==================== rr_arbiter_4
--- config.mk ---
export PLATFORM = sky130hd
export DESIGN_NAME = rr_arbiter_4
export DESIGN_NICKNAME = d
export VERILOG_FILES = /design/src/rtl/rr_arbiter_4_pkg.sv /design/src/rtl/rr_arbiter_4_grant_decode.sv /design/src/rtl/rr_arbiter_4.sv
export SDC_FILE = /design/constraint.sdc
export NUM_CORES = 1
export LEC_CHECK = 0
export CORE_MARGIN = 5
export CORE_UTILIZATION = 45
export DETAILED_ROUTE_END_ITERATION = 7
export PLACE_DENSITY = 0.79
export SYNTH_ARGS = -nofsm -noshare
export SYNTH_HDL_FRONTEND = slang
export SYNTH_SLANG_ARGS = --single-unit
--- constraint.sdc ---
create_clock -name clk -period 1.7 [get_ports clk]
set_input_delay 0.425 -clock clk [delete_from_list [all_inputs] [get_ports clk]]
set_output_delay 0.425 -clock clk [all_outputs]
set_load 0.01 [all_outputs]
--- src/rtl/rr_arbiter_4_pkg.sv ---
// Shared constants and types for the 4-requester round-robin arbiter.
package rr_arbiter_4_pkg;

    localparam int NUM_REQ = 4;
    localparam int IDX_W   = 2;

    // Arbiter control state: waiting to arbitrate, or a requester owns the port.
    typedef enum logic {
        ST_IDLE  = 1'b0,
        ST_GRANT = 1'b1
    } state_e;

endpackage : rr_arbiter_4_pkg

--- src/rtl/rr_arbiter_4_grant_decode.sv ---
// 2-to-4 decode of a winner index into a one-hot grant, gated by an enable.
module grant_decode
    import rr_arbiter_4_pkg::*;
(
    input  logic [IDX_W-1:0]   idx_i,
    input  logic               en_i,
    output logic [NUM_REQ-1:0] onehot_o
);

    // Decode the index; all-zero whenever there is nothing to grant.
    always_comb begin
        onehot_o = 4'b0000;
        if (en_i) begin
            case (idx_i)
                2'd0:    onehot_o = 4'b0001;
                2'd1:    onehot_o = 4'b0010;
                2'd2:    onehot_o = 4'b0100;
                2'd3:    onehot_o = 4'b1000;
                default: onehot_o = 4'b0000;
            endcase
        end else begin
            onehot_o = 4'b0000;
        end
    end

endmodule : grant_decode

--- src/rtl/rr_arbiter_4.sv ---
// Four-requester round-robin arbiter with registered one-hot grant and an
// optional hold limit that forcibly revokes a grant after MAX_HOLD cycles.
module rr_arbiter_4
    import rr_arbiter_4_pkg::*;
#(
    parameter int MAX_HOLD = 16,
    parameter int CNT_W    = 5
) (
    input  logic               clk,
    input  logic               rst_n,
    input  logic [NUM_REQ-1:0] req,
    output logic [NUM_REQ-1:0] gnt,
    output logic [IDX_W-1:0]   gnt_id,
    output logic               gnt_valid,
    output logic               timeout
);

    localparam bit               HOLD_EN   = (MAX_HOLD != 0);
    localparam logic [CNT_W-1:0] HOLD_LAST = CNT_W'(MAX_HOLD - 1);

    // First set request scanning last+1, last+2, last+3, last (mod 4), so the
    // requester served most recently has the lowest priority.
    function automatic logic [IDX_W-1:0] rr_pick(input logic [NUM_REQ-1:0] r,
                                                 input logic [IDX_W-1:0]   last);
        logic [IDX_W-1:0] idx;
        rr_pick = last;
        for (int k = NUM_REQ; k >= 1; k--) begin
            idx = last + IDX_W'(k);
            if (r[idx]) begin
                rr_pick = idx;
            end
        end
    endfunction

    state_e               state_q,     state_d;
    logic [NUM_REQ-1:0]   gnt_q,       gnt_d;
    logic [IDX_W-1:0]     gnt_id_q,    gnt_id_d;
    logic                 gnt_valid_q, gnt_valid_d;
    logic                 timeout_q,   timeout_d;
    logic [CNT_W-1:0]     hold_cnt_q,  hold_cnt_d;
    logic [IDX_W-1:0]     last_q,      last_d;

    logic [IDX_W-1:0]     winner_s;
    logic                 any_req_s;
    logic [NUM_REQ-1:0]   dec_gnt_s;

    assign winner_s  = rr_pick(req, last_q);
    assign any_req_s = |req;

    grant_decode u_grant_decode (
        .idx_i    (winner_s),
        .en_i     (any_req_s),
        .onehot_o (dec_gnt_s)
    );

    // Next-state logic: arbitrate in IDLE, hold or release in GRANT.
    always_comb begin
        state_d     = state_q;
        gnt_d       = gnt_q;
        gnt_id_d    = gnt_id_q;
        gnt_valid_d = gnt_valid_q;
        timeout_d   = 1'b0;
        hold_cnt_d  = hold_cnt_q;
        last_d      = last_q;
        case (state_q)
            ST_IDLE: begin
                if (any_req_s) begin
                    gnt_d       = dec_gnt_s;
                    gnt_id_d    = winner_s;
                    gnt_valid_d = 1'b1;
                    last_d      = winner_s;
                    hold_cnt_d  = {CNT_W{1'b0}};
                    state_d     = ST_GRANT;
                end else begin
                    gnt_d       = 4'b0000;
                    gnt_valid_d = 1'b0;
                    state_d     = ST_IDLE;
                end
            end
            ST_GRANT: begin
                if (!req[gnt_id_q]) begin
                    // Normal release; wins over a simultaneous hold-limit hit.
                    gnt_d       = 4'b0000;
                    gnt_valid_d = 1'b0;
                    hold_cnt_d  = {CNT_W{1'b0}};
                    state_d     = ST_IDLE;
                end else if (HOLD_EN && (hold_cnt_q == HOLD_LAST)) begin
                    gnt_d       = 4'b0000;
                    gnt_valid_d = 1'b0;
                    timeout_d   = 1'b1;
                    hold_cnt_d  = {CNT_W{1'b0}};
                    state_d     = ST_IDLE;
                end else begin
                    // Counter stays parked at zero when the limit is disabled.
                    hold_cnt_d  = HOLD_EN ? (hold_cnt_q + CNT_W'(1)) : {CNT_W{1'b0}};
                    state_d     = ST_GRANT;
                end
            end
            default: begin
                gnt_d       = 4'b0000;
                gnt_valid_d = 1'b0;
                hold_cnt_d  = {CNT_W{1'b0}};
                state_d     = ST_IDLE;
            end
        endcase
    end

    // State and output registers; everything clears asynchronously on rst_n.
    always_ff @(posedge clk or negedge rst_n) begin
        if (!rst_n) begin
            state_q     <= ST_IDLE;
            gnt_q       <= 4'b0000;
            gnt_id_q    <= 2'b00;
            gnt_valid_q <= 1'b0;
            timeout_q   <= 1'b0;
            hold_cnt_q  <= {CNT_W{1'b0}};
            last_q      <= 2'b11;
        end else begin
            state_q     <= state_d;
            gnt_q       <= gnt_d;
            gnt_id_q    <= gnt_id_d;
            gnt_valid_q <= gnt_valid_d;
            timeout_q   <= timeout_d;
            hold_cnt_q  <= hold_cnt_d;
            last_q      <= last_d;
        end
    end

    assign gnt       = gnt_q;
    assign gnt_id    = gnt_id_q;
    assign gnt_valid = gnt_valid_q;
    assign timeout   = timeout_q;

endmodule : rr_arbiter_4

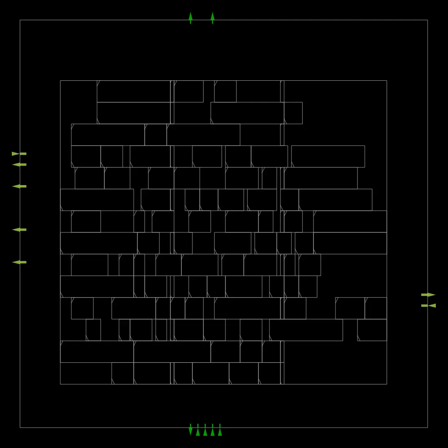
rr_arbiter_4: cell outlines without signal wires
Non-Filler Instances: 110
num sequential: 16
Layout Utilization: 67.9%
sequential share of cell area: 38.1%

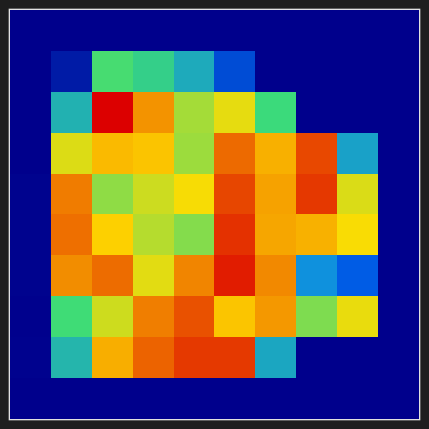
rr_arbiter_4: local utilization
Drawn at 8 px/um. 10 x 10 tiles, from dark blue (low) to red (high), 0 to 100% covered.
nearly empty tiles: 43%
tiles over 75% full: 29%
densest ninth of the die: middle
emptiest ninth of the die: top right
core area: 0.00156 sq mm
Floorplan Utilization: 48.8%

==> CHANGELOG.md <==
## Flow update

- Worst hold slack: 0.435 ns
- HP Class: primary input to async pin
- Worst slew pin tran: 0.368 ns
- Placed cell areas: 977 sq um
- Synthesized registers: 16
- Total GRT Usage: 14.6%
- H-tree depth: 1
- Syn Nets: 74
- Fin nets: 102
- Met3 routed WL: 86 um
- Synth Seq Share: 53.0%
- Peak VDD IR: 1.04 mV
- Final ANT Viol Nets: 0
- Top layer reached by signal wires: met4
- Max reg flops: 5
- Crit path launch: req[3]
- CP Capture Point: hold_cnt_q[3]
- Layout clock buffer count: 4
- Status: completed
- Buffering overhead: 21.7%
- CTS Root Cell: clkbuf_4
- GPL Wtd Cong: 0.822
what timing repair did:
| item | CTS | global route |
|---|---|---|
| pin swaps | 0 | 1 |
| endpoints found under the setup margin | 2 | 12 |
| setup buffers | 2 | 0 |
| gates resized | 0 | 9 |
stage by stage:
step,setup WS [ns],instances
final,0.0383,110
after CTS,0.00799,110
after global placement,-0.297,104
after global routing,-0.000124,110
after floorplan,0.125,67
after detailed placement,-0.316,104
power breakdown:
| group | internal, uW | switching, uW | total [uW] |
|---|---|---|---|
| clock | 131 | 126 | 256 |
| sequential | 538 | 151 | 689 |
| combinational | 463 | 346 | 809 |

==================== if_share_arbiter_flat
===== config.mk =====
export PLATFORM = sky130hd
export DESIGN_NAME = if_share_arbiter_flat
export DESIGN_NICKNAME = d
export VERILOG_FILES = /design/src/rtl/if_share_arbiter_pkg.sv /design/src/rtl/if_share_arbiter_if.sv /design/src/rtl/if_share_arbiter_rr_pick.sv /design/src/rtl/if_share_arbiter.sv /design/src/flat_wrapper.sv
export SDC_FILE = /design/constraint.sdc
export NUM_CORES = 1
export LEC_CHECK = 0
export CAP_MARGIN = 10
export CORE_AREA = 2 2 39 41
export CTS_CLUSTER_DIAMETER = 120
export DETAILED_ROUTE_END_ITERATION = 8
export DIE_AREA = 0 0 41 43
export SLEW_MARGIN = 20
export SYNTH_ARGS = -nofsm -noshare
export SYNTH_HDL_FRONTEND = slang
export SYNTH_HIERARCHICAL = 1
export SYNTH_SLANG_ARGS = --single-unit

===== constraint.sdc =====
create_clock -name clk -period 1.6 [get_ports clk]
set_clock_uncertainty 0.15 [all_clocks]
set_input_delay 0.16 -clock clk [delete_from_list [all_inputs] [get_ports clk]]
set_output_delay 0.16 -clock clk [all_outputs]
set_load 0.01 [all_outputs]

===== src/rtl/if_share_arbiter_pkg.sv =====
// Shared types and helpers for the interface-sharing round-robin arbiter.
package arb_pkg;

  typedef enum logic [1:0] {ARB_IDLE, ARB_GRANT, ARB_GAP} arb_state_t;

  localparam int unsigned ARB_MAX_REQ = 8;

  function automatic int unsigned onehot_to_idx(input logic [ARB_MAX_REQ-1:0] oh);
    int unsigned idx;
    idx = 0;
    for (int unsigned i = 0; i < ARB_MAX_REQ; i++) begin
      if (oh[i]) idx = i;
    end
    return idx;
  endfunction

endpackage


===== src/rtl/if_share_arbiter_if.sv =====
// Request/grant bundle between the interface requesters and the share arbiter.
interface if_share_arbiter_if #(
  parameter int unsigned N_REQ = 2
);
  localparam int unsigned OW = $clog2(N_REQ);

  logic [N_REQ-1:0] req;
  logic [N_REQ-1:0] done;
  logic [N_REQ-1:0] gnt;
  logic [OW-1:0]    owner;
  logic             busy;
  logic             revoke;

  modport master (
    output req, done,
    input  gnt, owner, busy, revoke
  );

  modport slave (
    input  req, done,
    output gnt, owner, busy, revoke
  );
endinterface


===== src/rtl/if_share_arbiter_rr_pick.sv =====
// Combinational round-robin pick: rotate by rr_ptr, take lowest set bit, rotate back.
module rr_pick
  import arb_pkg::*;
#(
  parameter int unsigned N = 2
) (
  input  logic [N-1:0]         req,
  input  logic [$clog2(N)-1:0] rr_ptr,
  output logic                 valid,
  output logic [$clog2(N)-1:0] idx
);
  localparam int unsigned W = $clog2(N);

  logic [2*N-2:0] dbl;
  logic [N-1:0]   rot;
  logic [N-1:0]   first_oh;
  logic [W:0]     sum;

  always_comb begin
    dbl      = {req[N-2:0], req};
    rot      = dbl[rr_ptr +: N];
    first_oh = '0;
    for (int unsigned i = N; i > 0; i--) begin
      if (rot[i-1]) begin
        first_oh      = '0;
        first_oh[i-1] = 1'b1;
      end
    end
    sum   = {1'b0, W'(onehot_to_idx(ARB_MAX_REQ'(first_oh)))} + {1'b0, rr_ptr};
    idx   = (sum >= (W+1)'(N)) ? W'(sum - (W+1)'(N)) : sum[W-1:0];
    valid = |req;
  end
endmodule


===== src/rtl/if_share_arbiter.sv =====
// Round-robin owner arbiter for the shared one/two resource.
// Optional forced revoke after MAX_HOLD cycles: define ARB_TIMEOUT_EN.
module if_share_arbiter
  import arb_pkg::*;
#(
  parameter int unsigned N_REQ    = 2,
  parameter int unsigned MAX_HOLD = 16,
  parameter int unsigned GAP      = 1
) (
  input logic              clk,
  input logic              rst,
  if_share_arbiter_if.slave bus
);
  localparam int unsigned W          = $clog2(N_REQ);
  localparam logic [W-1:0] LAST_IDX  = W'(N_REQ - 1);
  localparam int unsigned GAP_LAST_I = (GAP > 0) ? GAP - 1 : 0;
  localparam logic [1:0]  GAP_LAST   = GAP_LAST_I[1:0];

  if (N_REQ < 2 || N_REQ > ARB_MAX_REQ || GAP > 3 || MAX_HOLD < 2) begin : g_bad_cfg
    $error("if_share_arbiter: unsupported parameter set");
  end

  arb_state_t       state_q;
  logic [N_REQ-1:0] gnt_q;
  logic [N_REQ-1:0] gnt_pick;
  logic [W-1:0]     owner_q;
  logic [W-1:0]     rr_ptr_q;
  logic [W-1:0]     ptr_next;
  logic [W-1:0]     pick_idx;
  logic [1:0]       gap_cnt_q;
  logic             busy_q;
  logic             pick_valid;
  logic             owner_done;
  logic             timeout;
  logic             release_now;
  logic             load_grant;

  rr_pick #(.N(N_REQ)) u_pick (
    .req    (bus.req),
    .rr_ptr (rr_ptr_q),
    .valid  (pick_valid),
    .idx    (pick_idx)
  );

`ifdef ARB_TIMEOUT_EN
  localparam int unsigned   HOLD_W    = $clog2(MAX_HOLD + 1);
  localparam logic [HOLD_W-1:0] HOLD_LAST = HOLD_W'(MAX_HOLD - 1);
  localparam logic [HOLD_W-1:0] HOLD_SAT  = HOLD_W'(MAX_HOLD);

  logic [HOLD_W-1:0] hold_cnt_q;

  always_ff @(posedge clk) begin
    if (rst)                                             hold_cnt_q <= '0;
    else if (load_grant)                                 hold_cnt_q <= '0;
    else if (state_q == ARB_GRANT && hold_cnt_q != HOLD_SAT) hold_cnt_q <= hold_cnt_q + 1'b1;
  end

  // A same-cycle done wins over the timeout, so revoke only fires without it.
  assign timeout    = (hold_cnt_q == HOLD_LAST);
  assign bus.revoke = !rst && (state_q == ARB_GRANT) && timeout && !owner_done;
`else
  assign timeout    = 1'b0;
  assign bus.revoke = 1'b0;
`endif

  always_comb begin
    owner_done  = bus.done[owner_q];
    release_now = (state_q == ARB_GRANT) && (owner_done || !bus.req[owner_q] || timeout);
    ptr_next    = (owner_q == LAST_IDX) ? '0 : owner_q + W'(1);
    gnt_pick    = N_REQ'(1) << pick_idx;
    // Last GAP cycle arbitrates directly, so a release leaves exactly GAP idle cycles.
    load_grant  = pick_valid &&
                  ((state_q == ARB_IDLE) || (state_q == ARB_GAP && gap_cnt_q == GAP_LAST));
  end

  always_ff @(posedge clk) begin
    if (rst) begin
      state_q   <= ARB_IDLE;
      gnt_q     <= '0;
      owner_q   <= '0;
      busy_q    <= 1'b0;
      rr_ptr_q  <= '0;
      gap_cnt_q <= '0;
    end else if (load_grant) begin
      state_q <= ARB_GRANT;
      gnt_q   <= gnt_pick;
      owner_q <= pick_idx;
      busy_q  <= 1'b1;
    end else begin
      case (state_q)
        ARB_GRANT: begin
          if (release_now) begin
            gnt_q     <= '0;
            busy_q    <= 1'b0;
            rr_ptr_q  <= ptr_next;
            gap_cnt_q <= '0;
            state_q   <= (GAP > 0) ? ARB_GAP : ARB_IDLE;
          end
        end
        ARB_GAP: begin
          if (gap_cnt_q == GAP_LAST) state_q   <= ARB_IDLE;
          else                       gap_cnt_q <= gap_cnt_q + 2'd1;
        end
        ARB_IDLE: state_q <= ARB_IDLE;
        default:  state_q <= ARB_IDLE;
      endcase
    end
  end

  assign bus.gnt   = gnt_q;
  assign bus.owner = owner_q;
  assign bus.busy  = busy_q;
endmodule


===== src/flat_wrapper.sv =====
// flat-port wrapper written by rule: the top's interface ports become plain ports
module if_share_arbiter_flat import arb_pkg::*;
#(
  parameter int unsigned N_REQ    = 2,
  parameter int unsigned MAX_HOLD = 16,
  parameter int unsigned GAP      = 1
)
  (clk, rst, bus_req, bus_done, bus_gnt, bus_owner, bus_busy, bus_revoke);
  if_share_arbiter_if #(.N_REQ(N_REQ)) bus_i ();
  input logic clk;
  input logic rst;
  input wire logic [$bits(bus_i.req)-1:0] bus_req;
  input wire logic [$bits(bus_i.done)-1:0] bus_done;
  output wire logic [$bits(bus_i.gnt)-1:0] bus_gnt;
  output wire logic [$bits(bus_i.owner)-1:0] bus_owner;
  output wire logic [$bits(bus_i.busy)-1:0] bus_busy;
  output wire logic [$bits(bus_i.revoke)-1:0] bus_revoke;
  assign bus_i.req = bus_req;
  assign bus_i.done = bus_done;
  assign bus_gnt = bus_i.gnt;
  assign bus_owner = bus_i.owner;
  assign bus_busy = bus_i.busy;
  assign bus_revoke = bus_i.revoke;
  if_share_arbiter #(.N_REQ(N_REQ), .MAX_HOLD(MAX_HOLD), .GAP(GAP)) u_core (.clk(clk), .rst(rst), .bus(bus_i));
endmodule

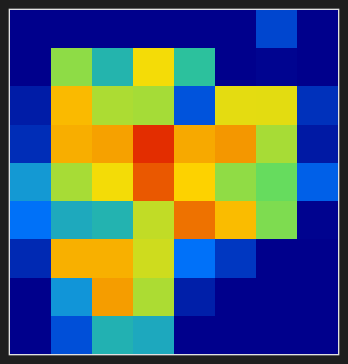
if_share_arbiter_flat: local utilization
Drawn at 8 px/um. 8 x 9 tiles, from dark blue (low) to red (high), 0 to 100% covered.
nearly empty tiles: 32%
mean over tiles: 35%
tiles over 75% full: 18%
Floorplan Utilization: 35.3%
core area: 0.00138 sq mm

==> CHANGELOG.md <==
## Flow update

- Status: completed
- Seq power: 254 uW
- H-tree depth: 1
- CTS Root Cell: clkbuf_4
- Layout clock buffer count: 4
- Unrepaired setup endpoints after global routing: false
- Post-Syn Instances: 56
- WS Path Type: register to register
- Syn. warnings: 6
- Most frequent cells in the layout: clkdlybuf4s50_1, a21oi_1, dfxtp_1
- Xor/xnor share: 0%
- CP Capture Point: u_core/gap_cnt_q[0]
- Fin nets: 78
- Max-cap violations: 0
- Non-clk invs: 4
- Buffering overhead: 17.6%
- Slowest CP cell: or3b_1
- Startpoint Class: register
- Pins Over Slew Limit: 0
- Critical path depth: 5
- FILL cells: 135
layer usage:
metal | global-route usage, % | share of wire, %
met1 | 19.5 | 50
met2 | 19.4 | 42
met3 | 9.95 | 5.8
met4 | 11.3 | 2.0
met5 | 0 | 0
Yosys cell counts, types with 2 or more instances:
master	n	area share [%]
o311ai_1	2	3.6
nand2b_1	5	6.4
nor2b_1	3	3.8
a21oi_1	8	8.2
nor3_1	2	2.1
o21ai_0	3	3.1
dfxtp_1	9	37
inv_1	4	3.1

==================== ifid_stage_register
[config.mk]
export PLATFORM = sky130hd
export DESIGN_NAME = ifid_stage_register
export DESIGN_NICKNAME = d
export VERILOG_FILES = /design/src/rtl/ifid_stage_register.sv
export SDC_FILE = /design/constraint.sdc
export NUM_CORES = 1
export LEC_CHECK = 0
export CORE_MARGIN = 2
export CORE_UTILIZATION = 28
export CTS_CLUSTER_SIZE = 16
export DETAILED_ROUTE_END_ITERATION = 8
export PLACE_DENSITY = 0.5
export RECOVER_POWER = 100
export SYNTH_ARGS = -nofsm -noshare
export SYNTH_HDL_FRONTEND = slang
export SYNTH_SLANG_ARGS = --single-unit
[constraint.sdc]
create_clock -name clock -period 2.1 [get_ports clock]
set_input_delay 0.315 -clock clock [delete_from_list [all_inputs] [get_ports clock]]
set_output_delay 0.315 -clock clock [all_outputs]
set_load 0.02 [all_outputs]
[src/rtl/ifid_stage_register.sv]
// ifid_stage_register
//   Phase-gated pipeline register between fetch and decode. Holds one
//   output entry plus a one-entry skid buffer. The skid catches a fetch
//   beat that arrives while decode stalls. Flush and empty-advance edges
//   inject a NOP bubble and bump a saturating bubble counter.
//
// Ports
//   clock, reset            rising-edge clock, async active-low reset
//   phasecounter            one-hot phase; bit CAPTURE_PHASE enables capture
//   in_pc/in_command/in_cond/in_valid   fetch-side entry
//   in_ready                high when the skid is empty (upstream may send)
//   stall, flush            decode hold request / squash
//   out_pc/out_command/out_cond/out_valid   registered entry to decode
//   bubble_count            saturating count of bubbles issued
module ifid_stage_register #(
  parameter int               PC_W          = 16,
  parameter int               CMD_W         = 16,
  parameter int               COND_W        = 4,
  parameter int               PHASE_W       = 5,
  parameter int               CAPTURE_PHASE = 0,
  parameter logic [CMD_W-1:0] NOP_COMMAND   = '0,
  parameter int               BCNT_W        = 8
) (
  input  logic               clock,
  input  logic               reset,
  input  logic [PHASE_W-1:0] phasecounter,
  input  logic [PC_W-1:0]    in_pc,
  input  logic [CMD_W-1:0]   in_command,
  input  logic [COND_W-1:0]  in_cond,
  input  logic               in_valid,
  output logic               in_ready,
  input  logic               stall,
  input  logic               flush,
  output logic [PC_W-1:0]    out_pc,
  output logic [CMD_W-1:0]   out_command,
  output logic [COND_W-1:0]  out_cond,
  output logic               out_valid,
  output logic [BCNT_W-1:0]  bubble_count
);

  typedef struct packed {
    logic [PC_W-1:0]   pc;
    logic [CMD_W-1:0]  cmd;
    logic [COND_W-1:0] cond;
  } entry_t;

  localparam entry_t NOP_ENTRY = '{pc: '0, cmd: NOP_COMMAND, cond: '0};

  entry_t              out_q, skid_q, in_entry;
  logic                out_vld_q, skid_full;
  logic [BCNT_W-1:0]   bcnt_q, bcnt_inc;
  logic                capture;

  assign in_entry = '{pc: in_pc, cmd: in_command, cond: in_cond};
  assign capture  = phasecounter[CAPTURE_PHASE];
  // Holds at all-ones instead of wrapping.
  assign bcnt_inc = (bcnt_q == '1) ? bcnt_q : bcnt_q + 1'b1;

  always_ff @(posedge clock or negedge reset) begin
    if (!reset) begin
      out_q     <= NOP_ENTRY;
      out_vld_q <= 1'b0;
      skid_q    <= '0;
      skid_full <= 1'b0;
      bcnt_q    <= '0;
    end else if (capture) begin
      if (flush) begin
        out_q     <= NOP_ENTRY;
        out_vld_q <= 1'b0;
        skid_full <= 1'b0;
        bcnt_q    <= bcnt_inc;
      end else if (stall) begin
        // Outputs hold; park one incoming beat if there is room.
        if (!skid_full && in_valid) begin
          skid_q    <= in_entry;
          skid_full <= 1'b1;
        end
      end else if (skid_full) begin
        // Drain the older parked beat first to keep arrival order.
        out_q     <= skid_q;
        out_vld_q <= 1'b1;
        skid_full <= 1'b0;
      end else if (in_valid) begin
        out_q     <= in_entry;
        out_vld_q <= 1'b1;
      end else begin
        out_q     <= NOP_ENTRY;
        out_vld_q <= 1'b0;
        bcnt_q    <= bcnt_inc;
      end
    end
  end

  assign in_ready     = ~skid_full;
  assign out_pc       = out_q.pc;
  assign out_command  = out_q.cmd;
  assign out_cond     = out_q.cond;
  assign out_valid    = out_vld_q;
  assign bubble_count = bcnt_q;

endmodule
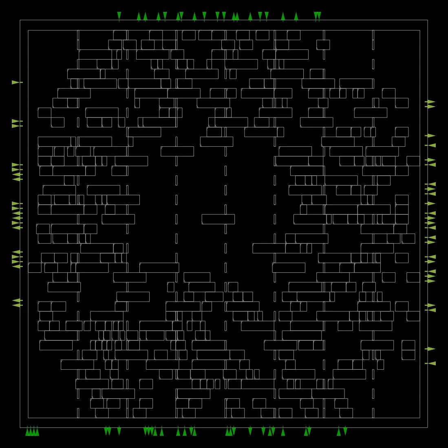
ifid_stage_register: cell outlines without signal wires
core area: 0.0120 sq mm
row cnt: 40
Taps Inserted: 147

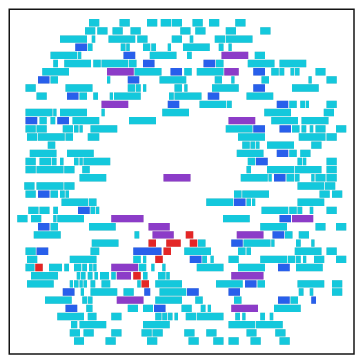
ifid_stage_register: drive-strength map
Drawn at 3 px/um.
| colour | size | cells | share | most used |
|---|---|---|---|---|
| blue | x2 | 40 | 10% | mux2_2 |
| red | x3 and x4 | 9 | 2.4% | buf_4 |
| cyan | x1 and smaller | 317 | 83% | dfrtp_1 |
| purple | x6 and larger | 16 | 4.2% | clkbuf_16 |
Final Cell Area: 0.00480 sq mm
bufs w/o clock: 99
Syn-to-layout area delta: 40.8%

==> CHANGELOG.md <==
## Flow update

- Most used flip-flop cell: dfrtp_1
- Overall power: 4830 uW
- Top cells by area: dfrtp_1, mux2_2, a22oi_1
- Layout clock buffer count: 13
- Floorplan Utilization: 28.5%
- CTS tree: built
- HP Class: register to register
- Largest power group: registers
- Post-DP HPWL: 5.20 mm
- Power Internal: 3520 uW
- CTS clk-pin slew, worst paths: 0.06 ns
- Sw frac: 27.1%
- Max-cap violations: 0
- Buffering overhead: 20.7%
- Status: completed
- Reg power frac: 43.6%
- Crit path launch: stall
- Worst Hold End: out_pc[4]
- Psw: 1310 uW
- Mean area per synthesized cell: 11.9 sq um
- Synth Seq Share: 60.1%
- Top-Level Pins: 92
- Pins Over Slew Limit: 0
registers in the layout, summed over array words and instances (netlist names):
register and count:
out_cond 4, bubble_count 8, out_pc 16, out_valid 1
skid_full 1, out_command 16, skid_q 36
worst max-delay path, cell delays in order:
cell	delay (ns)
clkdlybuf4s50_1	0.48
or2b_1	0.27
nor3_1	0.48
buf_12	0.25
mux2_2	0.35
layer usage:
| layer | wire length, um | GRT usage (%) |
|---|---|---|
| met1 | 3760 | 17.0 |
| met2 | 3860 | 21.2 |
| met3 | 410 | 4.18 |
| met4 | 104 | 5.20 |
| met5 | 0 | 0 |

==================== serial_sub
serial_sub, cell outlines without signal wires:
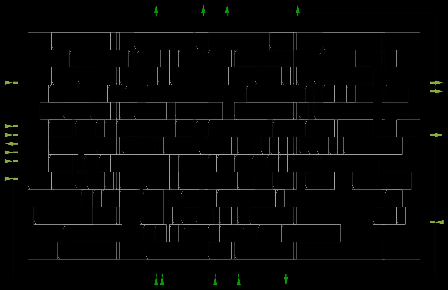
serial_sub, M1 wires:
Drawn at 12 px/um. Supply wires on this layer in grey. Cells faint in the background.
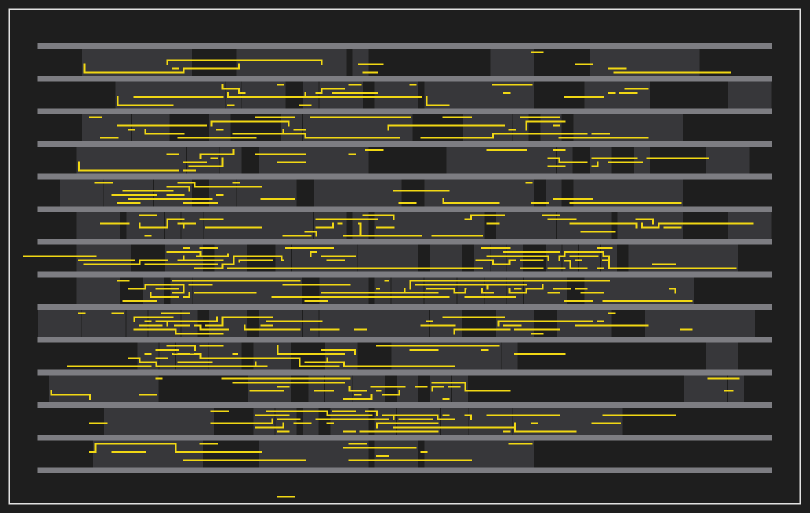
[src/rtl/serial_sub.sv]
// Bit-serial two's-complement subtractor: diff = a - b, one bit per clock,
// using one full-adder cell fed with ~b and a carry flip-flop preset to 1.
module serial_sub #(
    parameter int W = 4
) (
    input  logic         clk,
    input  logic         rst,
    input  logic         start,
    input  logic [W-1:0] a,
    input  logic [W-1:0] b,
    output logic         busy,
    output logic         done,
    output logic [W-1:0] diff,
    output logic         borrow,
    output logic         overflow,
    output logic         zero
);

    // state   | meaning
    // S_IDLE  | waiting for start; operands captured on the accepting edge
    // S_SHIFT | one result bit per edge, W edges in total
    // S_DONE  | one-cycle done pulse, start ignored
    localparam logic [1:0] S_IDLE  = 2'd0;
    localparam logic [1:0] S_SHIFT = 2'd1;
    localparam logic [1:0] S_DONE  = 2'd2;

    localparam int            CW       = $clog2(W + 1);
    localparam logic [CW-1:0] CNT_LAST = CW'(W - 1);
    localparam logic [CW-1:0] CNT_ONE  = CW'(1);

    logic [1:0]    state_q, state_d;
    logic [W-1:0]  a_sh_q, a_sh_d;
    logic [W-1:0]  b_sh_q, b_sh_d;
    logic [W-1:0]  r_sh_q, r_sh_d;
    logic          carry_q, carry_d;
    logic [CW-1:0] cnt_q, cnt_d;
    logic          a_msb_q, a_msb_d;
    logic          b_msb_q, b_msb_d;
    logic [W-1:0]  diff_q, diff_d;
    logic          borrow_q, borrow_d;
    logic          overflow_q, overflow_d;
    logic          zero_q, zero_d;

    logic          sum_bit;
    logic          carry_nxt;
    logic [W-1:0]  r_nxt;

    assign sum_bit   = a_sh_q[0] ^ b_sh_q[0] ^ carry_q;
    assign carry_nxt = (a_sh_q[0] & b_sh_q[0]) | (a_sh_q[0] & carry_q) | (b_sh_q[0] & carry_q);
    assign r_nxt     = {sum_bit, r_sh_q[W-1:1]};

    always_comb begin
        state_d    = state_q;
        a_sh_d     = a_sh_q;
        b_sh_d     = b_sh_q;
        r_sh_d     = r_sh_q;
        carry_d    = carry_q;
        cnt_d      = cnt_q;
        a_msb_d    = a_msb_q;
        b_msb_d    = b_msb_q;
        diff_d     = diff_q;
        borrow_d   = borrow_q;
        overflow_d = overflow_q;
        zero_d     = zero_q;

        case (state_q)
            S_IDLE: begin
                if (start) begin
                    a_sh_d  = a;
                    b_sh_d  = ~b;
                    carry_d = 1'b1;
                    cnt_d   = '0;
                    a_msb_d = a[W-1];
                    b_msb_d = b[W-1];
                    state_d = S_SHIFT;
                end
            end
            S_SHIFT: begin
                carry_d = carry_nxt;
                a_sh_d  = a_sh_q >> 1;
                b_sh_d  = b_sh_q >> 1;
                r_sh_d  = r_nxt;
                cnt_d   = cnt_q + CNT_ONE;
                // Last bit: publish the result including this edge's sum bit.
                if (cnt_q == CNT_LAST) begin
                    diff_d     = r_nxt;
                    borrow_d   = ~carry_nxt;
                    overflow_d = (a_msb_q != b_msb_q) && (r_nxt[W-1] != a_msb_q);
                    zero_d     = (r_nxt == '0);
                    state_d    = S_DONE;
                end
            end
            S_DONE: begin
                state_d = S_IDLE;
            end
            default: begin
                state_d = S_IDLE;
            end
        endcase
    end

    always_ff @(posedge clk or posedge rst) begin
        if (rst) begin
            state_q    <= S_IDLE;
            a_sh_q     <= '0;
            b_sh_q     <= '0;
            r_sh_q     <= '0;
            carry_q    <= 1'b0;
            cnt_q      <= '0;
            a_msb_q    <= 1'b0;
            b_msb_q    <= 1'b0;
            diff_q     <= '0;
            borrow_q   <= 1'b0;
            overflow_q <= 1'b0;
            zero_q     <= 1'b0;
        end else begin
            state_q    <= state_d;
            a_sh_q     <= a_sh_d;
            b_sh_q     <= b_sh_d;
            r_sh_q     <= r_sh_d;
            carry_q    <= carry_d;
            cnt_q      <= cnt_d;
            a_msb_q    <= a_msb_d;
            b_msb_q    <= b_msb_d;
            diff_q     <= diff_d;
            borrow_q   <= borrow_d;
            overflow_q <= overflow_d;
            zero_q     <= zero_d;
        end
    end

    assign busy     = (state_q == S_SHIFT);
    assign done     = (state_q == S_DONE);
    assign diff     = diff_q;
    assign borrow   = borrow_q;
    assign overflow = overflow_q;
    assign zero     = zero_q;

endmodule

[config.mk]
export PLATFORM = sky130hd
export DESIGN_NAME = serial_sub
export DESIGN_NICKNAME = d
export VERILOG_FILES = /design/src/rtl/serial_sub.sv
export SDC_FILE = /design/constraint.sdc
export NUM_CORES = 1
export LEC_CHECK = 0
export CAP_MARGIN = 20
export CORE_ASPECT_RATIO = 0.6
export CORE_MARGIN = 2
export CORE_UTILIZATION = 51
export CTS_CLUSTER_DIAMETER = 150
export DETAILED_ROUTE_END_ITERATION = 7
export PLACE_DENSITY = 0.86
export REMOVE_ABC_BUFFERS = 1
export SLEW_MARGIN = 40
export SYNTH_ARGS = -nofsm -noshare
export SYNTH_HDL_FRONTEND = slang
export SYNTH_SLANG_ARGS = --single-unit
export TNS_END_PERCENT = 50
[constraint.sdc]
create_clock -name clk -period 2.22 [get_ports clk]
set_input_delay 0.444 -clock clk [delete_from_list [all_inputs] [get_ports clk]]
set_output_delay 0.444 -clock clk [all_outputs]
set_load 0.02 [all_outputs]
==> CHANGELOG.md <==
## Flow update

- Synthesized registers: 26
- Largest power group: combinational logic
- Post-Syn Instances: 105
- Most used flip-flop cell: dfrtp_1
- WS Path Type: register to output port
- Tool warnings: 25
- Pwr Density: 1330 mW/mm^2
- Status: completed
- Final worst path period share: 89.3%
- Most frequent cells in the layout: dfrtp_1, clkdlybuf4s50_1, nand2_1
- Cell accounting for the most synthesized area: dfrtp_1
- Crit-path max FO: 15
- Max Freq: 504 MHz
- RR Startpoint: a_sh_q[0]
- Crit path DAT: 1.54 ns
- Critical path depth: 3
- Dominant cell area share: 55.7%
- Taps Inserted: 30
- Total GRT Usage: 18.4%
- Final TNS setup: 0 ns
- Flop area: 651 sq um
- Layout clock buffer count: 3
- Clk power: 255 uW
- # resized after CTS: 0
## Picture notes: 'cell outlines without signal wires' of serial_sub
Non-Filler Instances: 157
row cnt: 13
core area: 0.00216 sq mm
sequential share of cell area: 45.1%

## Picture notes: 'M1 wires' of serial_sub
wire length on this layer: 988 um
share of all routed wire: 45%
main direction: horizontal
grt met1 use: 22.3%
vias: 868
Post-Route WL: 2.18 mm

-- logic make-up (layout without fill, tap and decap cells) --
group                    after synthesis  after routing  share of synthesized area, %
AND-OR/OR-AND                         30             30                          16.2
adder cells (fa/ha/maj)                3              3                          3.85
buffers and inverters                 11             33                          4.28
flip-flops                            26             26                          55.7
multiplexers                           7              7                          7.71
AND/OR/NAND/NOR                       28             28                          12.3
-- per-layer routing --
metal	up-vias	routed length, um	track usage [%]
li1	411	-	-
met1	431	988	22.3
met2	22	1050	31.8
met3	4	118	6.04
met4	0	17	6.77
met5	-	0	0

==================== fir_l3_stream_ctrl
**config.mk**
```make
export PLATFORM = sky130hd
export DESIGN_NAME = fir_l3_stream_ctrl
export DESIGN_NICKNAME = d
export VERILOG_FILES = /design/src/rtl/fir_l3_stream_ctrl.sv
export SDC_FILE = /design/constraint.sdc
export NUM_CORES = 1
export LEC_CHECK = 0
export ABC_AREA = 1
export CORE_MARGIN = 4
export CORE_UTILIZATION = 40
export CTS_CLUSTER_SIZE = 10
export DETAILED_ROUTE_END_ITERATION = 16
export PLACE_DENSITY_LB_ADDON = 0.25
export SLEW_MARGIN = 20
export SYNTH_ARGS = -nofsm -noshare
export SYNTH_HDL_FRONTEND = slang
export SYNTH_SLANG_ARGS = --single-unit
```
**constraint.sdc**
```tcl
create_clock -name clk -period 48.8 [get_ports clk]
set_clock_uncertainty 0.2 [all_clocks]
set_input_delay 4.88 -clock clk [delete_from_list [all_inputs] [get_ports clk]]
set_output_delay 4.88 -clock clk [all_outputs]
set_load 0.005 [all_outputs]
```
**src/rtl/fir_l3_stream_ctrl.sv**
```systemverilog
// Stream controller for the L=3 parallel FIR core: packs serial samples into
// 3-lane blocks, tracks core latency with a tag shift register, and serializes results.
module fir_l3_stream_ctrl #(
  parameter int DATA_IN_WIDTH  = 16,
  parameter int DATA_OUT_WIDTH = 64,
  parameter int FIR_LATENCY    = 2,
  parameter int FIFO_DEPTH     = 4
) (
  input  logic                      clk,
  input  logic                      reset,
  input  logic [DATA_IN_WIDTH-1:0]  s_data,
  input  logic                      s_valid,
  output logic                      s_ready,
  input  logic                      flush,
  output logic                      flush_busy,
  output logic [DATA_IN_WIDTH-1:0]  blk_data_1,
  output logic [DATA_IN_WIDTH-1:0]  blk_data_2,
  output logic [DATA_IN_WIDTH-1:0]  blk_data_3,
  output logic                      blk_adv,
  input  logic [DATA_OUT_WIDTH-1:0] blk_res_1,
  input  logic [DATA_OUT_WIDTH-1:0] blk_res_2,
  input  logic [DATA_OUT_WIDTH-1:0] blk_res_3,
  output logic [DATA_OUT_WIDTH-1:0] m_data,
  output logic [1:0]                m_lane,
  output logic                      m_valid,
  input  logic                      m_ready,
  output logic [1:0]                dbg_state_o
);

  localparam int AW = (FIFO_DEPTH > 1) ? $clog2(FIFO_DEPTH) : 1;
  localparam int CW = AW + 1;

  typedef enum logic [1:0] {FILL, PAD, ISSUE, DRAIN} state_t;
  typedef logic [DATA_IN_WIDTH-1:0] lane_t;

  state_t                 state_q, state_d;
  logic [1:0]             lane_cnt_q, lane_cnt_d;
  lane_t                  lane_q [3];
  lane_t                  lane_d [3];
  lane_t                  blk_q [3];
  lane_t                  blk_d [3];
  logic [FIR_LATENCY-1:0] tag_q, tag_d;
  logic                   pad_q, pad_d;
  logic [3:0]             drain_q, drain_d;
  logic                   busy_q, busy_d;
  logic [1:0]             sel_q, sel_d;
  logic [AW-1:0]          wr_q, wr_d, rd_q, rd_d;
  logic [CW-1:0]          cnt_q, cnt_d;
  logic [DATA_OUT_WIDTH-1:0] mem1 [FIFO_DEPTH];
  logic [DATA_OUT_WIDTH-1:0] mem2 [FIFO_DEPTH];
  logic [DATA_OUT_WIDTH-1:0] mem3 [FIFO_DEPTH];
  logic                   adv, adv_ok, push, pop, hs, fifo_full;

  // Output handshake: a beat transfers on any cycle with m_valid && m_ready;
  // the input side takes a sample on s_valid && s_ready.
  assign fifo_full   = (cnt_q == CW'(FIFO_DEPTH));
  assign m_valid     = (cnt_q != '0);
  assign hs          = m_valid && m_ready;
  assign pop         = hs && (sel_q == 2'd2);
  // Advancing is safe unless it would push into a full FIFO that is not popping.
  assign adv_ok      = !fifo_full || pop || !tag_q[FIR_LATENCY-1];
  assign s_ready     = (state_q == FILL) && !flush && !reset;
  assign blk_adv     = adv;
  assign flush_busy  = busy_q;
  assign blk_data_1  = blk_q[0];
  assign blk_data_2  = blk_q[1];
  assign blk_data_3  = blk_q[2];
  assign m_lane      = sel_q;
  assign dbg_state_o = state_q;

  always_comb begin
    m_data = '0;
    if (m_valid) begin
      case (sel_q)
        2'd0:    m_data = mem1[rd_q];
        2'd1:    m_data = mem2[rd_q];
        default: m_data = mem3[rd_q];
      endcase
    end
  end

  always_comb begin
    state_d    = state_q;
    lane_cnt_d = lane_cnt_q;
    lane_d     = lane_q;
    blk_d      = blk_q;
    tag_d      = tag_q;
    pad_d      = pad_q;
    drain_d    = drain_q;
    busy_d     = busy_q;
    adv        = 1'b0;
    push       = 1'b0;
    case (state_q)
      FILL: begin
        if (flush) begin
          busy_d  = 1'b1;
          state_d = PAD;
        end else if (s_valid && s_ready) begin
          for (int i = 0; i < 3; i++) begin
            if (2'(i) == lane_cnt_q) lane_d[i] = s_data;
          end
          if (lane_cnt_q == 2'd2) begin
            blk_d[0]   = lane_q[0];
            blk_d[1]   = lane_q[1];
            blk_d[2]   = s_data;
            lane_cnt_d = 2'd0;
            state_d    = ISSUE;
          end else begin
            lane_cnt_d = lane_cnt_q + 2'd1;
          end
        end
      end
      PAD: begin
        for (int i = 0; i < 3; i++) begin
          if (2'(i) >= lane_cnt_q) begin
            lane_d[i] = '0;
            blk_d[i]  = '0;
          end else begin
            blk_d[i]  = lane_q[i];
          end
        end
        lane_cnt_d = 2'd0;
        if (lane_cnt_q == 2'd0) begin
          drain_d = 4'(FIR_LATENCY);
          state_d = DRAIN;
        end else begin
          pad_d   = 1'b1;
          state_d = ISSUE;
        end
      end
      ISSUE: begin
        if (adv_ok) begin
          adv   = 1'b1;
          pad_d = 1'b0;
          if (pad_q || flush) begin
            busy_d  = 1'b1;
            drain_d = 4'(FIR_LATENCY);
            blk_d   = '{default: '0};
            state_d = DRAIN;
          end else begin
            state_d = FILL;
          end
        end
      end
      default: begin
        if (drain_q == 4'd0) begin
          busy_d  = 1'b0;
          state_d = FILL;
        end else if (adv_ok) begin
          adv     = 1'b1;
          drain_d = drain_q - 4'd1;
        end
      end
    endcase
    // Tag bit marks blocks whose results must be captured; drain blocks carry 0.
    if (adv) begin
      tag_d    = tag_q << 1;
      tag_d[0] = (state_q == ISSUE);
      push     = tag_q[FIR_LATENCY-1];
    end
  end

  always_comb begin
    wr_d  = wr_q + AW'(push);
    rd_d  = rd_q + AW'(pop);
    cnt_d = cnt_q + CW'(push) - CW'(pop);
    sel_d = sel_q;
    if (hs) sel_d = (sel_q == 2'd2) ? 2'd0 : sel_q + 2'd1;
  end

  always_ff @(posedge clk) begin
    if (reset) begin
      state_q    <= FILL;
      lane_cnt_q <= 2'd0;
      lane_q     <= '{default: '0};
      blk_q      <= '{default: '0};
      tag_q      <= '0;
      pad_q      <= 1'b0;
      drain_q    <= 4'd0;
      busy_q     <= 1'b0;
      sel_q      <= 2'd0;
      wr_q       <= '0;
      rd_q       <= '0;
      cnt_q      <= '0;
    end else begin
      state_q    <= state_d;
      lane_cnt_q <= lane_cnt_d;
      lane_q     <= lane_d;
      blk_q      <= blk_d;
      tag_q      <= tag_d;
      pad_q      <= pad_d;
      drain_q    <= drain_d;
      busy_q     <= busy_d;
      sel_q      <= sel_d;
      wr_q       <= wr_d;
      rd_q       <= rd_d;
      cnt_q      <= cnt_d;
    end
  end

  always_ff @(posedge clk) begin
    if (push) begin
      mem1[wr_q] <= blk_res_1;
      mem2[wr_q] <= blk_res_2;
      mem3[wr_q] <= blk_res_3;
    end
  end

endmodule

```
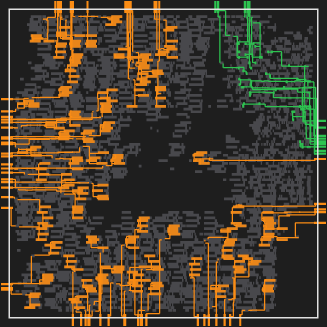
fir_l3_stream_ctrl: nets reached from selected ports
Drawn at 1 px/um.
| colour | port | bits | direction | end cells | buffers | wire |
|---|---|---|---|---|---|---|
| orange | blk_res_3 | 64 | input | 256 | 64 | 5,070 um |
| green | s_data | 16 | input | 48 | 16 | 1,520 um |
Top-Level Pins: 333
IO buf count: 332

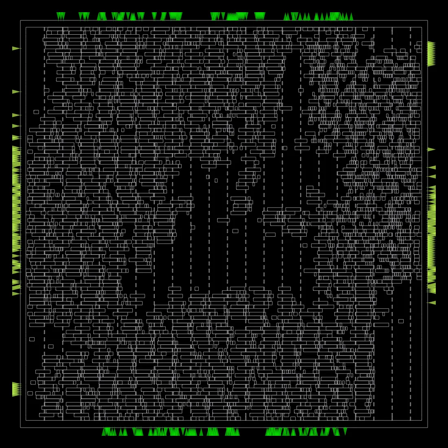
fir_l3_stream_ctrl: cell outlines without signal wires
Non-Filler Instances: 4,592
FILL cells: 7,850

==> CHANGELOG.md <==
## Flow update

- Min Tclk post-route: 11.56 ns
- Status: completed
- Cell accounting for the most synthesized area: edfxtp_1
- Comb pwr share: 14.5%
- FA/HA/MAJ Cells, Area Fraction: 0.406%
- Max-cap violations: 0
- Yosys cell types: 31
- Crit path required time: 43.72 ns
- Chip area line of the yosys report: 0.0358 sq mm
- Combinational share of cell area: 21.1%
- Vias: 24.1k
- Fraction of layout cells with a size suffix above 1: 6.37%
- Final worst path period share: 23.7%
- Reg power frac: 48.3%
- Top cell excl fill/tap: edfxtp_1
- Cts hold-fix bufs: 0
- Combinational power: 264 uW
- Family with the most delay on the worst path: buffers and inverters
- Non-clk invs: 140
- Crit path launch: m_ready
- Synth Seq Share: 71.0%
- Fin nets: 3,594
- Final setup vio count: 0
- Mux share: 0.0839%
- CTS Sinks: 885
- Num sequential: 885
- Post-Syn Instances: 3,113
[metal layers]
| metal | up-vias | routed length, um | track usage (%) |
|---|---|---|---|
| met3 | 168 | 5420 | 4.43 |
| met2 | 620 | 44400 | 31.2 |
| met5 | - | 110 | 0 |
| li1 | 11500 | - | - |
| met1 | 11700 | 41900 | 26.5 |
| met4 | 16 | 2410 | 6.79 |
[flip-flops by register name, indices dropped and copies added, names as in the netlist, 3 cells and up]
register / count
lane_q: 48
mem1: 256
mem3: 256
blk_data_3: 16
mem2: 256
drain_q: 4
blk_data_1: 16
blk_data_2: 16
cnt_q: 3

==================== fpu_result_queue
fpu_result_queue, cell outlines without signal wires:
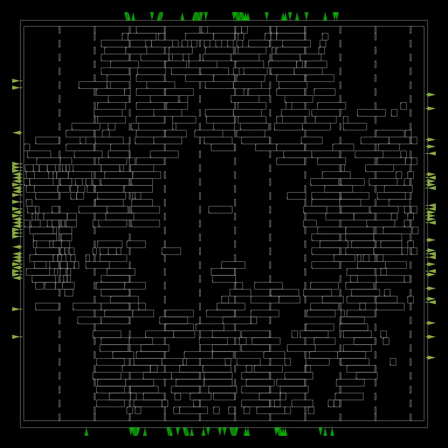
fpu_result_queue, local utilization:
Drawn at 2 px/um. 16 x 16 tiles, from dark blue (low) to red (high), 0 to 100% covered.
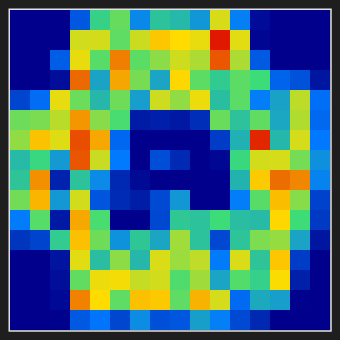
fpu_result_queue, M1 wires:
Drawn at 4 px/um. Supply wires on this layer in grey. Cells faint in the background.
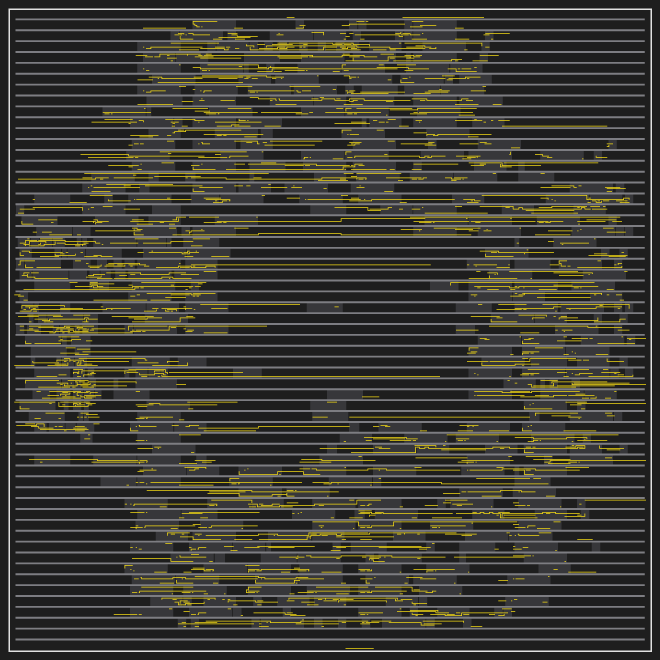
File: src/rtl/fpu_pkg.sv
// rtl/fpu_pkg.sv - shared FPU constants and result entry type
package fpu_pkg;

    // Exception flag bit positions within the 5-bit {NV,DZ,OF,UF,NX} vector
    localparam int EXC_NV = 4;
    localparam int EXC_DZ = 3;
    localparam int EXC_OF = 2;
    localparam int EXC_UF = 1;
    localparam int EXC_NX = 0;

    // Default operation tag width: {valid_out[10:0], op_out[1:0]}
    localparam int FPU_TAG_W = 13;

    typedef struct packed {
        logic                 illegal;
        logic [FPU_TAG_W-1:0] tag;
        logic [4:0]           exc;
        logic [31:0]          data;
    } fpu_result_t;

endpackage

File: src/rtl/fpu_result_buf.sv
// rtl/fpu_result_buf.sv - entry storage array with one write and one read port
module fpu_result_buf #(
    parameter int DEPTH = 4,
    parameter int W     = 51,
    parameter int PW    = $clog2(DEPTH)
) (
    input  logic          clk,
    input  logic          we,
    input  logic [PW-1:0] waddr,
    input  logic [W-1:0]  wdata,
    input  logic [PW-1:0] raddr,
    output logic [W-1:0]  rdata
);

    logic [W-1:0] mem_q [DEPTH];

    // Storage is not reset; the top masks head outputs while the queue is empty
    always_ff @(posedge clk) begin
        if (we) mem_q[waddr] <= wdata;
    end

    // raddr comes from the registered read pointer, so rdata depends only on state
    assign rdata = mem_q[raddr];

endmodule

File: src/rtl/rvdff.sv
// rtl/rvdff.sv - generic flop with asynchronous active-low reset to zero
module rvdff #(
    parameter int WIDTH = 1
) (
    input  logic             clk,
    input  logic             rst_l,
    input  logic [WIDTH-1:0] din,
    output logic [WIDTH-1:0] dout
);

    // Plain state flop; cleared immediately when rst_l falls
    always_ff @(posedge clk or negedge rst_l) begin
        if (!rst_l) dout <= '0;
        else        dout <= din;
    end

endmodule

File: src/rtl/fpu_result_queue.sv
// rtl/fpu_result_queue.sv - captures FPU results into a small FIFO with sticky flags and irq
module fpu_result_queue
    import fpu_pkg::*;
#(
    parameter int DEPTH = 4,
    parameter int TAG_W = fpu_pkg::FPU_TAG_W
) (
    input  logic                       clk,
    input  logic                       rst_l,
    input  logic                       res_valid,
    input  logic [31:0]                res_data,
    input  logic [4:0]                 res_exc,
    input  logic [TAG_W-1:0]           res_tag,
    input  logic                       res_illegal,
    input  logic                       pop,
    input  logic                       clr_flags,
    input  logic                       irq_en,
    output logic [31:0]                head_data,
    output logic [4:0]                 head_exc,
    output logic [TAG_W-1:0]           head_tag,
    output logic                       head_illegal,
    output logic                       empty,
    output logic                       full,
    output logic [$clog2(DEPTH):0]     count,
    output logic [4:0]                 fflags,
    output logic                       overflow,
    output logic                       irq
);

    localparam int PW = $clog2(DEPTH);
    localparam int CW = PW + 1;
    localparam int EW = 1 + TAG_W + 5 + 32;

    logic          trig, trig_q;
    logic          push_req, push_ok, pop_ok;
    logic [PW-1:0] wr_ptr_q, wr_ptr_d, rd_ptr_q, rd_ptr_d;
    logic [CW-1:0] count_q, count_d;
    logic [4:0]    fflags_q, fflags_d, entry_exc;
    logic          overflow_q, overflow_d, irq_q, irq_d;
    logic [EW-1:0] wr_entry, rd_entry;

    // An illegal op is captured like a result; one entry per rising edge of either
    assign trig = res_valid | res_illegal;

    rvdff #(.WIDTH(1)) u_trig_ff (.clk(clk), .rst_l(rst_l), .din(trig), .dout(trig_q));

    assign push_req = trig & ~trig_q;
    assign pop_ok   = pop & ~empty;
    // At full a same-cycle pop frees the slot being written (wr_ptr == rd_ptr)
    assign push_ok  = push_req & (~full | pop);

    assign empty = (count_q == '0);
    assign full  = (count_q == CW'(DEPTH));

    // Illegal entries carry no result or exceptions
    assign entry_exc = res_illegal ? 5'd0 : res_exc;
    assign wr_entry  = {res_illegal, res_tag, entry_exc, res_illegal ? 32'd0 : res_data};

    fpu_result_buf #(.DEPTH(DEPTH), .W(EW), .PW(PW)) u_buf (
        .clk   (clk),
        .we    (push_ok),
        .waddr (wr_ptr_q),
        .wdata (wr_entry),
        .raddr (rd_ptr_q),
        .rdata (rd_entry)
    );

    // Pointer and occupancy next state; pointers wrap naturally since DEPTH is a power of two
    always_comb begin
        wr_ptr_d = wr_ptr_q;
        rd_ptr_d = rd_ptr_q;
        count_d  = count_q;
        if (push_ok) wr_ptr_d = wr_ptr_q + PW'(1);
        if (pop_ok)  rd_ptr_d = rd_ptr_q + PW'(1);
        if (push_ok && !pop_ok)      count_d = count_q + CW'(1);
        else if (!push_ok && pop_ok) count_d = count_q - CW'(1);
    end

    // Pointer and occupancy registers
    always_ff @(posedge clk or negedge rst_l) begin
        if (!rst_l) begin
            wr_ptr_q <= '0;
            rd_ptr_q <= '0;
            count_q  <= '0;
        end else begin
            wr_ptr_q <= wr_ptr_d;
            rd_ptr_q <= rd_ptr_d;
            count_q  <= count_d;
        end
    end

    // Sticky flags: clear first so a same-cycle accepted push leaves only its own exceptions
    always_comb begin
        fflags_d   = (clr_flags ? 5'd0 : fflags_q) | (push_ok ? entry_exc : 5'd0);
        overflow_d = clr_flags ? 1'b0 : (overflow_q | (push_req & ~push_ok));
        irq_d      = irq_en & (count_d != '0);
    end

    rvdff #(.WIDTH(5)) u_fflags_ff   (.clk(clk), .rst_l(rst_l), .din(fflags_d),   .dout(fflags_q));
    rvdff #(.WIDTH(1)) u_overflow_ff (.clk(clk), .rst_l(rst_l), .din(overflow_d), .dout(overflow_q));
    rvdff #(.WIDTH(1)) u_irq_ff      (.clk(clk), .rst_l(rst_l), .din(irq_d),      .dout(irq_q));

    assign fflags   = fflags_q;
    assign overflow = overflow_q;
    assign irq      = irq_q;
    assign count    = count_q;

    assign {head_illegal, head_tag, head_exc, head_data} = empty ? '0 : rd_entry;

endmodule

File: config.mk
export PLATFORM = sky130hd
export DESIGN_NAME = fpu_result_queue
export DESIGN_NICKNAME = d
export VERILOG_FILES = /design/src/rtl/fpu_pkg.sv /design/src/rtl/fpu_result_buf.sv /design/src/rtl/rvdff.sv /design/src/rtl/fpu_result_queue.sv
export SDC_FILE = /design/constraint.sdc
export NUM_CORES = 1
export LEC_CHECK = 0
export CORE_UTILIZATION = 35
export DETAILED_ROUTE_END_ITERATION = 10
export DONT_BUFFER_PORTS = 1
export SETUP_SLACK_MARGIN = 0.2
export SKIP_LAST_GASP = 1
export SLEW_MARGIN = 10
export SYNTH_ARGS = -nofsm -noshare
export SYNTH_HDL_FRONTEND = slang
export SYNTH_SLANG_ARGS = --single-unit
File: constraint.sdc
create_clock -name clk -period 3 [get_ports clk]
set_input_delay 0.6 -clock clk [delete_from_list [all_inputs] [get_ports clk]]
set_output_delay 0.6 -clock clk [all_outputs]
set_load 0.01 [all_outputs]
==> CHANGELOG.md <==
## Flow update

- Most frequent cells in the layout: edfxtp_1, mux4_2, and2_1
- Flip-flops with a built-in enable: 204
- Initial antenna violation count: 2
- HP Class: primary input to register
- M1 WL: 7.05 mm
- Chip area line of the yosys report: 0.00875 sq mm
- Unrepaired setup endpoints after global routing: false
- Ant. Diodes: 1
- Cells after DPL: 756
- Seq power: 3780 uW
- Cell with the most instances after synthesis: edfxtp_1
- Status: completed
- Dominant cell area share: 70.0%
- Gr ovfl total: 0
- Fin nets: 524
- Syn Nets: 506
- Final worst path period share: 89.3%
- Non-Filler Instances: 800
- Worst hold slack: 0.172 ns
- Family with the most delay on the worst path: flip-flops
- Peak VDD IR: 0.535 mV
- Combinational power: 2640 uW
About 'cell outlines without signal wires' of fpu_result_queue:
core area: 0.0244 sq mm
sequential share of cell area: 65.3%

About 'local utilization' of fpu_result_queue:
emptiest ninth of the die: middle
mean over tiles: 37%
fullest tile: 97%
tiles over 75% full: 11%
nearly empty tiles: 20%
Layout Utilization: 40.8%
Floorplan Utilization: 35.9%

About 'M1 wires' of fpu_result_queue:
wire length on this layer: 7,050 um
share of all routed wire: 42%
grt met1 use: 17.3%
vias: 4,010
Post-Route WL: 16.9 mm

==> logic make-up (layout without fill, tap and decap cells) <==
| family | Yosys count | count (layout) | share of synthesized area (%) |
|---|---|---|---|
| xor gates and xnor gates | 4 | 4 | 0.400 |
| buffers and inverters | 31 | 63 | 1.69 |
| and+or+nand+nor | 107 | 108 | 7.37 |
| adders and majority gates | 8 | 8 | 1.13 |
| DFF | 219 | 219 | 74.3 |
| AOI/OAI and AO/OA | 22 | 22 | 1.97 |
| muxes | 51 | 51 | 13.1 |
| other | 0 | 1 | 0 |

==================== rect_fill_writer
rect_fill_writer, local utilization:
Drawn at 2 px/um. 14 x 11 tiles, from dark blue (low) to red (high), 0 to 100% covered.
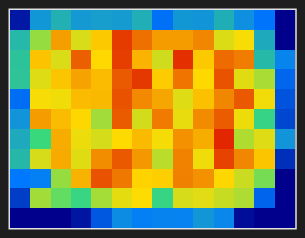
rect_fill_writer, drive-strength map:
Drawn at 2 px/um.
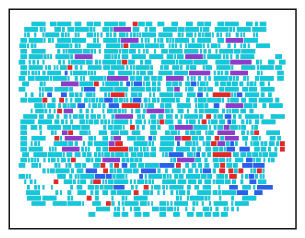
`src/rtl/rect_fill_writer.sv`:
```
// Rectangle fill engine: emits one clipped frame-buffer pixel write per clock, row-major.
// Optional build macro RECT_OUTLINE_EN adds an 'outline' input that limits writes to the border.
module rect_fill_writer #(
    parameter int SCREEN_W = 160,
    parameter int SCREEN_H = 120,
    parameter int ADDR_W   = 15,
    parameter int COLOR_W  = 24
) (
    input  logic               clk,
    input  logic               rst,
    input  logic               start,
    input  logic [7:0]         x0,
    input  logic [6:0]         y0,
    input  logic [7:0]         w,
    input  logic [6:0]         h,
    input  logic [COLOR_W-1:0] color,
`ifdef RECT_OUTLINE_EN
    input  logic               outline,
`endif
    output logic               busy,
    output logic               done,
    output logic [ADDR_W-1:0]  wr_addr,
    output logic [COLOR_W-1:0] wr_data,
    output logic               wr_en
);

    typedef enum logic [1:0] {IDLE, SETUP, SCAN, FINISH} state_t;

    localparam logic [8:0]        SCREEN_W9 = 9'(SCREEN_W);
    localparam logic [7:0]        SCREEN_H8 = 8'(SCREEN_H);
    localparam logic [ADDR_W-1:0] ROW_STEP  = ADDR_W'(SCREEN_W);

    state_t state, state_n;

    logic [7:0]         x0_q, x0_n;
    logic [6:0]         y0_q, y0_n;
    logic [7:0]         w_q, w_n;
    logic [6:0]         h_q, h_n;
    logic [COLOR_W-1:0] color_q, color_n;
`ifdef RECT_OUTLINE_EN
    logic               outline_q, outline_n;
`endif

    logic [7:0]         x_q, x_n;
    logic [6:0]         y_q, y_n;
    logic [ADDR_W-1:0]  row_base, row_n;

    logic               busy_n, done_n, wr_en_n;
    logic [ADDR_W-1:0]  wr_addr_n;
    logic [COLOR_W-1:0] wr_data_n;

    logic [8:0]         x_sum, x_end, x_last;
    logic [7:0]         y_sum, y_end, y_last;
    logic               empty, at_x_last, at_y_last, emit;
    logic [ADDR_W-1:0]  row_first;

    // Clipped bounds are widened by one bit so x0+w and y0+h never wrap.
    always_comb begin
        x_sum     = {1'b0, x0_q} + {1'b0, w_q};
        y_sum     = {1'b0, y0_q} + {1'b0, h_q};
        x_end     = (x_sum > SCREEN_W9) ? SCREEN_W9 : x_sum;
        y_end     = (y_sum > SCREEN_H8) ? SCREEN_H8 : y_sum;
        x_last    = x_end - 9'd1;
        y_last    = y_end - 8'd1;
        empty     = (w_q == 8'd0) || (h_q == 7'd0) ||
                    ({1'b0, x0_q} >= SCREEN_W9) || ({1'b0, y0_q} >= SCREEN_H8);
        at_x_last = ({1'b0, x_q} == x_last);
        at_y_last = ({1'b0, y_q} == y_last);
        row_first = ADDR_W'(y0_q) * ROW_STEP;
    end

    always_comb begin
        state_n   = state;
        busy_n    = busy;
        done_n    = 1'b0;
        wr_en_n   = 1'b0;
        wr_addr_n = wr_addr;
        wr_data_n = wr_data;
        x0_n      = x0_q;
        y0_n      = y0_q;
        w_n       = w_q;
        h_n       = h_q;
        color_n   = color_q;
`ifdef RECT_OUTLINE_EN
        outline_n = outline_q;
`endif
        x_n       = x_q;
        y_n       = y_q;
        row_n     = row_base;
        emit      = 1'b0;

        unique case (state)
            IDLE: begin
                busy_n = 1'b0;
                if (start) begin
                    x0_n    = x0;
                    y0_n    = y0;
                    w_n     = w;
                    h_n     = h;
                    color_n = color;
`ifdef RECT_OUTLINE_EN
                    outline_n = outline;
`endif
                    busy_n  = 1'b1;
                    state_n = SETUP;
                end
            end
            SETUP: begin
                if (empty) begin
                    busy_n  = 1'b0;
                    done_n  = 1'b1;
                    state_n = FINISH;
                end else begin
                    x_n     = x0_q;
                    y_n     = y0_q;
                    row_n   = row_first;
                    emit    = 1'b1;
                    state_n = SCAN;
                end
            end
            SCAN: begin
                // Row advance adds one stride instead of multiplying y by the width.
                if (at_x_last) begin
                    if (at_y_last) begin
                        busy_n  = 1'b0;
                        done_n  = 1'b1;
                        state_n = FINISH;
                    end else begin
                        x_n   = x0_q;
                        y_n   = y_q + 7'd1;
                        row_n = row_base + ROW_STEP;
                        emit  = 1'b1;
                    end
                end else begin
                    x_n  = x_q + 8'd1;
                    emit = 1'b1;
                end
            end
            FINISH: begin
                busy_n  = 1'b0;
                state_n = IDLE;
            end
            default: state_n = IDLE;
        endcase

        if (emit) begin
            wr_addr_n = row_n + ADDR_W'(x_n);
            wr_data_n = color_q;
`ifdef RECT_OUTLINE_EN
            wr_en_n   = !outline_q || (x_n == x0_q) || ({1'b0, x_n} == x_last) ||
                        (y_n == y0_q) || ({1'b0, y_n} == y_last);
`else
            wr_en_n   = 1'b1;
`endif
        end
    end

    always_ff @(posedge clk) begin
        if (rst) begin
            state    <= IDLE;
            busy     <= 1'b0;
            done     <= 1'b0;
            wr_en    <= 1'b0;
            wr_addr  <= '0;
            wr_data  <= '0;
            x0_q     <= '0;
            y0_q     <= '0;
            w_q      <= '0;
            h_q      <= '0;
            color_q  <= '0;
`ifdef RECT_OUTLINE_EN
            outline_q <= 1'b0;
`endif
            x_q      <= '0;
            y_q      <= '0;
            row_base <= '0;
        end else begin
            state    <= state_n;
            busy     <= busy_n;
            done     <= done_n;
            wr_en    <= wr_en_n;
            wr_addr  <= wr_addr_n;
            wr_data  <= wr_data_n;
            x0_q     <= x0_n;
            y0_q     <= y0_n;
            w_q      <= w_n;
            h_q      <= h_n;
            color_q  <= color_n;
`ifdef RECT_OUTLINE_EN
            outline_q <= outline_n;
`endif
            x_q      <= x_n;
            y_q      <= y_n;
            row_base <= row_n;
        end
    end

endmodule

```
`config.mk`:
```
export PLATFORM = sky130hd
export DESIGN_NAME = rect_fill_writer
export DESIGN_NICKNAME = d
export VERILOG_FILES = /design/src/rtl/rect_fill_writer.sv
export SDC_FILE = /design/constraint.sdc
export NUM_CORES = 1
export LEC_CHECK = 0
export CAP_MARGIN = 5
export CORE_ASPECT_RATIO = 0.75
export CORE_MARGIN = 4
export CORE_UTILIZATION = 55
export DETAILED_ROUTE_END_ITERATION = 8
export PLACE_DENSITY = 0.8
export SYNTH_ARGS = -nofsm -noshare
export SYNTH_HDL_FRONTEND = slang
export SYNTH_SLANG_ARGS = --single-unit
```
`constraint.sdc`:
```
create_clock -name clk -period 7.1 [get_ports clk]
set_input_delay 1.42 -clock clk [delete_from_list [all_inputs] [get_ports clk]]
set_output_delay 1.42 -clock clk [all_outputs]
set_load 0.03 [all_outputs]
```
==> CHANGELOG.md <==
## Flow update

- Status: completed
- Ys async rst share: 0%
- Clk power: 923 uW
- Largest net degree at the start of global routing: 62
- Comb pwr share: 41.0%
- Most frequent cells in the layout: nand2_1, dfxtp_1, a21oi_1
- Crit path launch: y0_q[0]
- Top cells by area: dfxtp_1, nand2_1, a21oi_1
- Comb area leader: simple AND/OR/NAND/NOR gates
- Fraction of layout cells with a size suffix above 1: 10.7%
- Worst Skew: 0.0116 ns
- GR Util met3: 5.00%
- Post-Syn Instances: 949
- WS Path Type: register to register
- Crit path required time: 7.41 ns
- GRT busiest layer: met2
- CTS Root Cell: clkbuf_16
- Peak VDD IR: 0.234 mV
- Syn. warnings: 0
- Initial antenna violation count: 0
- # Post-CTS Setup Buffers: 0
- Worst reg2reg path depth: 33
About 'local utilization' of rect_fill_writer:
tiles over 75% full: 40%
densest ninth of the die: middle
fullest tile: 96%
nearly empty tiles: 5.8%
mean over tiles: 59%
Layout Utilization: 71.7%
Floorplan Utilization: 56.9%
core area: 0.0132 sq mm

About 'drive-strength map' of rect_fill_writer:
| colour | size | cells | share |
|---|---|---|---|
| blue | x2 | 41 | 3.9% |
| cyan | x1 and smaller | 947 | 89% |
| red | x3 and x4 | 43 | 4.1% |
| purple | x6 and larger | 29 | 2.7% |
Final Cell Area: 0.00943 sq mm
final setup margin: 0.373 ns
bufs w/o clock: 129
Syn-to-layout area delta: 26.1%

-- worst max-delay path by stage --
stage | endpoint | slack [ns] | cells past startpoint
2_1_floorplan | wr_addr[13] | 0.59 | 34
3_3_place_gp | wr_addr[13] | 0.27 | 32
3_5_place_dp | wr_addr[13] | -0.01 | 32
4_1_cts | wr_addr[13] | 0.09 | 31
5_1_grt | wr_addr[12] | -0.08 | 31
6_report | wr_addr[12] | 0.37 | 33
-- layer usage --
layer  part of all wire, %  vias up  wire [um]
met5                     0        -          0
met4                   1.3        0        253
met3                   6.5       28       1300
met2                    45      237       9010
met1                    47     3402       9320
li1                      -     3532          -

==================== counter_sweep_ctrl
counter_sweep_ctrl, cell outlines without signal wires:
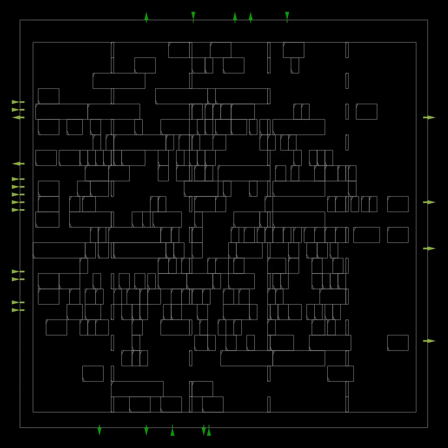
counter_sweep_ctrl, drive-strength map:
Drawn at 4 px/um.
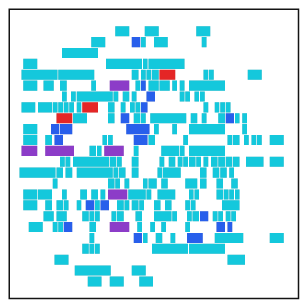
==> config.mk <==
export PLATFORM = sky130hd
export DESIGN_NAME = counter_sweep_ctrl
export DESIGN_NICKNAME = d
export VERILOG_FILES = /design/src/rtl/counter_pkg.sv /design/src/rtl/sweep_step.sv /design/src/rtl/counter_sweep_ctrl.sv
export SDC_FILE = /design/constraint.sdc
export NUM_CORES = 1
export LEC_CHECK = 0
export ABC_AREA = 1
export CAP_MARGIN = 20
export CORE_MARGIN = 2
export CORE_UTILIZATION = 30
export DETAILED_ROUTE_END_ITERATION = 16
export GPL_TIMING_DRIVEN = 0
export SETUP_SLACK_MARGIN = 0.1
export SYNTH_ARGS = -nofsm -noshare
export SYNTH_HDL_FRONTEND = slang
export SYNTH_HIERARCHICAL = 1
export SYNTH_SLANG_ARGS = --single-unit
==> constraint.sdc <==
create_clock -name clk -period 3.7 [get_ports clk]
set_clock_uncertainty 0.1 [all_clocks]
set_input_delay 0.555 -clock clk [delete_from_list [all_inputs] [get_ports clk]]
set_output_delay 0.555 -clock clk [all_outputs]
set_load 0.1 [all_outputs]
==> src/rtl/counter_pkg.sv <==
`default_nettype none
// +----------------------------------------------------------------------+
// | counter_pkg                                                          |
// | Shared types and defaults for the counter sweep controller.          |
// | Rev 1.0 - initial release                                            |
// +----------------------------------------------------------------------+
package counter_pkg;

  localparam int c_DEF_WIDTH   = 5;
  localparam int c_DEF_MAX_VAL = 30;

  localparam logic c_UP   = 1'b0;
  localparam logic c_DOWN = 1'b1;

  typedef enum logic [1:0] {
    IDLE = 2'd0,
    RUN  = 2'd1,
    DONE = 2'd2
  } state_t;

endpackage
`default_nettype wire

==> src/rtl/sweep_step.sv <==
`default_nettype none
// +----------------------------------------------------------------------+
// | sweep_step                                                           |
// | Next-count, direction and target-range unit for the sweep controller.|
// | Macro SWEEP_WRAP_EN: modulo-(MAX_VAL+1) ring stepping, shortest path.|
// | Rev 1.0 - initial release                                            |
// +----------------------------------------------------------------------+
module sweep_step
  import counter_pkg::*;
#(
  parameter int WIDTH   = c_DEF_WIDTH,
  parameter int MAX_VAL = c_DEF_MAX_VAL
) (
  input  logic [WIDTH-1:0] count,
  input  logic             mode,
  input  logic [WIDTH-1:0] target,
  output logic [WIDTH-1:0] next,
  output logic             hit,
  output logic             dir,
  output logic             over
);

  localparam logic [WIDTH-1:0] c_MAX = WIDTH'(MAX_VAL);
  localparam logic [WIDTH-1:0] c_ONE = WIDTH'(1);

`ifdef SWEEP_WRAP_EN
  localparam logic [WIDTH+1:0] c_RING = (WIDTH+2)'(MAX_VAL + 1);

  logic [WIDTH+1:0] w_dist_up;

  always_comb begin
    w_dist_up = '0;
    if (target >= count) begin
      w_dist_up = {2'b00, target - count};
    end else begin
      w_dist_up = c_RING - {2'b00, count - target};
    end
  end

  // Up wins ties: 2*up_distance <= ring size means up is not longer.
  assign dir = ({w_dist_up[WIDTH:0], 1'b0} <= c_RING) ? c_UP : c_DOWN;

  always_comb begin
    next = count;
    if (mode == c_UP) begin
      next = (count == c_MAX) ? '0 : count + c_ONE;
    end else begin
      next = (count == '0) ? c_MAX : count - c_ONE;
    end
  end
`else
  assign dir  = (target > count) ? c_UP : c_DOWN;
  assign next = (mode == c_UP) ? count + c_ONE : count - c_ONE;
`endif

  assign hit  = (next == target);
  assign over = (target > c_MAX);

endmodule
`default_nettype wire

==> src/rtl/counter_sweep_ctrl.sv <==
`default_nettype none
// +----------------------------------------------------------------------+
// | counter_sweep_ctrl                                                   |
// | Round-robin arbitrated, holdable up/down counter sweep controller.   |
// | Optional macro SWEEP_WRAP_EN (see sweep_step).                       |
// | Rev 1.0 - initial release                                            |
// +----------------------------------------------------------------------+
module counter_sweep_ctrl
  import counter_pkg::*;
#(
  parameter int WIDTH   = c_DEF_WIDTH,
  parameter int MAX_VAL = c_DEF_MAX_VAL
) (
  input  logic             clk,
  input  logic             rst_n,
  input  logic             req0_valid,
  input  logic [WIDTH-1:0] req0_target,
  output logic             req0_ready,
  input  logic             req1_valid,
  input  logic [WIDTH-1:0] req1_target,
  output logic             req1_ready,
  input  logic             hold,
  output logic [WIDTH-1:0] counter,
  output logic             mode,
  output logic             busy,
  output logic             done,
  output logic             done_id,
  output logic             err
);

  state_t           r_state;
  state_t           w_next_state;
  logic [WIDTH-1:0] r_counter;
  logic [WIDTH-1:0] r_target;
  logic             r_mode;
  logic             r_owner;
  logic             r_prio;
  logic             r_err;

  logic             w_any;
  logic             w_winner;
  logic [WIDTH-1:0] w_sel_target;
  logic [WIDTH-1:0] w_step_target;
  logic [WIDTH-1:0] w_next_count;
  logic             w_zero;
  logic             w_hit;
  logic             w_dir;
  logic             w_bad;
  logic             w_accept;
  logic             w_step;

  // r_prio names the requester that wins a tie.
  assign w_any        = req0_valid | req1_valid;
  assign w_winner     = (req0_valid & req1_valid) ? r_prio : req1_valid;
  assign w_sel_target = w_winner ? req1_target : req0_target;
  assign w_zero       = (w_sel_target == r_counter);

  // The step unit sees the candidate target in IDLE and the latched one while running.
  assign w_step_target = (r_state == IDLE) ? w_sel_target : r_target;

  sweep_step #(
    .WIDTH   (WIDTH),
    .MAX_VAL (MAX_VAL)
  ) u_step (
    .count  (r_counter),
    .mode   (r_mode),
    .target (w_step_target),
    .next   (w_next_count),
    .hit    (w_hit),
    .dir    (w_dir),
    .over   (w_bad)
  );

  always_ff @(posedge clk or negedge rst_n) begin
    if (!rst_n) begin
      r_state <= IDLE;
    end else begin
      r_state <= w_next_state;
    end
  end

  always_comb begin
    w_next_state = r_state;
    w_accept     = 1'b0;
    w_step       = 1'b0;
    req0_ready   = 1'b0;
    req1_ready   = 1'b0;
    case (r_state)
      IDLE: begin
        if (w_any) begin
          w_accept   = 1'b1;
          req0_ready = ~w_winner;
          req1_ready = w_winner;
          if (!w_bad) begin
            w_next_state = w_zero ? DONE : RUN;
          end
        end
      end
      RUN: begin
        if (!hold) begin
          w_step = 1'b1;
          if (w_hit) begin
            w_next_state = DONE;
          end
        end
      end
      DONE:    w_next_state = IDLE;
      default: w_next_state = IDLE;
    endcase
  end

  always_ff @(posedge clk or negedge rst_n) begin
    if (!rst_n) begin
      r_counter <= '0;
      r_target  <= '0;
      r_mode    <= c_UP;
      r_owner   <= 1'b0;
      r_prio    <= 1'b0;
      r_err     <= 1'b0;
    end else begin
      r_err <= w_accept & w_bad;
      // Rejected commands leave owner, pointer and mode untouched.
      if (w_accept && !w_bad) begin
        r_owner  <= w_winner;
        r_prio   <= ~w_winner;
        r_target <= w_sel_target;
        if (!w_zero) begin
          r_mode <= w_dir;
        end
      end
      if (w_step) begin
        r_counter <= w_next_count;
      end
    end
  end

  assign counter = r_counter;
  assign mode    = r_mode;
  assign busy    = (r_state != IDLE);
  assign done    = (r_state == DONE);
  assign done_id = r_owner;
  assign err     = r_err;

endmodule
`default_nettype wire
==> CHANGELOG.md <==
## Flow update

- Status: completed
- Fin. Hold Viols: 0
- Initial antenna violation count: 0
- Floorplan Utilization: 31.4%
- GR Util met3: 1.53%
- Cell Area, Synth: 0.00139 sq mm
- Flop area: 400 sq um
- Xor/xnor share: 1.81%
- Comb area leader: simple AND/OR/NAND/NOR gates
- Max Freq: 307 MHz
- IO buf count: 25
- Cell accounting for the most synthesized area: dfrtp_1
- Crit path DAT: 2.61 ns
- Fraction of layout cells with a size suffix above 1: 12.1%
- Buffering overhead: 15.2%
- Post-Syn Instances: 203
- Final ANT Viol Nets: 0
- Cell with the most instances after synthesis: nand2_1
- Most used flip-flop cell: dfrtp_1
- Chip area line of the yosys report: 0.00139 sq mm
- Late-Pin Clk Latency: 0.26 ns
- Cells in synth_stat.txt: 203
- Mux share: 0.813%
About 'cell outlines without signal wires' of counter_sweep_ctrl:
num sequential: 16
FILL cells: 485

About 'drive-strength map' of counter_sweep_ctrl:
| colour | size | cells | share | most used |
|---|---|---|---|---|
| cyan | x1 and smaller | 204 | 88% | nand2_1 |
| red | x3 and x4 | 3 | 1.3% | nor2_4 |
| blue | x2 | 19 | 8.2% | nand2_2 |
| purple | x6 and larger | 6 | 2.6% | clkbuf_8 |
final setup margin: 0.437 ns
Syn-to-layout area delta: 26.7%
bufs w/o clock: 27

==> stage by stage <==
stage	cell area [sq um]	util, %
6_report	1760	39.8
5_1_grt	1760	39.8
4_1_cts	1760	39.8
3_5_place_dp	1700	38.5
3_3_place_gp	1700	38.5
2_1_floorplan	1390	-
==> worst min-delay path, cell delays in order, from the launching register on <==
cell	delay (ns)
dfrtp_1	0.34
nand2_1	0.05
o21ai_0	0.06
==> registers in the layout, indices dropped and copies added, names as in the netlist <==
register  flops
mode          1
r_state       2
r_prio        1
err           1
done_id       1
counter       5
r_target      5

==================== parallel_to_serial_stream
parallel_to_serial_stream, cell outlines without signal wires:
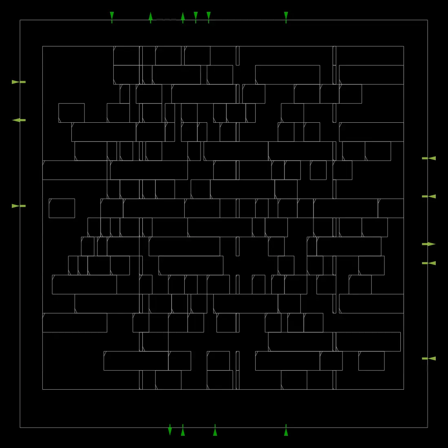
parallel_to_serial_stream, nets reached from selected ports:
Drawn at 6 px/um.
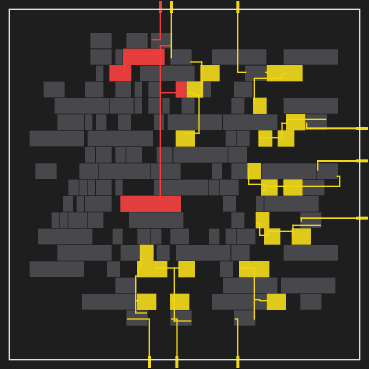
### config.mk
export PLATFORM = sky130hd
export DESIGN_NAME = parallel_to_serial_stream
export DESIGN_NICKNAME = d
export VERILOG_FILES = /design/src/rtl/parallel_to_serial_stream.sv
export SDC_FILE = /design/constraint.sdc
export NUM_CORES = 1
export LEC_CHECK = 0
export CAP_MARGIN = 0
export CORE_MARGIN = 3
export CORE_UTILIZATION = 45
export DETAILED_ROUTE_END_ITERATION = 8
export PLACE_DENSITY = 0.68
export SETUP_SLACK_MARGIN = 0.02
export SYNTH_ARGS = -nofsm -noshare
export SYNTH_HDL_FRONTEND = slang
export SYNTH_SLANG_ARGS = --single-unit
### constraint.sdc
create_clock -name clk -period 5.25 [get_ports clk]
set_input_delay 1.3125 -clock clk [delete_from_list [all_inputs] [get_ports clk]]
set_output_delay 1.3125 -clock clk [all_outputs]
set_load 0.01 [all_outputs]
### src/rtl/parallel_to_serial_stream.sv
// parallel_to_serial_stream
// Accepts WIDTH-bit words over valid/ready and emits them LANES bits per
// beat, least- or most-significant lanes first. A one-word holding buffer
// behind the shift register lets consecutive words stream with no idle beat.
module parallel_to_serial_stream #(
  parameter int WIDTH     = 8,
  parameter int LANES     = 1,
  parameter bit MSB_FIRST = 1'b0
) (
  input  logic             clk,
  input  logic             rst_n,
  input  logic             flush,
  input  logic [WIDTH-1:0] data_in,
  input  logic             in_valid,
  output logic             in_ready,
  input  logic             shift_en,
  output logic [LANES-1:0] data_out,
  output logic             out_valid,
  output logic             word_done,
  output logic             busy
);

  localparam int BEATS = WIDTH / LANES;
  localparam int CW    = $clog2(BEATS + 1);

  localparam logic [CW-1:0] BEATS_C = CW'(BEATS);
  localparam logic [CW-1:0] ONE_C   = CW'(1);

  // A word must split into a whole number of beats.
  if (WIDTH < 1 || LANES < 1 || (WIDTH % LANES) != 0) begin : g_bad_params
    $error("parallel_to_serial_stream: LANES must be >= 1 and divide WIDTH");
  end

  // Moves the register one beat toward its output end, zero-filling behind.
  function automatic logic [WIDTH-1:0] shift_beat(input logic [WIDTH-1:0] v);
    if (MSB_FIRST) begin
      return v << LANES;
    end else begin
      return v >> LANES;
    end
  endfunction

  logic [WIDTH-1:0] sreg, sreg_nxt;
  logic [WIDTH-1:0] hold, hold_nxt;
  logic             hold_full, hold_full_nxt;
  logic [CW-1:0]    beats_left, beats_left_nxt;
  logic             word_done_nxt;

  logic             accept;
  logic             consume;
  logic             last_beat;
  logic [LANES-1:0] head;

  // The beat currently presented sits at the output end of the register.
  if (MSB_FIRST) begin : g_head_msb
    assign head = sreg[WIDTH-1 -: LANES];
  end else begin : g_head_lsb
    assign head = sreg[LANES-1:0];
  end

  assign out_valid = (beats_left != '0);
  assign data_out  = out_valid ? head : '0;
  assign in_ready  = !hold_full && !flush;
  assign busy      = out_valid || hold_full;

  assign accept    = in_valid && in_ready;
  assign consume   = shift_en && out_valid;
  assign last_beat = consume && (beats_left == ONE_C);

  // Next-state: flush wins; otherwise shift on consume, reload on the last
  // beat (hold first, then a fresh word), or park an accepted word.
  always_comb begin
    sreg_nxt       = sreg;
    hold_nxt       = hold;
    hold_full_nxt  = hold_full;
    beats_left_nxt = beats_left;
    word_done_nxt  = 1'b0;

    if (flush) begin
      sreg_nxt       = '0;
      hold_nxt       = '0;
      hold_full_nxt  = 1'b0;
      beats_left_nxt = '0;
    end else if (last_beat) begin
      word_done_nxt = 1'b1;
      if (hold_full) begin
        sreg_nxt       = hold;
        beats_left_nxt = BEATS_C;
        hold_full_nxt  = 1'b0;
      end else if (accept) begin
        sreg_nxt       = data_in;
        beats_left_nxt = BEATS_C;
      end else begin
        sreg_nxt       = '0;
        beats_left_nxt = '0;
      end
    end else begin
      if (consume) begin
        sreg_nxt       = shift_beat(sreg);
        beats_left_nxt = beats_left - ONE_C;
      end
      if (accept) begin
        if (beats_left == '0) begin
          sreg_nxt       = data_in;
          beats_left_nxt = BEATS_C;
        end else begin
          hold_nxt      = data_in;
          hold_full_nxt = 1'b1;
        end
      end
    end
  end

  // State register; reset discards any buffered data immediately.
  always_ff @(posedge clk or negedge rst_n) begin
    if (!rst_n) begin
      sreg       <= '0;
      hold       <= '0;
      hold_full  <= 1'b0;
      beats_left <= '0;
      word_done  <= 1'b0;
    end else begin
      sreg       <= sreg_nxt;
      hold       <= hold_nxt;
      hold_full  <= hold_full_nxt;
      beats_left <= beats_left_nxt;
      word_done  <= word_done_nxt;
    end
  end

  // in_ready is low whenever hold is full, so a drain and an accept can
  // never collide on the holding buffer.
  a_no_hold_collision : assert property (
    @(posedge clk) disable iff (!rst_n) !(last_beat && hold_full && accept)
  );

  // The holding buffer only ever fills behind an active shift register.
  a_hold_implies_active : assert property (
    @(posedge clk) disable iff (!rst_n) hold_full |-> (beats_left != '0)
  );

  // The beat counter never exceeds one word's worth of beats.
  a_beats_in_range : assert property (
    @(posedge clk) disable iff (!rst_n) beats_left <= BEATS_C
  );

endmodule

==> CHANGELOG.md <==
## Flow update

- Status: completed
- Reg power frac: 35.2%
- Startpoint Class: primary input
- Top cell excl fill/tap: dfrtp_1
- GPL Wtd Cong: 0.825
- Power Internal: 434 uW
- Flop area: 551 sq um
- Wire per inst: 17.7 um
- Ant. Diodes: 0
- Flip-flops with a built-in enable: 0
- Cells after DPL: 155
- Worst Setup End Kind: output port
- # Post-CTS Setup Buffers: 0
- Pins Over Slew Limit: 0
- Hold depth: 1
- CTS tree: built
Notes on 'cell outlines without signal wires' of parallel_to_serial_stream above:
Taps Inserted: 30
Layout Utilization: 57.0%
sequential share of cell area: 38.3%

Notes on 'nets reached from selected ports' of parallel_to_serial_stream above:
| colour | port | bits | direction | end cells | buffers | wire |
|---|---|---|---|---|---|---|
| red | in_valid | 1 | input | 4 | 1 | 48.4 um |
| yellow | data_in | 8 | input | 24 | 8 | 193 um |
Top-Level Pins: 18
IO buf count: 17

-- registers in the layout, summed over array words and instances, names as in the netlist --
signal      count
hold            8
word_done       1
hold_full       1
beats_left      4
sreg            8
-- worst paths after layout --
| path | to | slack, ns |
|---|---|---|
| min in group asynchronous | hold[2] | 1.52 |
| max | in_ready | 1.29 |
| max reg2reg | hold[7] | 3.03 |
| max in group asynchronous | beats_left[1] | 3.12 |
| min reg2reg | hold[5] | 0.53 |
| min | hold[5] | 0.53 |

==================== regfile_bypass_sb_flat
<file path="src/rtl/regfile_bypass_sb_if.sv">
// -----------------------------------------------------------------------------
// regfile_bypass_sb_if
// Bus bundle for the bypassing register file with busy scoreboard.
//   master : issue/decode/writeback side (drives addresses, writes, alloc, clr)
//   slave  : the register file (drives read data, busy flags, busy count)
// Signals:
//   ra[NR*AW]     read addresses, port k at ra[k*AW +: AW]
//   rd[NR*DW]     read data,      port k at rd[k*DW +: DW]
//   rbusy[NR]     busy flag of each read address
//   we0/wa0/wd0   write port 0
//   we1/wa1/wd1   write port 1 (wins over port 0 on the same address)
//   alloc/alloc_a mark a register as having a pending writer
//   clr           flush all busy bits
//   busy_cnt      registered number of busy registers (0..2^AW)
// -----------------------------------------------------------------------------
interface regfile_bypass_sb_if #(
    parameter int AW = 3,
    parameter int DW = 8,
    parameter int NR = 3
);
    logic [NR*AW-1:0] ra;
    logic [NR*DW-1:0] rd;
    logic [NR-1:0]    rbusy;
    logic             we0;
    logic [AW-1:0]    wa0;
    logic [DW-1:0]    wd0;
    logic             we1;
    logic [AW-1:0]    wa1;
    logic [DW-1:0]    wd1;
    logic             alloc;
    logic [AW-1:0]    alloc_a;
    logic             clr;
    logic [AW:0]      busy_cnt;

    modport master (
        output ra, we0, wa0, wd0, we1, wa1, wd1, alloc, alloc_a, clr,
        input  rd, rbusy, busy_cnt
    );

    modport slave (
        input  ra, we0, wa0, wd0, we1, wa1, wd1, alloc, alloc_a, clr,
        output rd, rbusy, busy_cnt
    );
endinterface

</file>
<file path="src/rtl/regfile_bypass_sb.sv">
// -----------------------------------------------------------------------------
// regfile_bypass_sb
// Multi-port register file: two write ports, NR combinational read ports with
// same-cycle write-to-read bypass, optional hardwired-zero register 0 and a
// per-register busy scoreboard with a registered population count.
// Ports:
//   clk    : rising-edge clock
//   rst_n  : asynchronous active-low reset (clears data, busy bits, count)
//   bus    : regfile_bypass_sb_if.slave (reads, writes, alloc, clr, busy_cnt)
// Parameters: AW address width, DW data width, NR read ports (1..8),
//             ZERO_REG=1 makes register 0 read zero, drop writes, never busy.
// -----------------------------------------------------------------------------
module regfile_bypass_sb #(
    parameter int AW       = 3,
    parameter int DW       = 8,
    parameter int NR       = 3,
    parameter int ZERO_REG = 1
) (
    input  logic                  clk,
    input  logic                  rst_n,
    regfile_bypass_sb_if.slave    bus
);
    localparam int D = 2 ** AW;

    // Count of set bits; sized to hold the full depth D.
    function automatic logic [AW:0] popcount(input logic [D-1:0] v);
        logic [AW:0] c;
        c = {(AW+1){1'b0}};
        for (int i = 0; i < D; i++) begin
            c = c + {{AW{1'b0}}, v[i]};
        end
        return c;
    endfunction

    // True when addr is the hardwired-zero register.
    function automatic logic is_zero_reg(input logic [AW-1:0] addr);
        return (ZERO_REG != 32'sd0) && (addr == {AW{1'b0}});
    endfunction

    logic [DW-1:0]    mem_r [D];
    logic [D-1:0]     busy_r;
    logic [D-1:0]     busy_nxt_s;
    logic [AW:0]      busy_cnt_r;
    logic             we0_eff_s;
    logic             we1_eff_s;
    logic             alloc_eff_s;
    logic [NR*DW-1:0] rd_s;
    logic [NR-1:0]    rbusy_s;

    // Qualify enables: anything aimed at the zero register is dropped.
    always_comb begin
        we0_eff_s   = 1'b0;
        we1_eff_s   = 1'b0;
        alloc_eff_s = 1'b0;
        if (is_zero_reg(bus.wa0)) begin
            we0_eff_s = 1'b0;
        end else begin
            we0_eff_s = bus.we0;
        end
        if (is_zero_reg(bus.wa1)) begin
            we1_eff_s = 1'b0;
        end else begin
            we1_eff_s = bus.we1;
        end
        if (is_zero_reg(bus.alloc_a)) begin
            alloc_eff_s = 1'b0;
        end else begin
            alloc_eff_s = bus.alloc;
        end
    end

    // Data array; port 1 is applied last so it wins an address collision.
    always_ff @(posedge clk or negedge rst_n) begin
        if (!rst_n) begin
            for (int i = 0; i < D; i++) begin
                mem_r[i] <= {DW{1'b0}};
            end
        end else begin
            if (we0_eff_s) begin
                mem_r[bus.wa0] <= bus.wd0;
            end
            if (we1_eff_s) begin
                mem_r[bus.wa1] <= bus.wd1;
            end
        end
    end

    // Next busy vector: flush beats everything, a new alloc beats a retiring write.
    always_comb begin
        busy_nxt_s = busy_r;
        for (int i = 0; i < D; i++) begin
            if (bus.clr) begin
                busy_nxt_s[i] = 1'b0;
            end else if (alloc_eff_s && (bus.alloc_a == AW'(i))) begin
                busy_nxt_s[i] = 1'b1;
            end else if ((we0_eff_s && (bus.wa0 == AW'(i))) ||
                         (we1_eff_s && (bus.wa1 == AW'(i)))) begin
                busy_nxt_s[i] = 1'b0;
            end else begin
                busy_nxt_s[i] = busy_r[i];
            end
        end
    end

    // Busy vector and its count; the count comes from the same next-state
    // vector so the two can never disagree.
    always_ff @(posedge clk or negedge rst_n) begin
        if (!rst_n) begin
            busy_r     <= {D{1'b0}};
            busy_cnt_r <= {(AW+1){1'b0}};
        end else begin
            busy_r     <= busy_nxt_s;
            busy_cnt_r <= popcount(busy_nxt_s);
        end
    end

    // Read ports: zero register, then port-1 bypass, port-0 bypass, array.
    // A bypassed value is already valid, so its busy flag reads clear.
    always_comb begin
        rd_s    = {(NR*DW){1'b0}};
        rbusy_s = {NR{1'b0}};
        for (int k = 0; k < NR; k++) begin
            if (is_zero_reg(bus.ra[k*AW +: AW])) begin
                rd_s[k*DW +: DW] = {DW{1'b0}};
                rbusy_s[k]       = 1'b0;
            end else if (we1_eff_s && (bus.wa1 == bus.ra[k*AW +: AW])) begin
                rd_s[k*DW +: DW] = bus.wd1;
                rbusy_s[k]       = 1'b0;
            end else if (we0_eff_s && (bus.wa0 == bus.ra[k*AW +: AW])) begin
                rd_s[k*DW +: DW] = bus.wd0;
                rbusy_s[k]       = 1'b0;
            end else begin
                rd_s[k*DW +: DW] = mem_r[bus.ra[k*AW +: AW]];
                rbusy_s[k]       = busy_r[bus.ra[k*AW +: AW]];
            end
        end
    end

    assign bus.rd       = rd_s;
    assign bus.rbusy    = rbusy_s;
    assign bus.busy_cnt = busy_cnt_r;

endmodule
</file>
<file path="src/flat_wrapper.sv">
// flat-port wrapper written by rule: the top's interface ports become plain ports
module regfile_bypass_sb_flat 
#(
    parameter int AW       = 3,
    parameter int DW       = 8,
    parameter int NR       = 3,
    parameter int ZERO_REG = 1
)
  (clk, rst_n, bus_ra, bus_we0, bus_wa0, bus_wd0, bus_we1, bus_wa1, bus_wd1, bus_alloc, bus_alloc_a, bus_clr, bus_rd, bus_rbusy, bus_busy_cnt);
  regfile_bypass_sb_if #(.AW(AW), .DW(DW), .NR(NR)) bus_i ();
  input  logic clk;
  input  logic rst_n;
  input wire logic [$bits(bus_i.ra)-1:0] bus_ra;
  input wire logic [$bits(bus_i.we0)-1:0] bus_we0;
  input wire logic [$bits(bus_i.wa0)-1:0] bus_wa0;
  input wire logic [$bits(bus_i.wd0)-1:0] bus_wd0;
  input wire logic [$bits(bus_i.we1)-1:0] bus_we1;
  input wire logic [$bits(bus_i.wa1)-1:0] bus_wa1;
  input wire logic [$bits(bus_i.wd1)-1:0] bus_wd1;
  input wire logic [$bits(bus_i.alloc)-1:0] bus_alloc;
  input wire logic [$bits(bus_i.alloc_a)-1:0] bus_alloc_a;
  input wire logic [$bits(bus_i.clr)-1:0] bus_clr;
  output wire logic [$bits(bus_i.rd)-1:0] bus_rd;
  output wire logic [$bits(bus_i.rbusy)-1:0] bus_rbusy;
  output wire logic [$bits(bus_i.busy_cnt)-1:0] bus_busy_cnt;
  assign bus_i.ra = bus_ra;
  assign bus_i.we0 = bus_we0;
  assign bus_i.wa0 = bus_wa0;
  assign bus_i.wd0 = bus_wd0;
  assign bus_i.we1 = bus_we1;
  assign bus_i.wa1 = bus_wa1;
  assign bus_i.wd1 = bus_wd1;
  assign bus_i.alloc = bus_alloc;
  assign bus_i.alloc_a = bus_alloc_a;
  assign bus_i.clr = bus_clr;
  assign bus_rd = bus_i.rd;
  assign bus_rbusy = bus_i.rbusy;
  assign bus_busy_cnt = bus_i.busy_cnt;
  regfile_bypass_sb #(.AW(AW), .DW(DW), .NR(NR), .ZERO_REG(ZERO_REG)) u_core (.clk(clk), .rst_n(rst_n), .bus(bus_i));
endmodule
</file>
<file path="config.mk">
export PLATFORM = sky130hd
export DESIGN_NAME = regfile_bypass_sb_flat
export DESIGN_NICKNAME = d
export VERILOG_FILES = /design/src/rtl/regfile_bypass_sb_if.sv /design/src/rtl/regfile_bypass_sb.sv /design/src/flat_wrapper.sv
export SDC_FILE = /design/constraint.sdc
export NUM_CORES = 1
export LEC_CHECK = 0
export CAP_MARGIN = 25
export CORE_UTILIZATION = 50
export DETAILED_ROUTE_END_ITERATION = 10
export PLACE_DENSITY = 0.72
export SYNTH_ARGS = -nofsm -noshare
export SYNTH_HDL_FRONTEND = slang
export SYNTH_SLANG_ARGS = --single-unit
</file>
<file path="constraint.sdc">
create_clock -name clk -period 9 [get_ports clk]
set_input_delay 1.8 -clock clk [delete_from_list [all_inputs] [get_ports clk]]
set_output_delay 1.8 -clock clk [all_outputs]
set_load 0.02 [all_outputs]
</file>
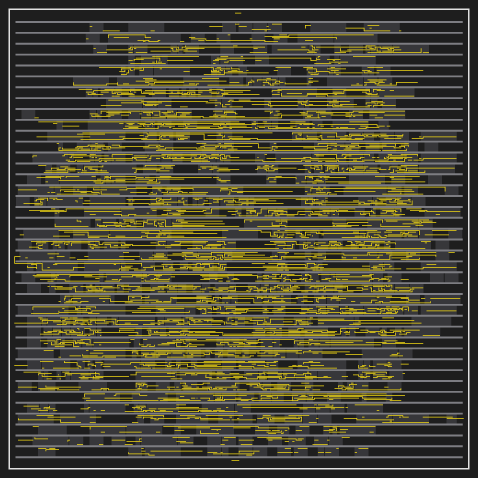
regfile_bypass_sb_flat: M1 wires
Drawn at 4 px/um. Supply wires on this layer in grey. Cells faint in the background.
longest straight run: 55.2 um
nets with wire on the layer: 679
wire length on this layer: 8,350 um
main direction: horizontal
Post-Route WL: 19.9 mm
grt met1 use: 43.1%
vias: 5,595

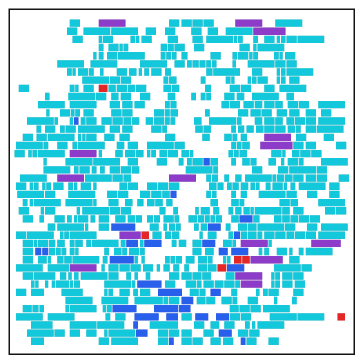
regfile_bypass_sb_flat: drive-strength map
Drawn at 3 px/um.
| colour | size | cells | share | most used |
|---|---|---|---|---|
| cyan | x1 and smaller | 641 | 92% | mux2i_1 |
| red | x3 and x4 | 6 | 0.86% | buf_4 |
| purple | x6 and larger | 15 | 2.2% | clkbuf_16 |
| blue | x2 | 32 | 4.6% | mux4_2 |
bufs w/o clock: 76
Syn-to-layout area delta: 13.9%
Final Cell Area: 0.00721 sq mm
final setup margin: 2.44 ns

==> CHANGELOG.md <==
## Flow update

- Late-Pin Clk Latency: 0.35 ns
- M1 WL: 8.35 mm
- Crit-path max FO: 24
- GR Util met2: 49.5%
- WS Path Type: primary input to output port
- Status: completed
- Fraction of layout cells with a size suffix above 1: 7.64%
- Row cnt: 40
- Cells in synth_stat.txt: 688
- R2R Setup Slk: 5.80 ns
- CTS Root Cell: clkbuf_16
- CP Buf/Inv Count: 2
- FILL cells: 1,035
- Combinational share of cell area: 54.8%
- Die width: 115 um
- Fin nets: 736
- Flip-flops with a built-in enable: 0
- # resized after CTS: 0
- Gr ovfl total: 0
logic make-up (layout without fill, tap and decap cells):
logic type | count (synthesis) | count (layout) | share of synthesized area, %
muxes | 161 | 161 | 27.5
AOI/OAI and AO/OA | 160 | 160 | 15.9
and+or+nand+nor | 171 | 171 | 14.3
xor gates and xnor gates | 19 | 19 | 2.63
adders and majority gates | 7 | 7 | 1.86
DFF | 76 | 76 | 30.0
buffers and inverters | 94 | 100 | 7.83
power breakdown:
part	internal [uW]	switching, uW	total [uW]
Clock	272	156	428
Sequential	400	67.9	468
Combinational	196	228	424
Total	867	452	1320

==================== bcd_hms_counter
bcd_hms_counter, drive-strength map:
Drawn at 4 px/um.
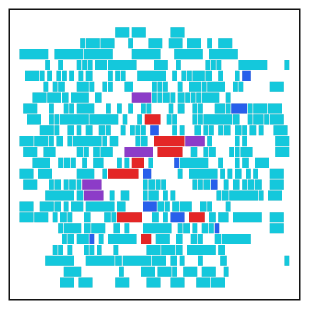
<file path="config.mk">
export PLATFORM = sky130hd
export DESIGN_NAME = bcd_hms_counter
export DESIGN_NICKNAME = d
export VERILOG_FILES = /design/src/rtl/bcd_hms_counter.sv
export SDC_FILE = /design/constraint.sdc
export NUM_CORES = 1
export LEC_CHECK = 0
export ABC_AREA = 1
export ABC_CLOCK_PERIOD_IN_PS = 4300
export CORE_MARGIN = 2
export CORE_UTILIZATION = 40
export DETAILED_ROUTE_END_ITERATION = 12
export PLACE_DENSITY = 0.71
export SLEW_MARGIN = 5
export SYNTH_ARGS = -nofsm -noshare
export SYNTH_HDL_FRONTEND = slang
export SYNTH_SLANG_ARGS = --single-unit
</file>
<file path="constraint.sdc">
create_clock -name clk_out -period 4.3 [get_ports clk_out]
set_clock_uncertainty 0.15 [all_clocks]
set_input_delay 1.29 -clock clk_out [delete_from_list [all_inputs] [get_ports clk_out]]
set_output_delay 1.29 -clock clk_out [all_outputs]
set_load 0.03 [all_outputs]
</file>
<file path="src/rtl/bcd_hms_counter.sv">
// bcd_hms_counter: six-digit BCD time-of-day counter (hh:mm:ss).
// Advances on a one-cycle `increase` tick and supports 12/24-hour display,
// validated parallel load, minute/hour set buttons and a day rollover pulse.
// Optional alarm compare is built when BCD_HMS_ALARM_EN is defined; without
// it, alarm is tied low and alarm_set is ignored (ports are identical).
// Hour register holds the displayed BCD hour: 00-23, or 01-12 with pm.
module bcd_hms_counter #(
    parameter int HOUR_MODE = 24,
    parameter bit RST_PM    = 1'b0
) (
    input  logic        clk_out,
    input  logic        rst,
    input  logic        increase,
    input  logic        load,
    input  logic [23:0] load_value,
    input  logic        load_pm,
    input  logic        inc_min,
    input  logic        inc_hour,
    input  logic        alarm_set,
    output logic [23:0] value,
    output logic        pm,
    output logic        day_over,
    output logic        load_err,
    output logic        alarm
);

    localparam bit         MODE12     = (HOUR_MODE == 12);
    localparam logic [7:0] RST_HOUR   = MODE12 ? 8'h12 : 8'h00;
    localparam logic       RST_PM_EFF = MODE12 ? RST_PM : 1'b0;

    generate
        if (HOUR_MODE != 12 && HOUR_MODE != 24) begin : g_bad_mode
            $error("bcd_hms_counter: HOUR_MODE must be 12 or 24");
        end
    endgenerate

    // Two-digit 00-59 step; MSB of the result is the carry out of the field.
    function automatic logic [8:0] step_60(input logic [7:0] v);
        logic [8:0] r;
        if (v[3:0] == 4'd9) begin
            if (v[7:4] == 4'd5) r = {1'b1, 8'h00};
            else                r = {1'b0, v[7:4] + 4'd1, 4'd0};
        end else begin
            r = {1'b0, v[7:4], v[3:0] + 4'd1};
        end
        return r;
    endfunction

    // Hour step that wraps within the field (23->00 or 12->01).
    function automatic logic [7:0] step_hour(input logic [7:0] h);
        logic [7:0] r;
        if (MODE12 && h == 8'h12)       r = 8'h01;
        else if (!MODE12 && h == 8'h23) r = 8'h00;
        else if (h[3:0] == 4'd9)        r = {h[7:4] + 4'd1, 4'd0};
        else                            r = {h[7:4], h[3:0] + 4'd1};
        return r;
    endfunction

    // True when a packed hh:mm:ss word is a legal time for this hour mode.
    function automatic logic time_ok(input logic [23:0] v);
        logic ok;
        ok = (v[23:20] <= 4'd9) && (v[19:16] <= 4'd9) &&
             (v[15:12] <= 4'd5) && (v[11:8]  <= 4'd9) &&
             (v[7:4]   <= 4'd5) && (v[3:0]   <= 4'd9);
        if (MODE12)
            ok = ok && ((v[23:20] == 4'd0 && v[19:16] != 4'd0) ||
                        (v[23:20] == 4'd1 && v[19:16] <= 4'd2));
        else
            ok = ok && ((v[23:20] <= 4'd1) ||
                        (v[23:20] == 4'd2 && v[19:16] <= 4'd3));
        return ok;
    endfunction

    logic [7:0] hour_q, hour_d;
    logic [7:0] min_q,  min_d;
    logic [7:0] sec_q,  sec_d;
    logic       pm_q,   pm_d;
    logic       day_over_q, day_over_d;
    logic       load_err_q, load_err_d;
    logic       alarm_q,    alarm_d;

    logic       load_ok;
    logic       sec_carry, min_carry;
    logic [7:0] sec_next, min_next, hour_next;

`ifdef BCD_HMS_ALARM_EN
    logic [7:0] alarm_hour_q, alarm_hour_d;
    logic [7:0] alarm_min_q,  alarm_min_d;
    logic       alarm_pm_q,   alarm_pm_d;
`else
    logic       unused_alarm_set;
    assign unused_alarm_set = alarm_set;
`endif

    // Next-state: load beats set buttons, which beat the seconds tick.
    always_comb begin
        hour_d     = hour_q;
        min_d      = min_q;
        sec_d      = sec_q;
        pm_d       = pm_q;
        day_over_d = 1'b0;
        load_err_d = 1'b0;
        alarm_d    = 1'b0;
        load_ok    = time_ok(load_value);
        {sec_carry, sec_next} = step_60(sec_q);
        {min_carry, min_next} = step_60(min_q);
        hour_next  = step_hour(hour_q);
`ifdef BCD_HMS_ALARM_EN
        alarm_hour_d = alarm_hour_q;
        alarm_min_d  = alarm_min_q;
        alarm_pm_d   = alarm_pm_q;
`endif
        if (load) begin
            if (load_ok) begin
                {hour_d, min_d, sec_d} = load_value;
                pm_d = MODE12 ? load_pm : 1'b0;
            end else begin
                load_err_d = 1'b1;
            end
        end else if (inc_hour || inc_min) begin
            if (inc_min)  min_d  = min_next;
            if (inc_hour) hour_d = hour_next;
        end else if (increase) begin
            sec_d = sec_next;
            if (sec_carry) begin
                min_d = min_next;
                if (min_carry) begin
                    hour_d = hour_next;
                    if (MODE12) begin
                        // 11:59:59 -> 12:00:00 flips AM/PM; only PM->AM ends the day
                        if (hour_q == 8'h11) begin
                            pm_d       = ~pm_q;
                            day_over_d = pm_q;
                        end
                    end else if (hour_q == 8'h23) begin
                        day_over_d = 1'b1;
                    end
                end
            end
`ifdef BCD_HMS_ALARM_EN
            alarm_d = ({hour_d, min_d, sec_d} == {alarm_hour_q, alarm_min_q, 8'h00}) &&
                      (pm_d == alarm_pm_q);
`endif
        end
`ifdef BCD_HMS_ALARM_EN
        if (alarm_set) begin
            if (load_ok) begin
                alarm_hour_d = load_value[23:16];
                alarm_min_d  = load_value[15:8];
                alarm_pm_d   = MODE12 ? load_pm : 1'b0;
            end else begin
                load_err_d = 1'b1;
            end
        end
`endif
    end

    // State and registered output flags.
    always_ff @(posedge clk_out) begin
        if (rst) begin
            hour_q     <= RST_HOUR;
            min_q      <= 8'h00;
            sec_q      <= 8'h00;
            pm_q       <= RST_PM_EFF;
            day_over_q <= 1'b0;
            load_err_q <= 1'b0;
            alarm_q    <= 1'b0;
        end else begin
            hour_q     <= hour_d;
            min_q      <= min_d;
            sec_q      <= sec_d;
            pm_q       <= pm_d;
            day_over_q <= day_over_d;
            load_err_q <= load_err_d;
            alarm_q    <= alarm_d;
        end
    end

`ifdef BCD_HMS_ALARM_EN
    // Alarm time registers, starting at the reset time.
    always_ff @(posedge clk_out) begin
        if (rst) begin
            alarm_hour_q <= RST_HOUR;
            alarm_min_q  <= 8'h00;
            alarm_pm_q   <= RST_PM_EFF;
        end else begin
            alarm_hour_q <= alarm_hour_d;
            alarm_min_q  <= alarm_min_d;
            alarm_pm_q   <= alarm_pm_d;
        end
    end
`endif

    assign value    = {hour_q, min_q, sec_q};
    assign pm       = pm_q;
    assign day_over = day_over_q;
    assign load_err = load_err_q;
    assign alarm    = alarm_q;

endmodule

</file>
==> CHANGELOG.md <==
## Flow update

- Peak VDD IR: 0.202 mV
- Most used flip-flop cell: dfxtp_1
- Non-Filler Instances: 392
- # resized after CTS: 0
- Top cell excl fill/tap: nand2_1
- Syn. warnings: 0
- Pins Over Slew Limit: 0
- Final setup vio count: 0
- Comb area leader: simple AND/OR/NAND/NOR gates
- # DRC: 0
- Status: completed
- Tool warnings: 32
- Unrepaired setup endpoints after global routing: false
- Die width: 72.2 um
- Most used cell along the critical path: nor2_2
- Worst slew pin tran: 0.520 ns
- Max Freq: 338 MHz
- Worst Setup End Kind: register
- Post-DP HPWL: 3.51 mm
- Max-cap violations: 0
- CTS Root Cell: clkbuf_8
- Pre-CTS WS: 1.03 ns
- Post-Syn Instances: 286
- Mi-comb count: 222
- Largest power group: registers
- Reg power frac: 43.5%
- Top-Level Pins: 60
- Overall power: 628 uW
Notes on 'drive-strength map' of bcd_hms_counter above:
| colour | size | cells | share |
|---|---|---|---|
| blue | x2 | 10 | 2.9% |
| purple | x6 and larger | 5 | 1.5% |
| cyan | x1 and smaller | 317 | 93% |
| red | x3 and x4 | 8 | 2.4% |
final setup margin: 1.34 ns
Syn-to-layout area delta: 34.2%
bufs w/o clock: 56
Final Cell Area: 0.00250 sq mm

-- metal layers --
layer  wire [um]  share of wire (%)  up-vias
met5           0                  0        -
met4          55                1.2        0
li1            -                  -     1016
met2        2090                 46       48
met3         244                5.4        9
met1        2160                 47      846
-- path summary, 6_finish.rpt --
kind,slack (ns),end,start,cells past startpoint
hold reg to reg,0.38,sec_q[7],sec_q[7],2
setup reg to reg,2.46,hour_q[4],min_q[0],8
hold / removal,0.38,sec_q[7],sec_q[7],2
setup / recovery,1.34,hour_q[4],load,8
-- flip-flops by register name (all words and copies together), names as in the netlist --
name	flops
sec_q	8
day_over	1
min_q	8
load_err	1
hour_q	8

==================== rtc_timekeeper
rtc_timekeeper, M1 wires:
Drawn at 8 px/um. Supply wires on this layer in grey. Cells faint in the background.
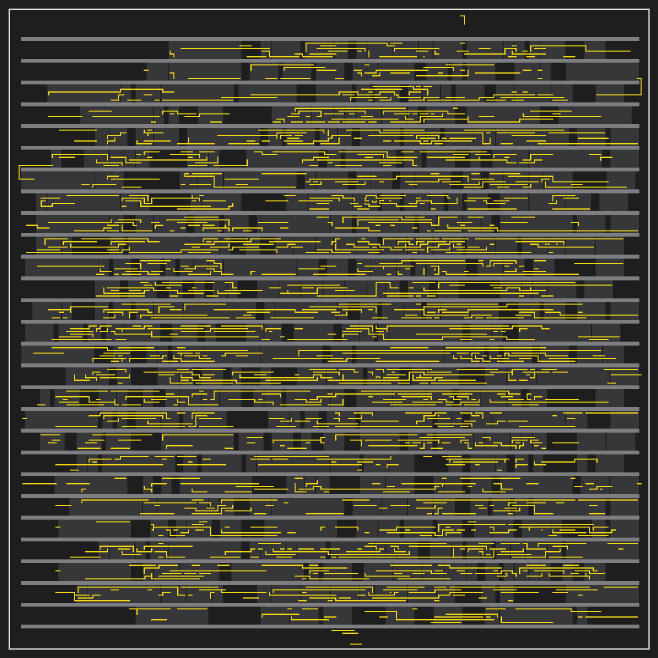
rtc_timekeeper, local utilization:
Drawn at 4 px/um. 8 x 8 tiles, from dark blue (low) to red (high), 0 to 100% covered.
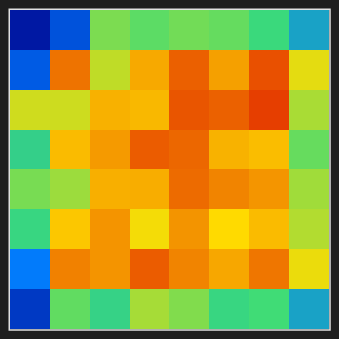
===== config.mk =====
export PLATFORM = sky130hd
export DESIGN_NAME = rtc_timekeeper
export DESIGN_NICKNAME = d
export VERILOG_FILES = /design/src/rtl/rtc_timekeeper.sv
export SDC_FILE = /design/constraint.sdc
export NUM_CORES = 1
export LEC_CHECK = 0
export CORE_UTILIZATION = 53
export CTS_CLUSTER_DIAMETER = 150
export DETAILED_ROUTE_END_ITERATION = 10
export PLACE_DENSITY = 0.81
export SLEW_MARGIN = 20
export SYNTH_ARGS = -nofsm -noshare
export SYNTH_HDL_FRONTEND = slang
export SYNTH_SLANG_ARGS = --single-unit
export TNS_END_PERCENT = 100

===== constraint.sdc =====
create_clock -name clk -period 2.8 [get_ports clk]
set_clock_uncertainty 0.2 [all_clocks]
set_input_delay 0.7 -clock clk [delete_from_list [all_inputs] [get_ports clk]]
set_output_delay 0.7 -clock clk [all_outputs]
set_load 0.005 [all_outputs]

===== src/rtl/rtc_timekeeper.sv =====
// Real-time clock: prescales clk into second ticks and keeps HH:MM:SS (24 h) with
// range-checked load, 12/24 h display mapping, an HH:MM alarm and one-cycle event strobes.
module rtc_timekeeper #(
  parameter int TICK_DIV = 50_000_000
) (
  input  logic       clk,
  input  logic       reset,
  input  logic       en,
  input  logic       load,
  input  logic [4:0] load_hrs,
  input  logic [5:0] load_min,
  input  logic [5:0] load_sec,
  input  logic       mode_12h,
  input  logic       alarm_en,
  input  logic [4:0] alarm_hrs,
  input  logic [5:0] alarm_min,
  output logic [5:0] sec,
  output logic [5:0] min,
  output logic [4:0] hrs,
  output logic [4:0] disp_hrs,
  output logic       pm,
  output logic       sec_tick,
  output logic       day_tick,
  output logic       alarm_hit,
  output logic       load_err
);

  localparam int PW = (TICK_DIV > 1) ? $clog2(TICK_DIV) : 1;
  localparam logic [PW-1:0] PRESC_MAX = PW'(TICK_DIV - 1);

  logic [PW-1:0] presc_q, presc_d;
  logic [5:0]    sec_q, sec_d;
  logic [5:0]    min_q, min_d;
  logic [4:0]    hrs_q, hrs_d;
  logic          sec_tick_q, sec_tick_d;
  logic          day_tick_q, day_tick_d;
  logic          alarm_hit_q, alarm_hit_d;
  logic          load_err_q, load_err_d;

  logic load_ok;
  logic tick;

  assign load_ok = (load_hrs <= 5'd23) && (load_min <= 6'd59) && (load_sec <= 6'd59);
  assign tick    = en && (presc_q == PRESC_MAX);

  // A load, valid or not, takes priority over a coincident tick; a rejected load
  // leaves time and prescaler exactly as they were.
  always_comb begin
    presc_d     = presc_q;
    sec_d       = sec_q;
    min_d       = min_q;
    hrs_d       = hrs_q;
    sec_tick_d  = 1'b0;
    day_tick_d  = 1'b0;
    alarm_hit_d = 1'b0;
    load_err_d  = 1'b0;

    if (load) begin
      if (load_ok) begin
        sec_d   = load_sec;
        min_d   = load_min;
        hrs_d   = load_hrs;
        presc_d = '0;
      end else begin
        load_err_d = 1'b1;
      end
    end else if (tick) begin
      presc_d    = '0;
      sec_tick_d = 1'b1;
      if (sec_q == 6'd59) begin
        sec_d = 6'd0;
        if (min_q == 6'd59) begin
          min_d = 6'd0;
          if (hrs_q == 5'd23) begin
            hrs_d      = 5'd0;
            day_tick_d = 1'b1;
          end else begin
            hrs_d = hrs_q + 5'd1;
          end
        end else begin
          min_d = min_q + 6'd1;
        end
      end else begin
        sec_d = sec_q + 6'd1;
      end
      alarm_hit_d = alarm_en && (hrs_d == alarm_hrs) && (min_d == alarm_min) && (sec_d == 6'd0);
    end else if (en) begin
      presc_d = presc_q + 1'b1;
    end
  end

  // NOTE: state registers use non-blocking assignments so every flop samples the
  // pre-edge values computed above, independent of statement order.
  always_ff @(posedge clk or posedge reset) begin
    if (reset) begin
      presc_q     <= '0;
      sec_q       <= '0;
      min_q       <= '0;
      hrs_q       <= '0;
      sec_tick_q  <= 1'b0;
      day_tick_q  <= 1'b0;
      alarm_hit_q <= 1'b0;
      load_err_q  <= 1'b0;
    end else begin
      presc_q     <= presc_d;
      sec_q       <= sec_d;
      min_q       <= min_d;
      hrs_q       <= hrs_d;
      sec_tick_q  <= sec_tick_d;
      day_tick_q  <= day_tick_d;
      alarm_hit_q <= alarm_hit_d;
      load_err_q  <= load_err_d;
    end
  end

  always_comb begin
    disp_hrs = hrs_q;
    if (mode_12h) begin
      if (hrs_q == 5'd0)      disp_hrs = 5'd12;
      else if (hrs_q > 5'd12) disp_hrs = hrs_q - 5'd12;
    end
  end

  assign pm        = (hrs_q >= 5'd12);
  assign sec       = sec_q;
  assign min       = min_q;
  assign hrs       = hrs_q;
  assign sec_tick  = sec_tick_q;
  assign day_tick  = day_tick_q;
  assign alarm_hit = alarm_hit_q;
  assign load_err  = load_err_q;

endmodule


==> CHANGELOG.md <==
## Flow update

- Late-Pin Clk Latency: 0.31 ns
- Final setup vio count: 0
- # Post-CTS Setup Buffers: 0
- CTS clk-pin slew, worst paths: 0.09 ns
- Sw frac: 33.5%
- Yosys cell types: 54
- Fin nets: 521
- Num sequential: 47
- Xor/xnor share: 7.92%
- Chip area line of the yosys report: 0.00321 sq mm
- Ant. Diodes: 0
- Reg power frac: 39.9%
- Most used flip-flop cell: dfrtp_1
- Worst r2r dst: alarm_hit
- Cell Area, Synth: 0.00321 sq mm
- Hold Startpoint: presc_q[1]
- Complex Gates by Area: 16.6%
- Pwr Density: 474 mW/mm^2
- Worst Setup End Kind: register
- Flip-flops with a built-in enable: 0
- Status: completed
- Gr ovfl total: 0
- Ys async rst share: 100%
- Synthesized registers: 47
- Syn. warnings: 0
- Synth top cells by count: nor2_1, dfrtp_1, nand2_1
About 'M1 wires' of rtc_timekeeper:
longest straight run: 37.7 um
wire length on this layer: 4,010 um
share of all routed wire: 41%
nets with wire on the layer: 463
Post-Route WL: 9.67 mm
vias: 3,465
grt met1 use: 39.2%

About 'local utilization' of rtc_timekeeper:
tiles over 75% full: 50%
densest ninth of the die: middle
mean over tiles: 67%
fullest tile: 93%
emptiest ninth of the die: top left
Layout Utilization: 77.2%
core area: 0.00568 sq mm
Floorplan Utilization: 56.5%

[per-layer routing]
metal  wire [um]  part of all wire (%)  global-route usage [%]  up-vias
met5           0                     0                       0        -
met4         239                   2.5                    12.3        0
met3         630                   6.5                    4.34       22
met2        4800                    50                    52.2      169
met1        4010                    41                    39.2     1678
li1            -                     -                       -     1596
[power by group through the flow]
stage	clock network (uW)	logic, uW	registers [uW]
4_1_cts	511	721	823
2_1_floorplan	0	354	821
3_3_place_gp	0	693	828
5_1_grt	544	803	834
6_report	506	742	827
3_5_place_dp	0	711	835

==================== melody_seq
--- src/rtl/melody_seq.sv ---
// melody_seq: score-driven square-wave tone sequencer with per-pitch half-period table,
// note/gap articulation timing, looping and abort.
module melody_seq #(
    parameter int STEPS    = 32,
    parameter int PITCH_W  = 4,
    parameter int DUR_W    = 3,
    parameter int HALF_W   = 18,
    parameter int BEAT_CYC = 6250000,
    parameter int GAP_CYC  = 500000,
    localparam int AW      = $clog2(STEPS)
) (
    input  logic                     clk,
    input  logic                     rst_n,
    input  logic                     start,
    input  logic                     stop,
    input  logic                     loop,
    input  logic [AW:0]              len,
    input  logic                     score_we,
    input  logic [AW-1:0]            score_addr,
    input  logic [PITCH_W+DUR_W-1:0] score_wdata,
    input  logic                     tbl_we,
    input  logic [PITCH_W-1:0]       tbl_addr,
    input  logic [HALF_W-1:0]        tbl_wdata,
    output logic                     nota,
    output logic                     busy,
    output logic [AW-1:0]            step,
    output logic                     done
);
    localparam int CW = $clog2((2**DUR_W) * BEAT_CYC + 1);
    localparam logic [1:0] IDLE = 2'd0, LOAD = 2'd1, TONE = 2'd2, GAP = 2'd3;

    logic [PITCH_W+DUR_W-1:0] score [STEPS];
    logic [HALF_W-1:0]        tbl [2**PITCH_W];
    logic [1:0]               state;
    logic [PITCH_W-1:0]       pitch;
    logic [DUR_W-1:0]         dur;
    logic [HALF_W-1:0]        half, tcnt;
    logic [CW-1:0]            cnt, tone_last;
    logic [AW:0]              len_c, step_nx;
    logic [PITCH_W+DUR_W-1:0] entry;

    always_ff @(posedge clk) begin
        if (score_we) score[score_addr] <= score_wdata;
        if (tbl_we) tbl[tbl_addr] <= tbl_wdata;
    end

    always_comb begin
        entry     = score[step];
        len_c     = (len > (AW+1)'(STEPS)) ? (AW+1)'(STEPS) : len;
        step_nx   = {1'b0, step} + 1'b1;
        tone_last = CW'((int'(dur) + 1) * BEAT_CYC - GAP_CYC - 1);
    end

    always_ff @(posedge clk or negedge rst_n) begin
        if (!rst_n) begin
            state <= IDLE;
            nota  <= 1'b0;
            busy  <= 1'b0;
            done  <= 1'b0;
            step  <= '0;
            pitch <= '0;
            dur   <= '0;
            half  <= '0;
            tcnt  <= '0;
            cnt   <= '0;
        end else begin
            done <= 1'b0;
            if (state != IDLE && stop) begin
                state <= IDLE;
                busy  <= 1'b0;
                nota  <= 1'b0;
            end else begin
                case (state)
                    IDLE: if (start && !stop && len != '0) begin
                        state <= LOAD;
                        busy  <= 1'b1;
                        step  <= '0;
                    end
                    LOAD: begin
                        pitch <= entry[PITCH_W+DUR_W-1:DUR_W];
                        dur   <= entry[DUR_W-1:0];
                        half  <= tbl[entry[PITCH_W+DUR_W-1:DUR_W]];
                        nota  <= 1'b0;
                        tcnt  <= '0;
                        cnt   <= '0;
                        state <= TONE;
                    end
                    TONE: if (cnt == tone_last) begin
                        cnt   <= '0;
                        nota  <= 1'b0;
                        state <= GAP;
                    end else begin
                        cnt <= cnt + 1'b1;
                        // rests and unprogrammed pitches (half=0) stay silent
                        if (pitch != '0 && half != '0) begin
                            if (tcnt == half - 1'b1) begin
                                tcnt <= '0;
                                nota <= ~nota;
                            end else begin
                                tcnt <= tcnt + 1'b1;
                            end
                        end
                    end
                    GAP: if (cnt == CW'(GAP_CYC - 1)) begin
                        cnt <= '0;
                        if (step_nx < len_c) begin
                            step  <= step_nx[AW-1:0];
                            state <= LOAD;
                        end else if (loop) begin
                            step  <= '0;
                            state <= LOAD;
                        end else begin
                            state <= IDLE;
                            busy  <= 1'b0;
                            done  <= 1'b1;
                        end
                    end else begin
                        cnt <= cnt + 1'b1;
                    end
                    default: state <= IDLE;
                endcase
            end
        end
    end
endmodule

--- config.mk ---
export PLATFORM = sky130hd
export DESIGN_NAME = melody_seq
export DESIGN_NICKNAME = d
export VERILOG_FILES = /design/src/rtl/melody_seq.sv
export SDC_FILE = /design/constraint.sdc
export NUM_CORES = 1
export LEC_CHECK = 0
export ABC_AREA = 1
export CAP_MARGIN = 25
export CORE_MARGIN = 4
export CORE_UTILIZATION = 50
export CTS_BUF_LIST = sky130_fd_sc_hd__clkbuf_4 sky130_fd_sc_hd__clkbuf_8 sky130_fd_sc_hd__clkbuf_16
export DETAILED_ROUTE_END_ITERATION = 12
export GPL_ROUTABILITY_DRIVEN = 0
export HOLD_SLACK_MARGIN = 0.08
export PLACE_DENSITY = 0.69
export SLEW_MARGIN = 20
export SYNTH_ARGS = -nofsm -noshare
export SYNTH_HDL_FRONTEND = slang
export SYNTH_SLANG_ARGS = --single-unit
--- constraint.sdc ---
create_clock -name clk -period 4.85 [get_ports clk]
set_input_delay 1.2125 -clock clk [delete_from_list [all_inputs] [get_ports clk]]
set_output_delay 1.2125 -clock clk [all_outputs]
set_load 0.03 [all_outputs]
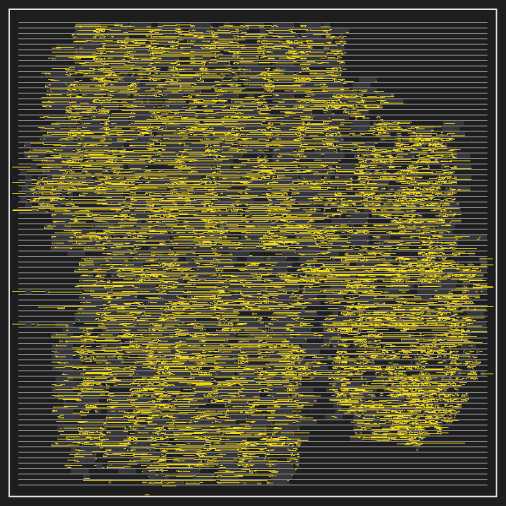
melody_seq: M1 wires
Drawn at 2 px/um. Supply wires on this layer in grey. Cells faint in the background.
main direction: horizontal
longest straight run: 66.2 um
grt met1 use: 32.4%
Post-Route WL: 67.8 mm
vias: 19.8k

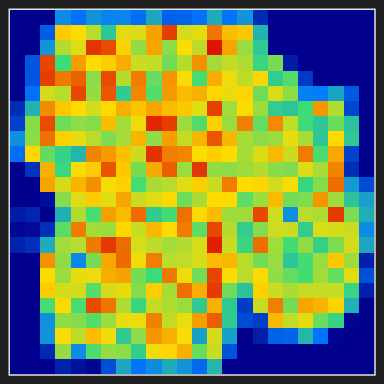
melody_seq: local utilization
Drawn at 1.5 px/um. 24 x 24 tiles, from dark blue (low) to red (high), 0 to 100% covered.
tiles over 75% full: 25%
fullest tile: 98%
nearly empty tiles: 17%
emptiest ninth of the die: top right
Layout Utilization: 57.3%
Floorplan Utilization: 50.9%
core area: 0.0542 sq mm

==> CHANGELOG.md <==
## Flow update

- Status: completed
- Cell with the most instances after synthesis: edfxtp_1
- Reg power frac: 30.4%
- Basic Gates by Area: 17.1%
- Post-Syn Instances: 2,608
- Cells in synth_stat.txt: 2,608
- Largest net degree at the start of global routing: 78
- Gr ovfl total: 0
- Psw: 8020 uW
- CTS Buf Count: 60
- Sequential share of cell area: 55.8%
- Cts hold-fix bufs: 0
- Cell accounting for the most synthesized area: edfxtp_1
- Pre-CTS WS: 0.165 ns
- Met3 routed WL: 5.95 mm
- Non-Filler Instances: 3,409
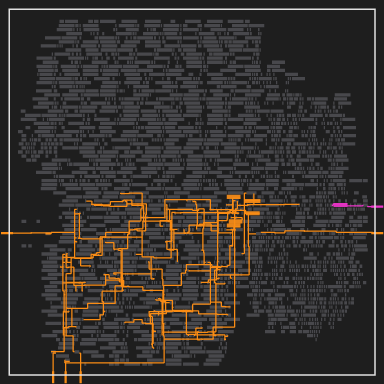
melody_seq: nets reached from selected ports
Drawn at 1.5 px/um.
| colour | port | bits | direction | end cells | buffers | wire |
|---|---|---|---|---|---|---|
| orange | step | 5 | output | 5 | 9 | 2,880 um |
| magenta | busy | 1 | output | 1 | 1 | 26.5 um |
IO buf count: 54
Top-Level Pins: 55

## power by group through the flow
| stage | Sequential, uW | Clock (uW) | Combinational [uW] |
|---|---|---|---|
| 4_1_cts | 5900 | 4580 | 8460 |
| 5_1_grt | 5920 | 4820 | 10200 |
| 6_report | 5900 | 4510 | 8990 |
| 2_1_floorplan | 5980 | 0 | 6650 |
| 3_3_place_gp | 5990 | 0 | 8230 |
| 3_5_place_dp | 6000 | 0 | 8400 |
## state kept, by name, summed over array words and instances (netlist names)
register	flops
cnt	26
pitch	4
score	224
done	1
state	2
half	18
busy	1
dur	3
tbl	288
tcnt	18
nota	1
step	5


==> gallery <==
M1 wires.
shot_01.png
Drawn at 4 px/um. Supply wires on this layer in grey. Cells faint in the background.
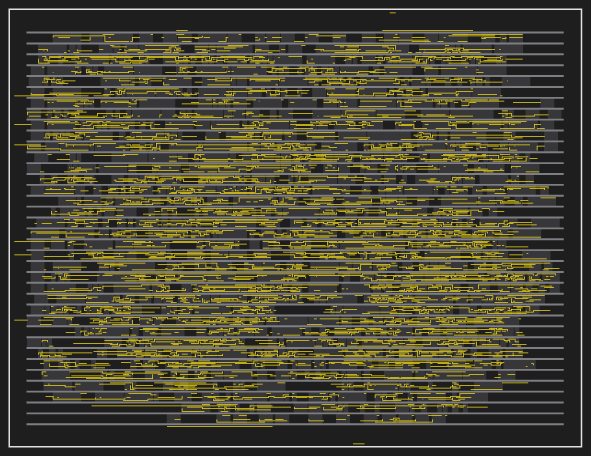
shot_02.png
Drawn at 8 px/um. Supply wires on this layer in grey. Cells faint in the background.
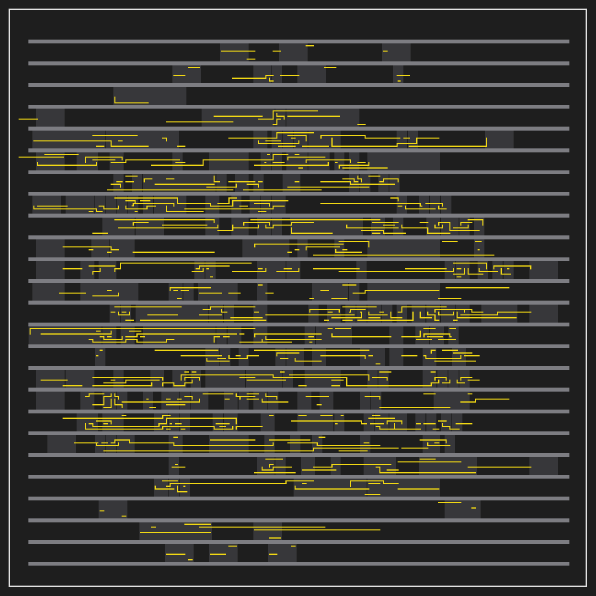
shot_03.png
Drawn at 2 px/um. Supply wires on this layer in grey. Cells faint in the background.
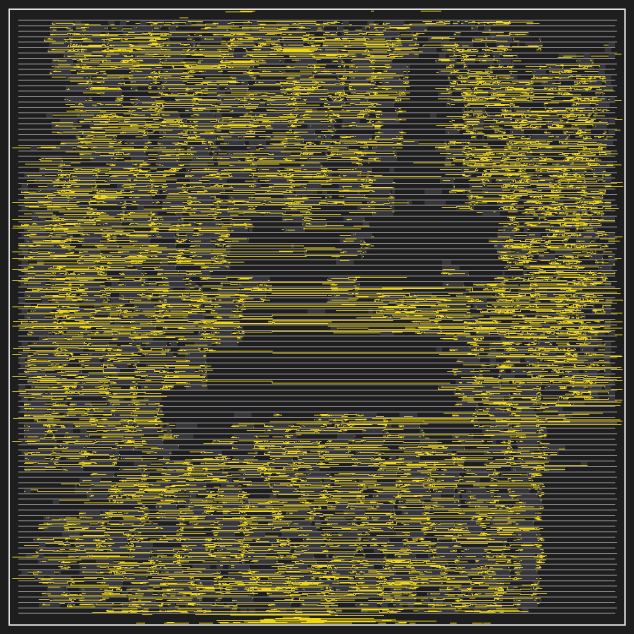
shot_04.png
Drawn at 12 px/um. Supply wires on this layer in grey. Cells faint in the background.
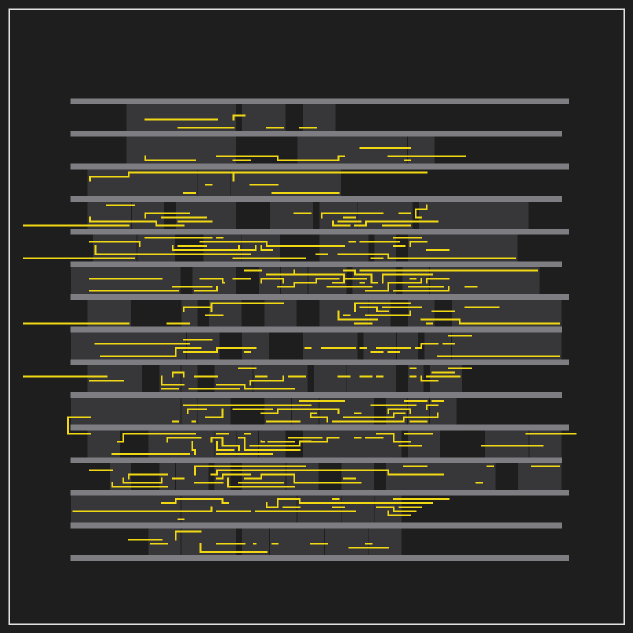
shot_05.png
Drawn at 4 px/um. Supply wires on this layer in grey. Cells faint in the background.
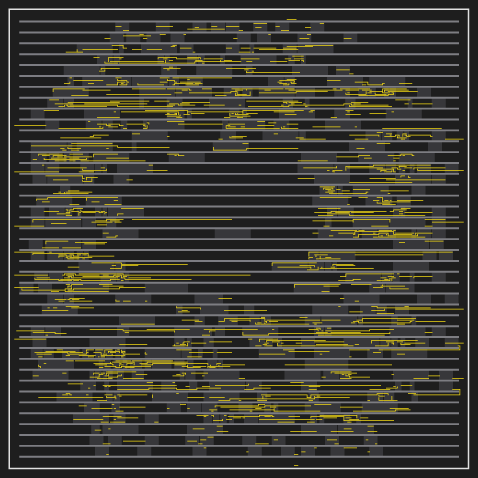
shot_06.png
Drawn at 8 px/um. Supply wires on this layer in grey. Cells faint in the background.
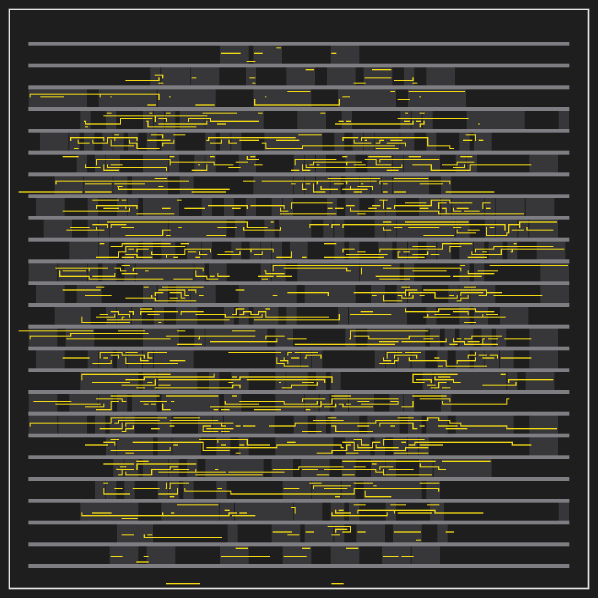
shot_04.png comes from rr_arbiter_4.
shot_02.png comes from counter_sweep_ctrl.
shot_06.png comes from bcd_hms_counter.
shot_01.png comes from rect_fill_writer.
shot_05.png comes from ifid_stage_register.
shot_03.png comes from fir_l3_stream_ctrl.
The one with the largest die is shot_03.png.
The one with the smallest die is shot_04.png.

Key to shot_01.png:
longest straight run: 57.5 um
main direction: horizontal
wire length on this layer: 9,320 um
share of all routed wire: 47%


==> layout pictures side by side <==
Drive-strength map.
image #1
Drawn at 1.5 px/um.
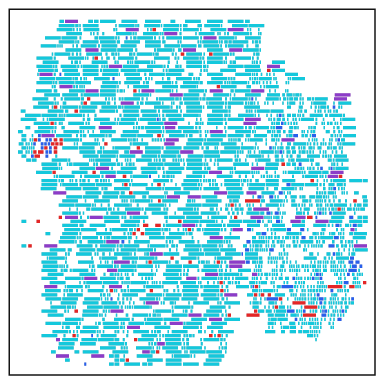
image #2
Drawn at 8 px/um.
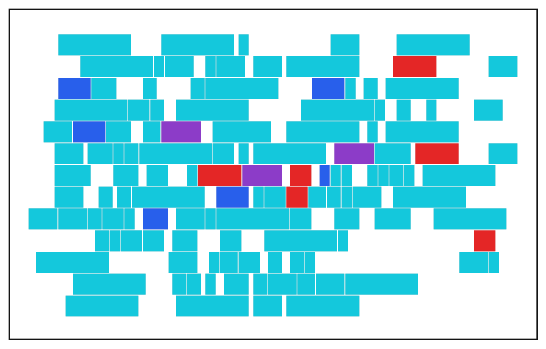
image #3
Drawn at 8 px/um.
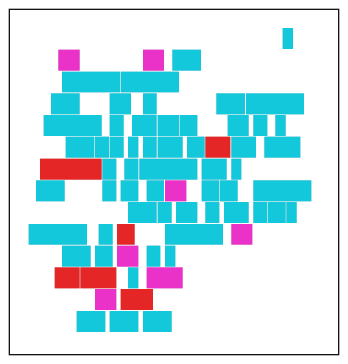
image #4
Drawn at 2 px/um.
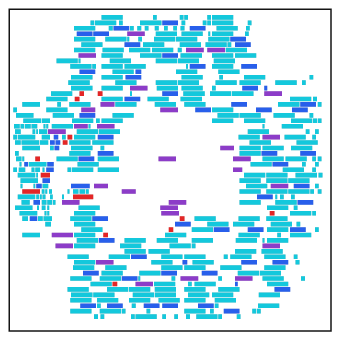
image #5
Drawn at 6 px/um.
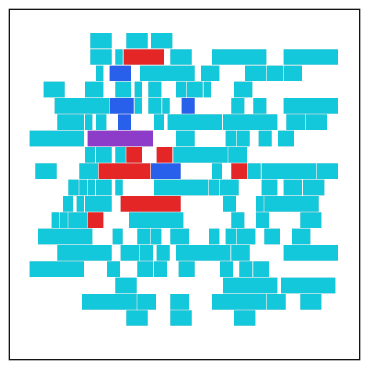
image #6
Drawn at 4 px/um.
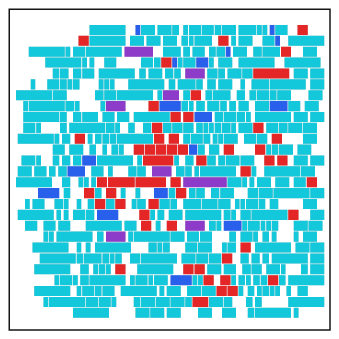
The one with the fewest cells is image #3.
The one with the smallest die is image #3.
| picture | from |
|---|---|
| image #2 | serial_sub |
| image #6 | rtc_timekeeper |
| image #5 | parallel_to_serial_stream |
| image #4 | fpu_result_queue |
| image #3 | if_share_arbiter_flat |
| image #1 | melody_seq |

Key to image #1:
| colour | size | cells | share | most used |
|---|---|---|---|---|
| purple | x6 and larger | 81 | 3.0% | clkbuf_16 |
| cyan | x1 and smaller | 2,454 | 91% | edfxtp_1 |
| red | x3 and x4 | 83 | 3.1% | buf_4 |
| blue | x2 | 93 | 3.4% | nor2_2 |

Power and IR drop assume default switching activity.
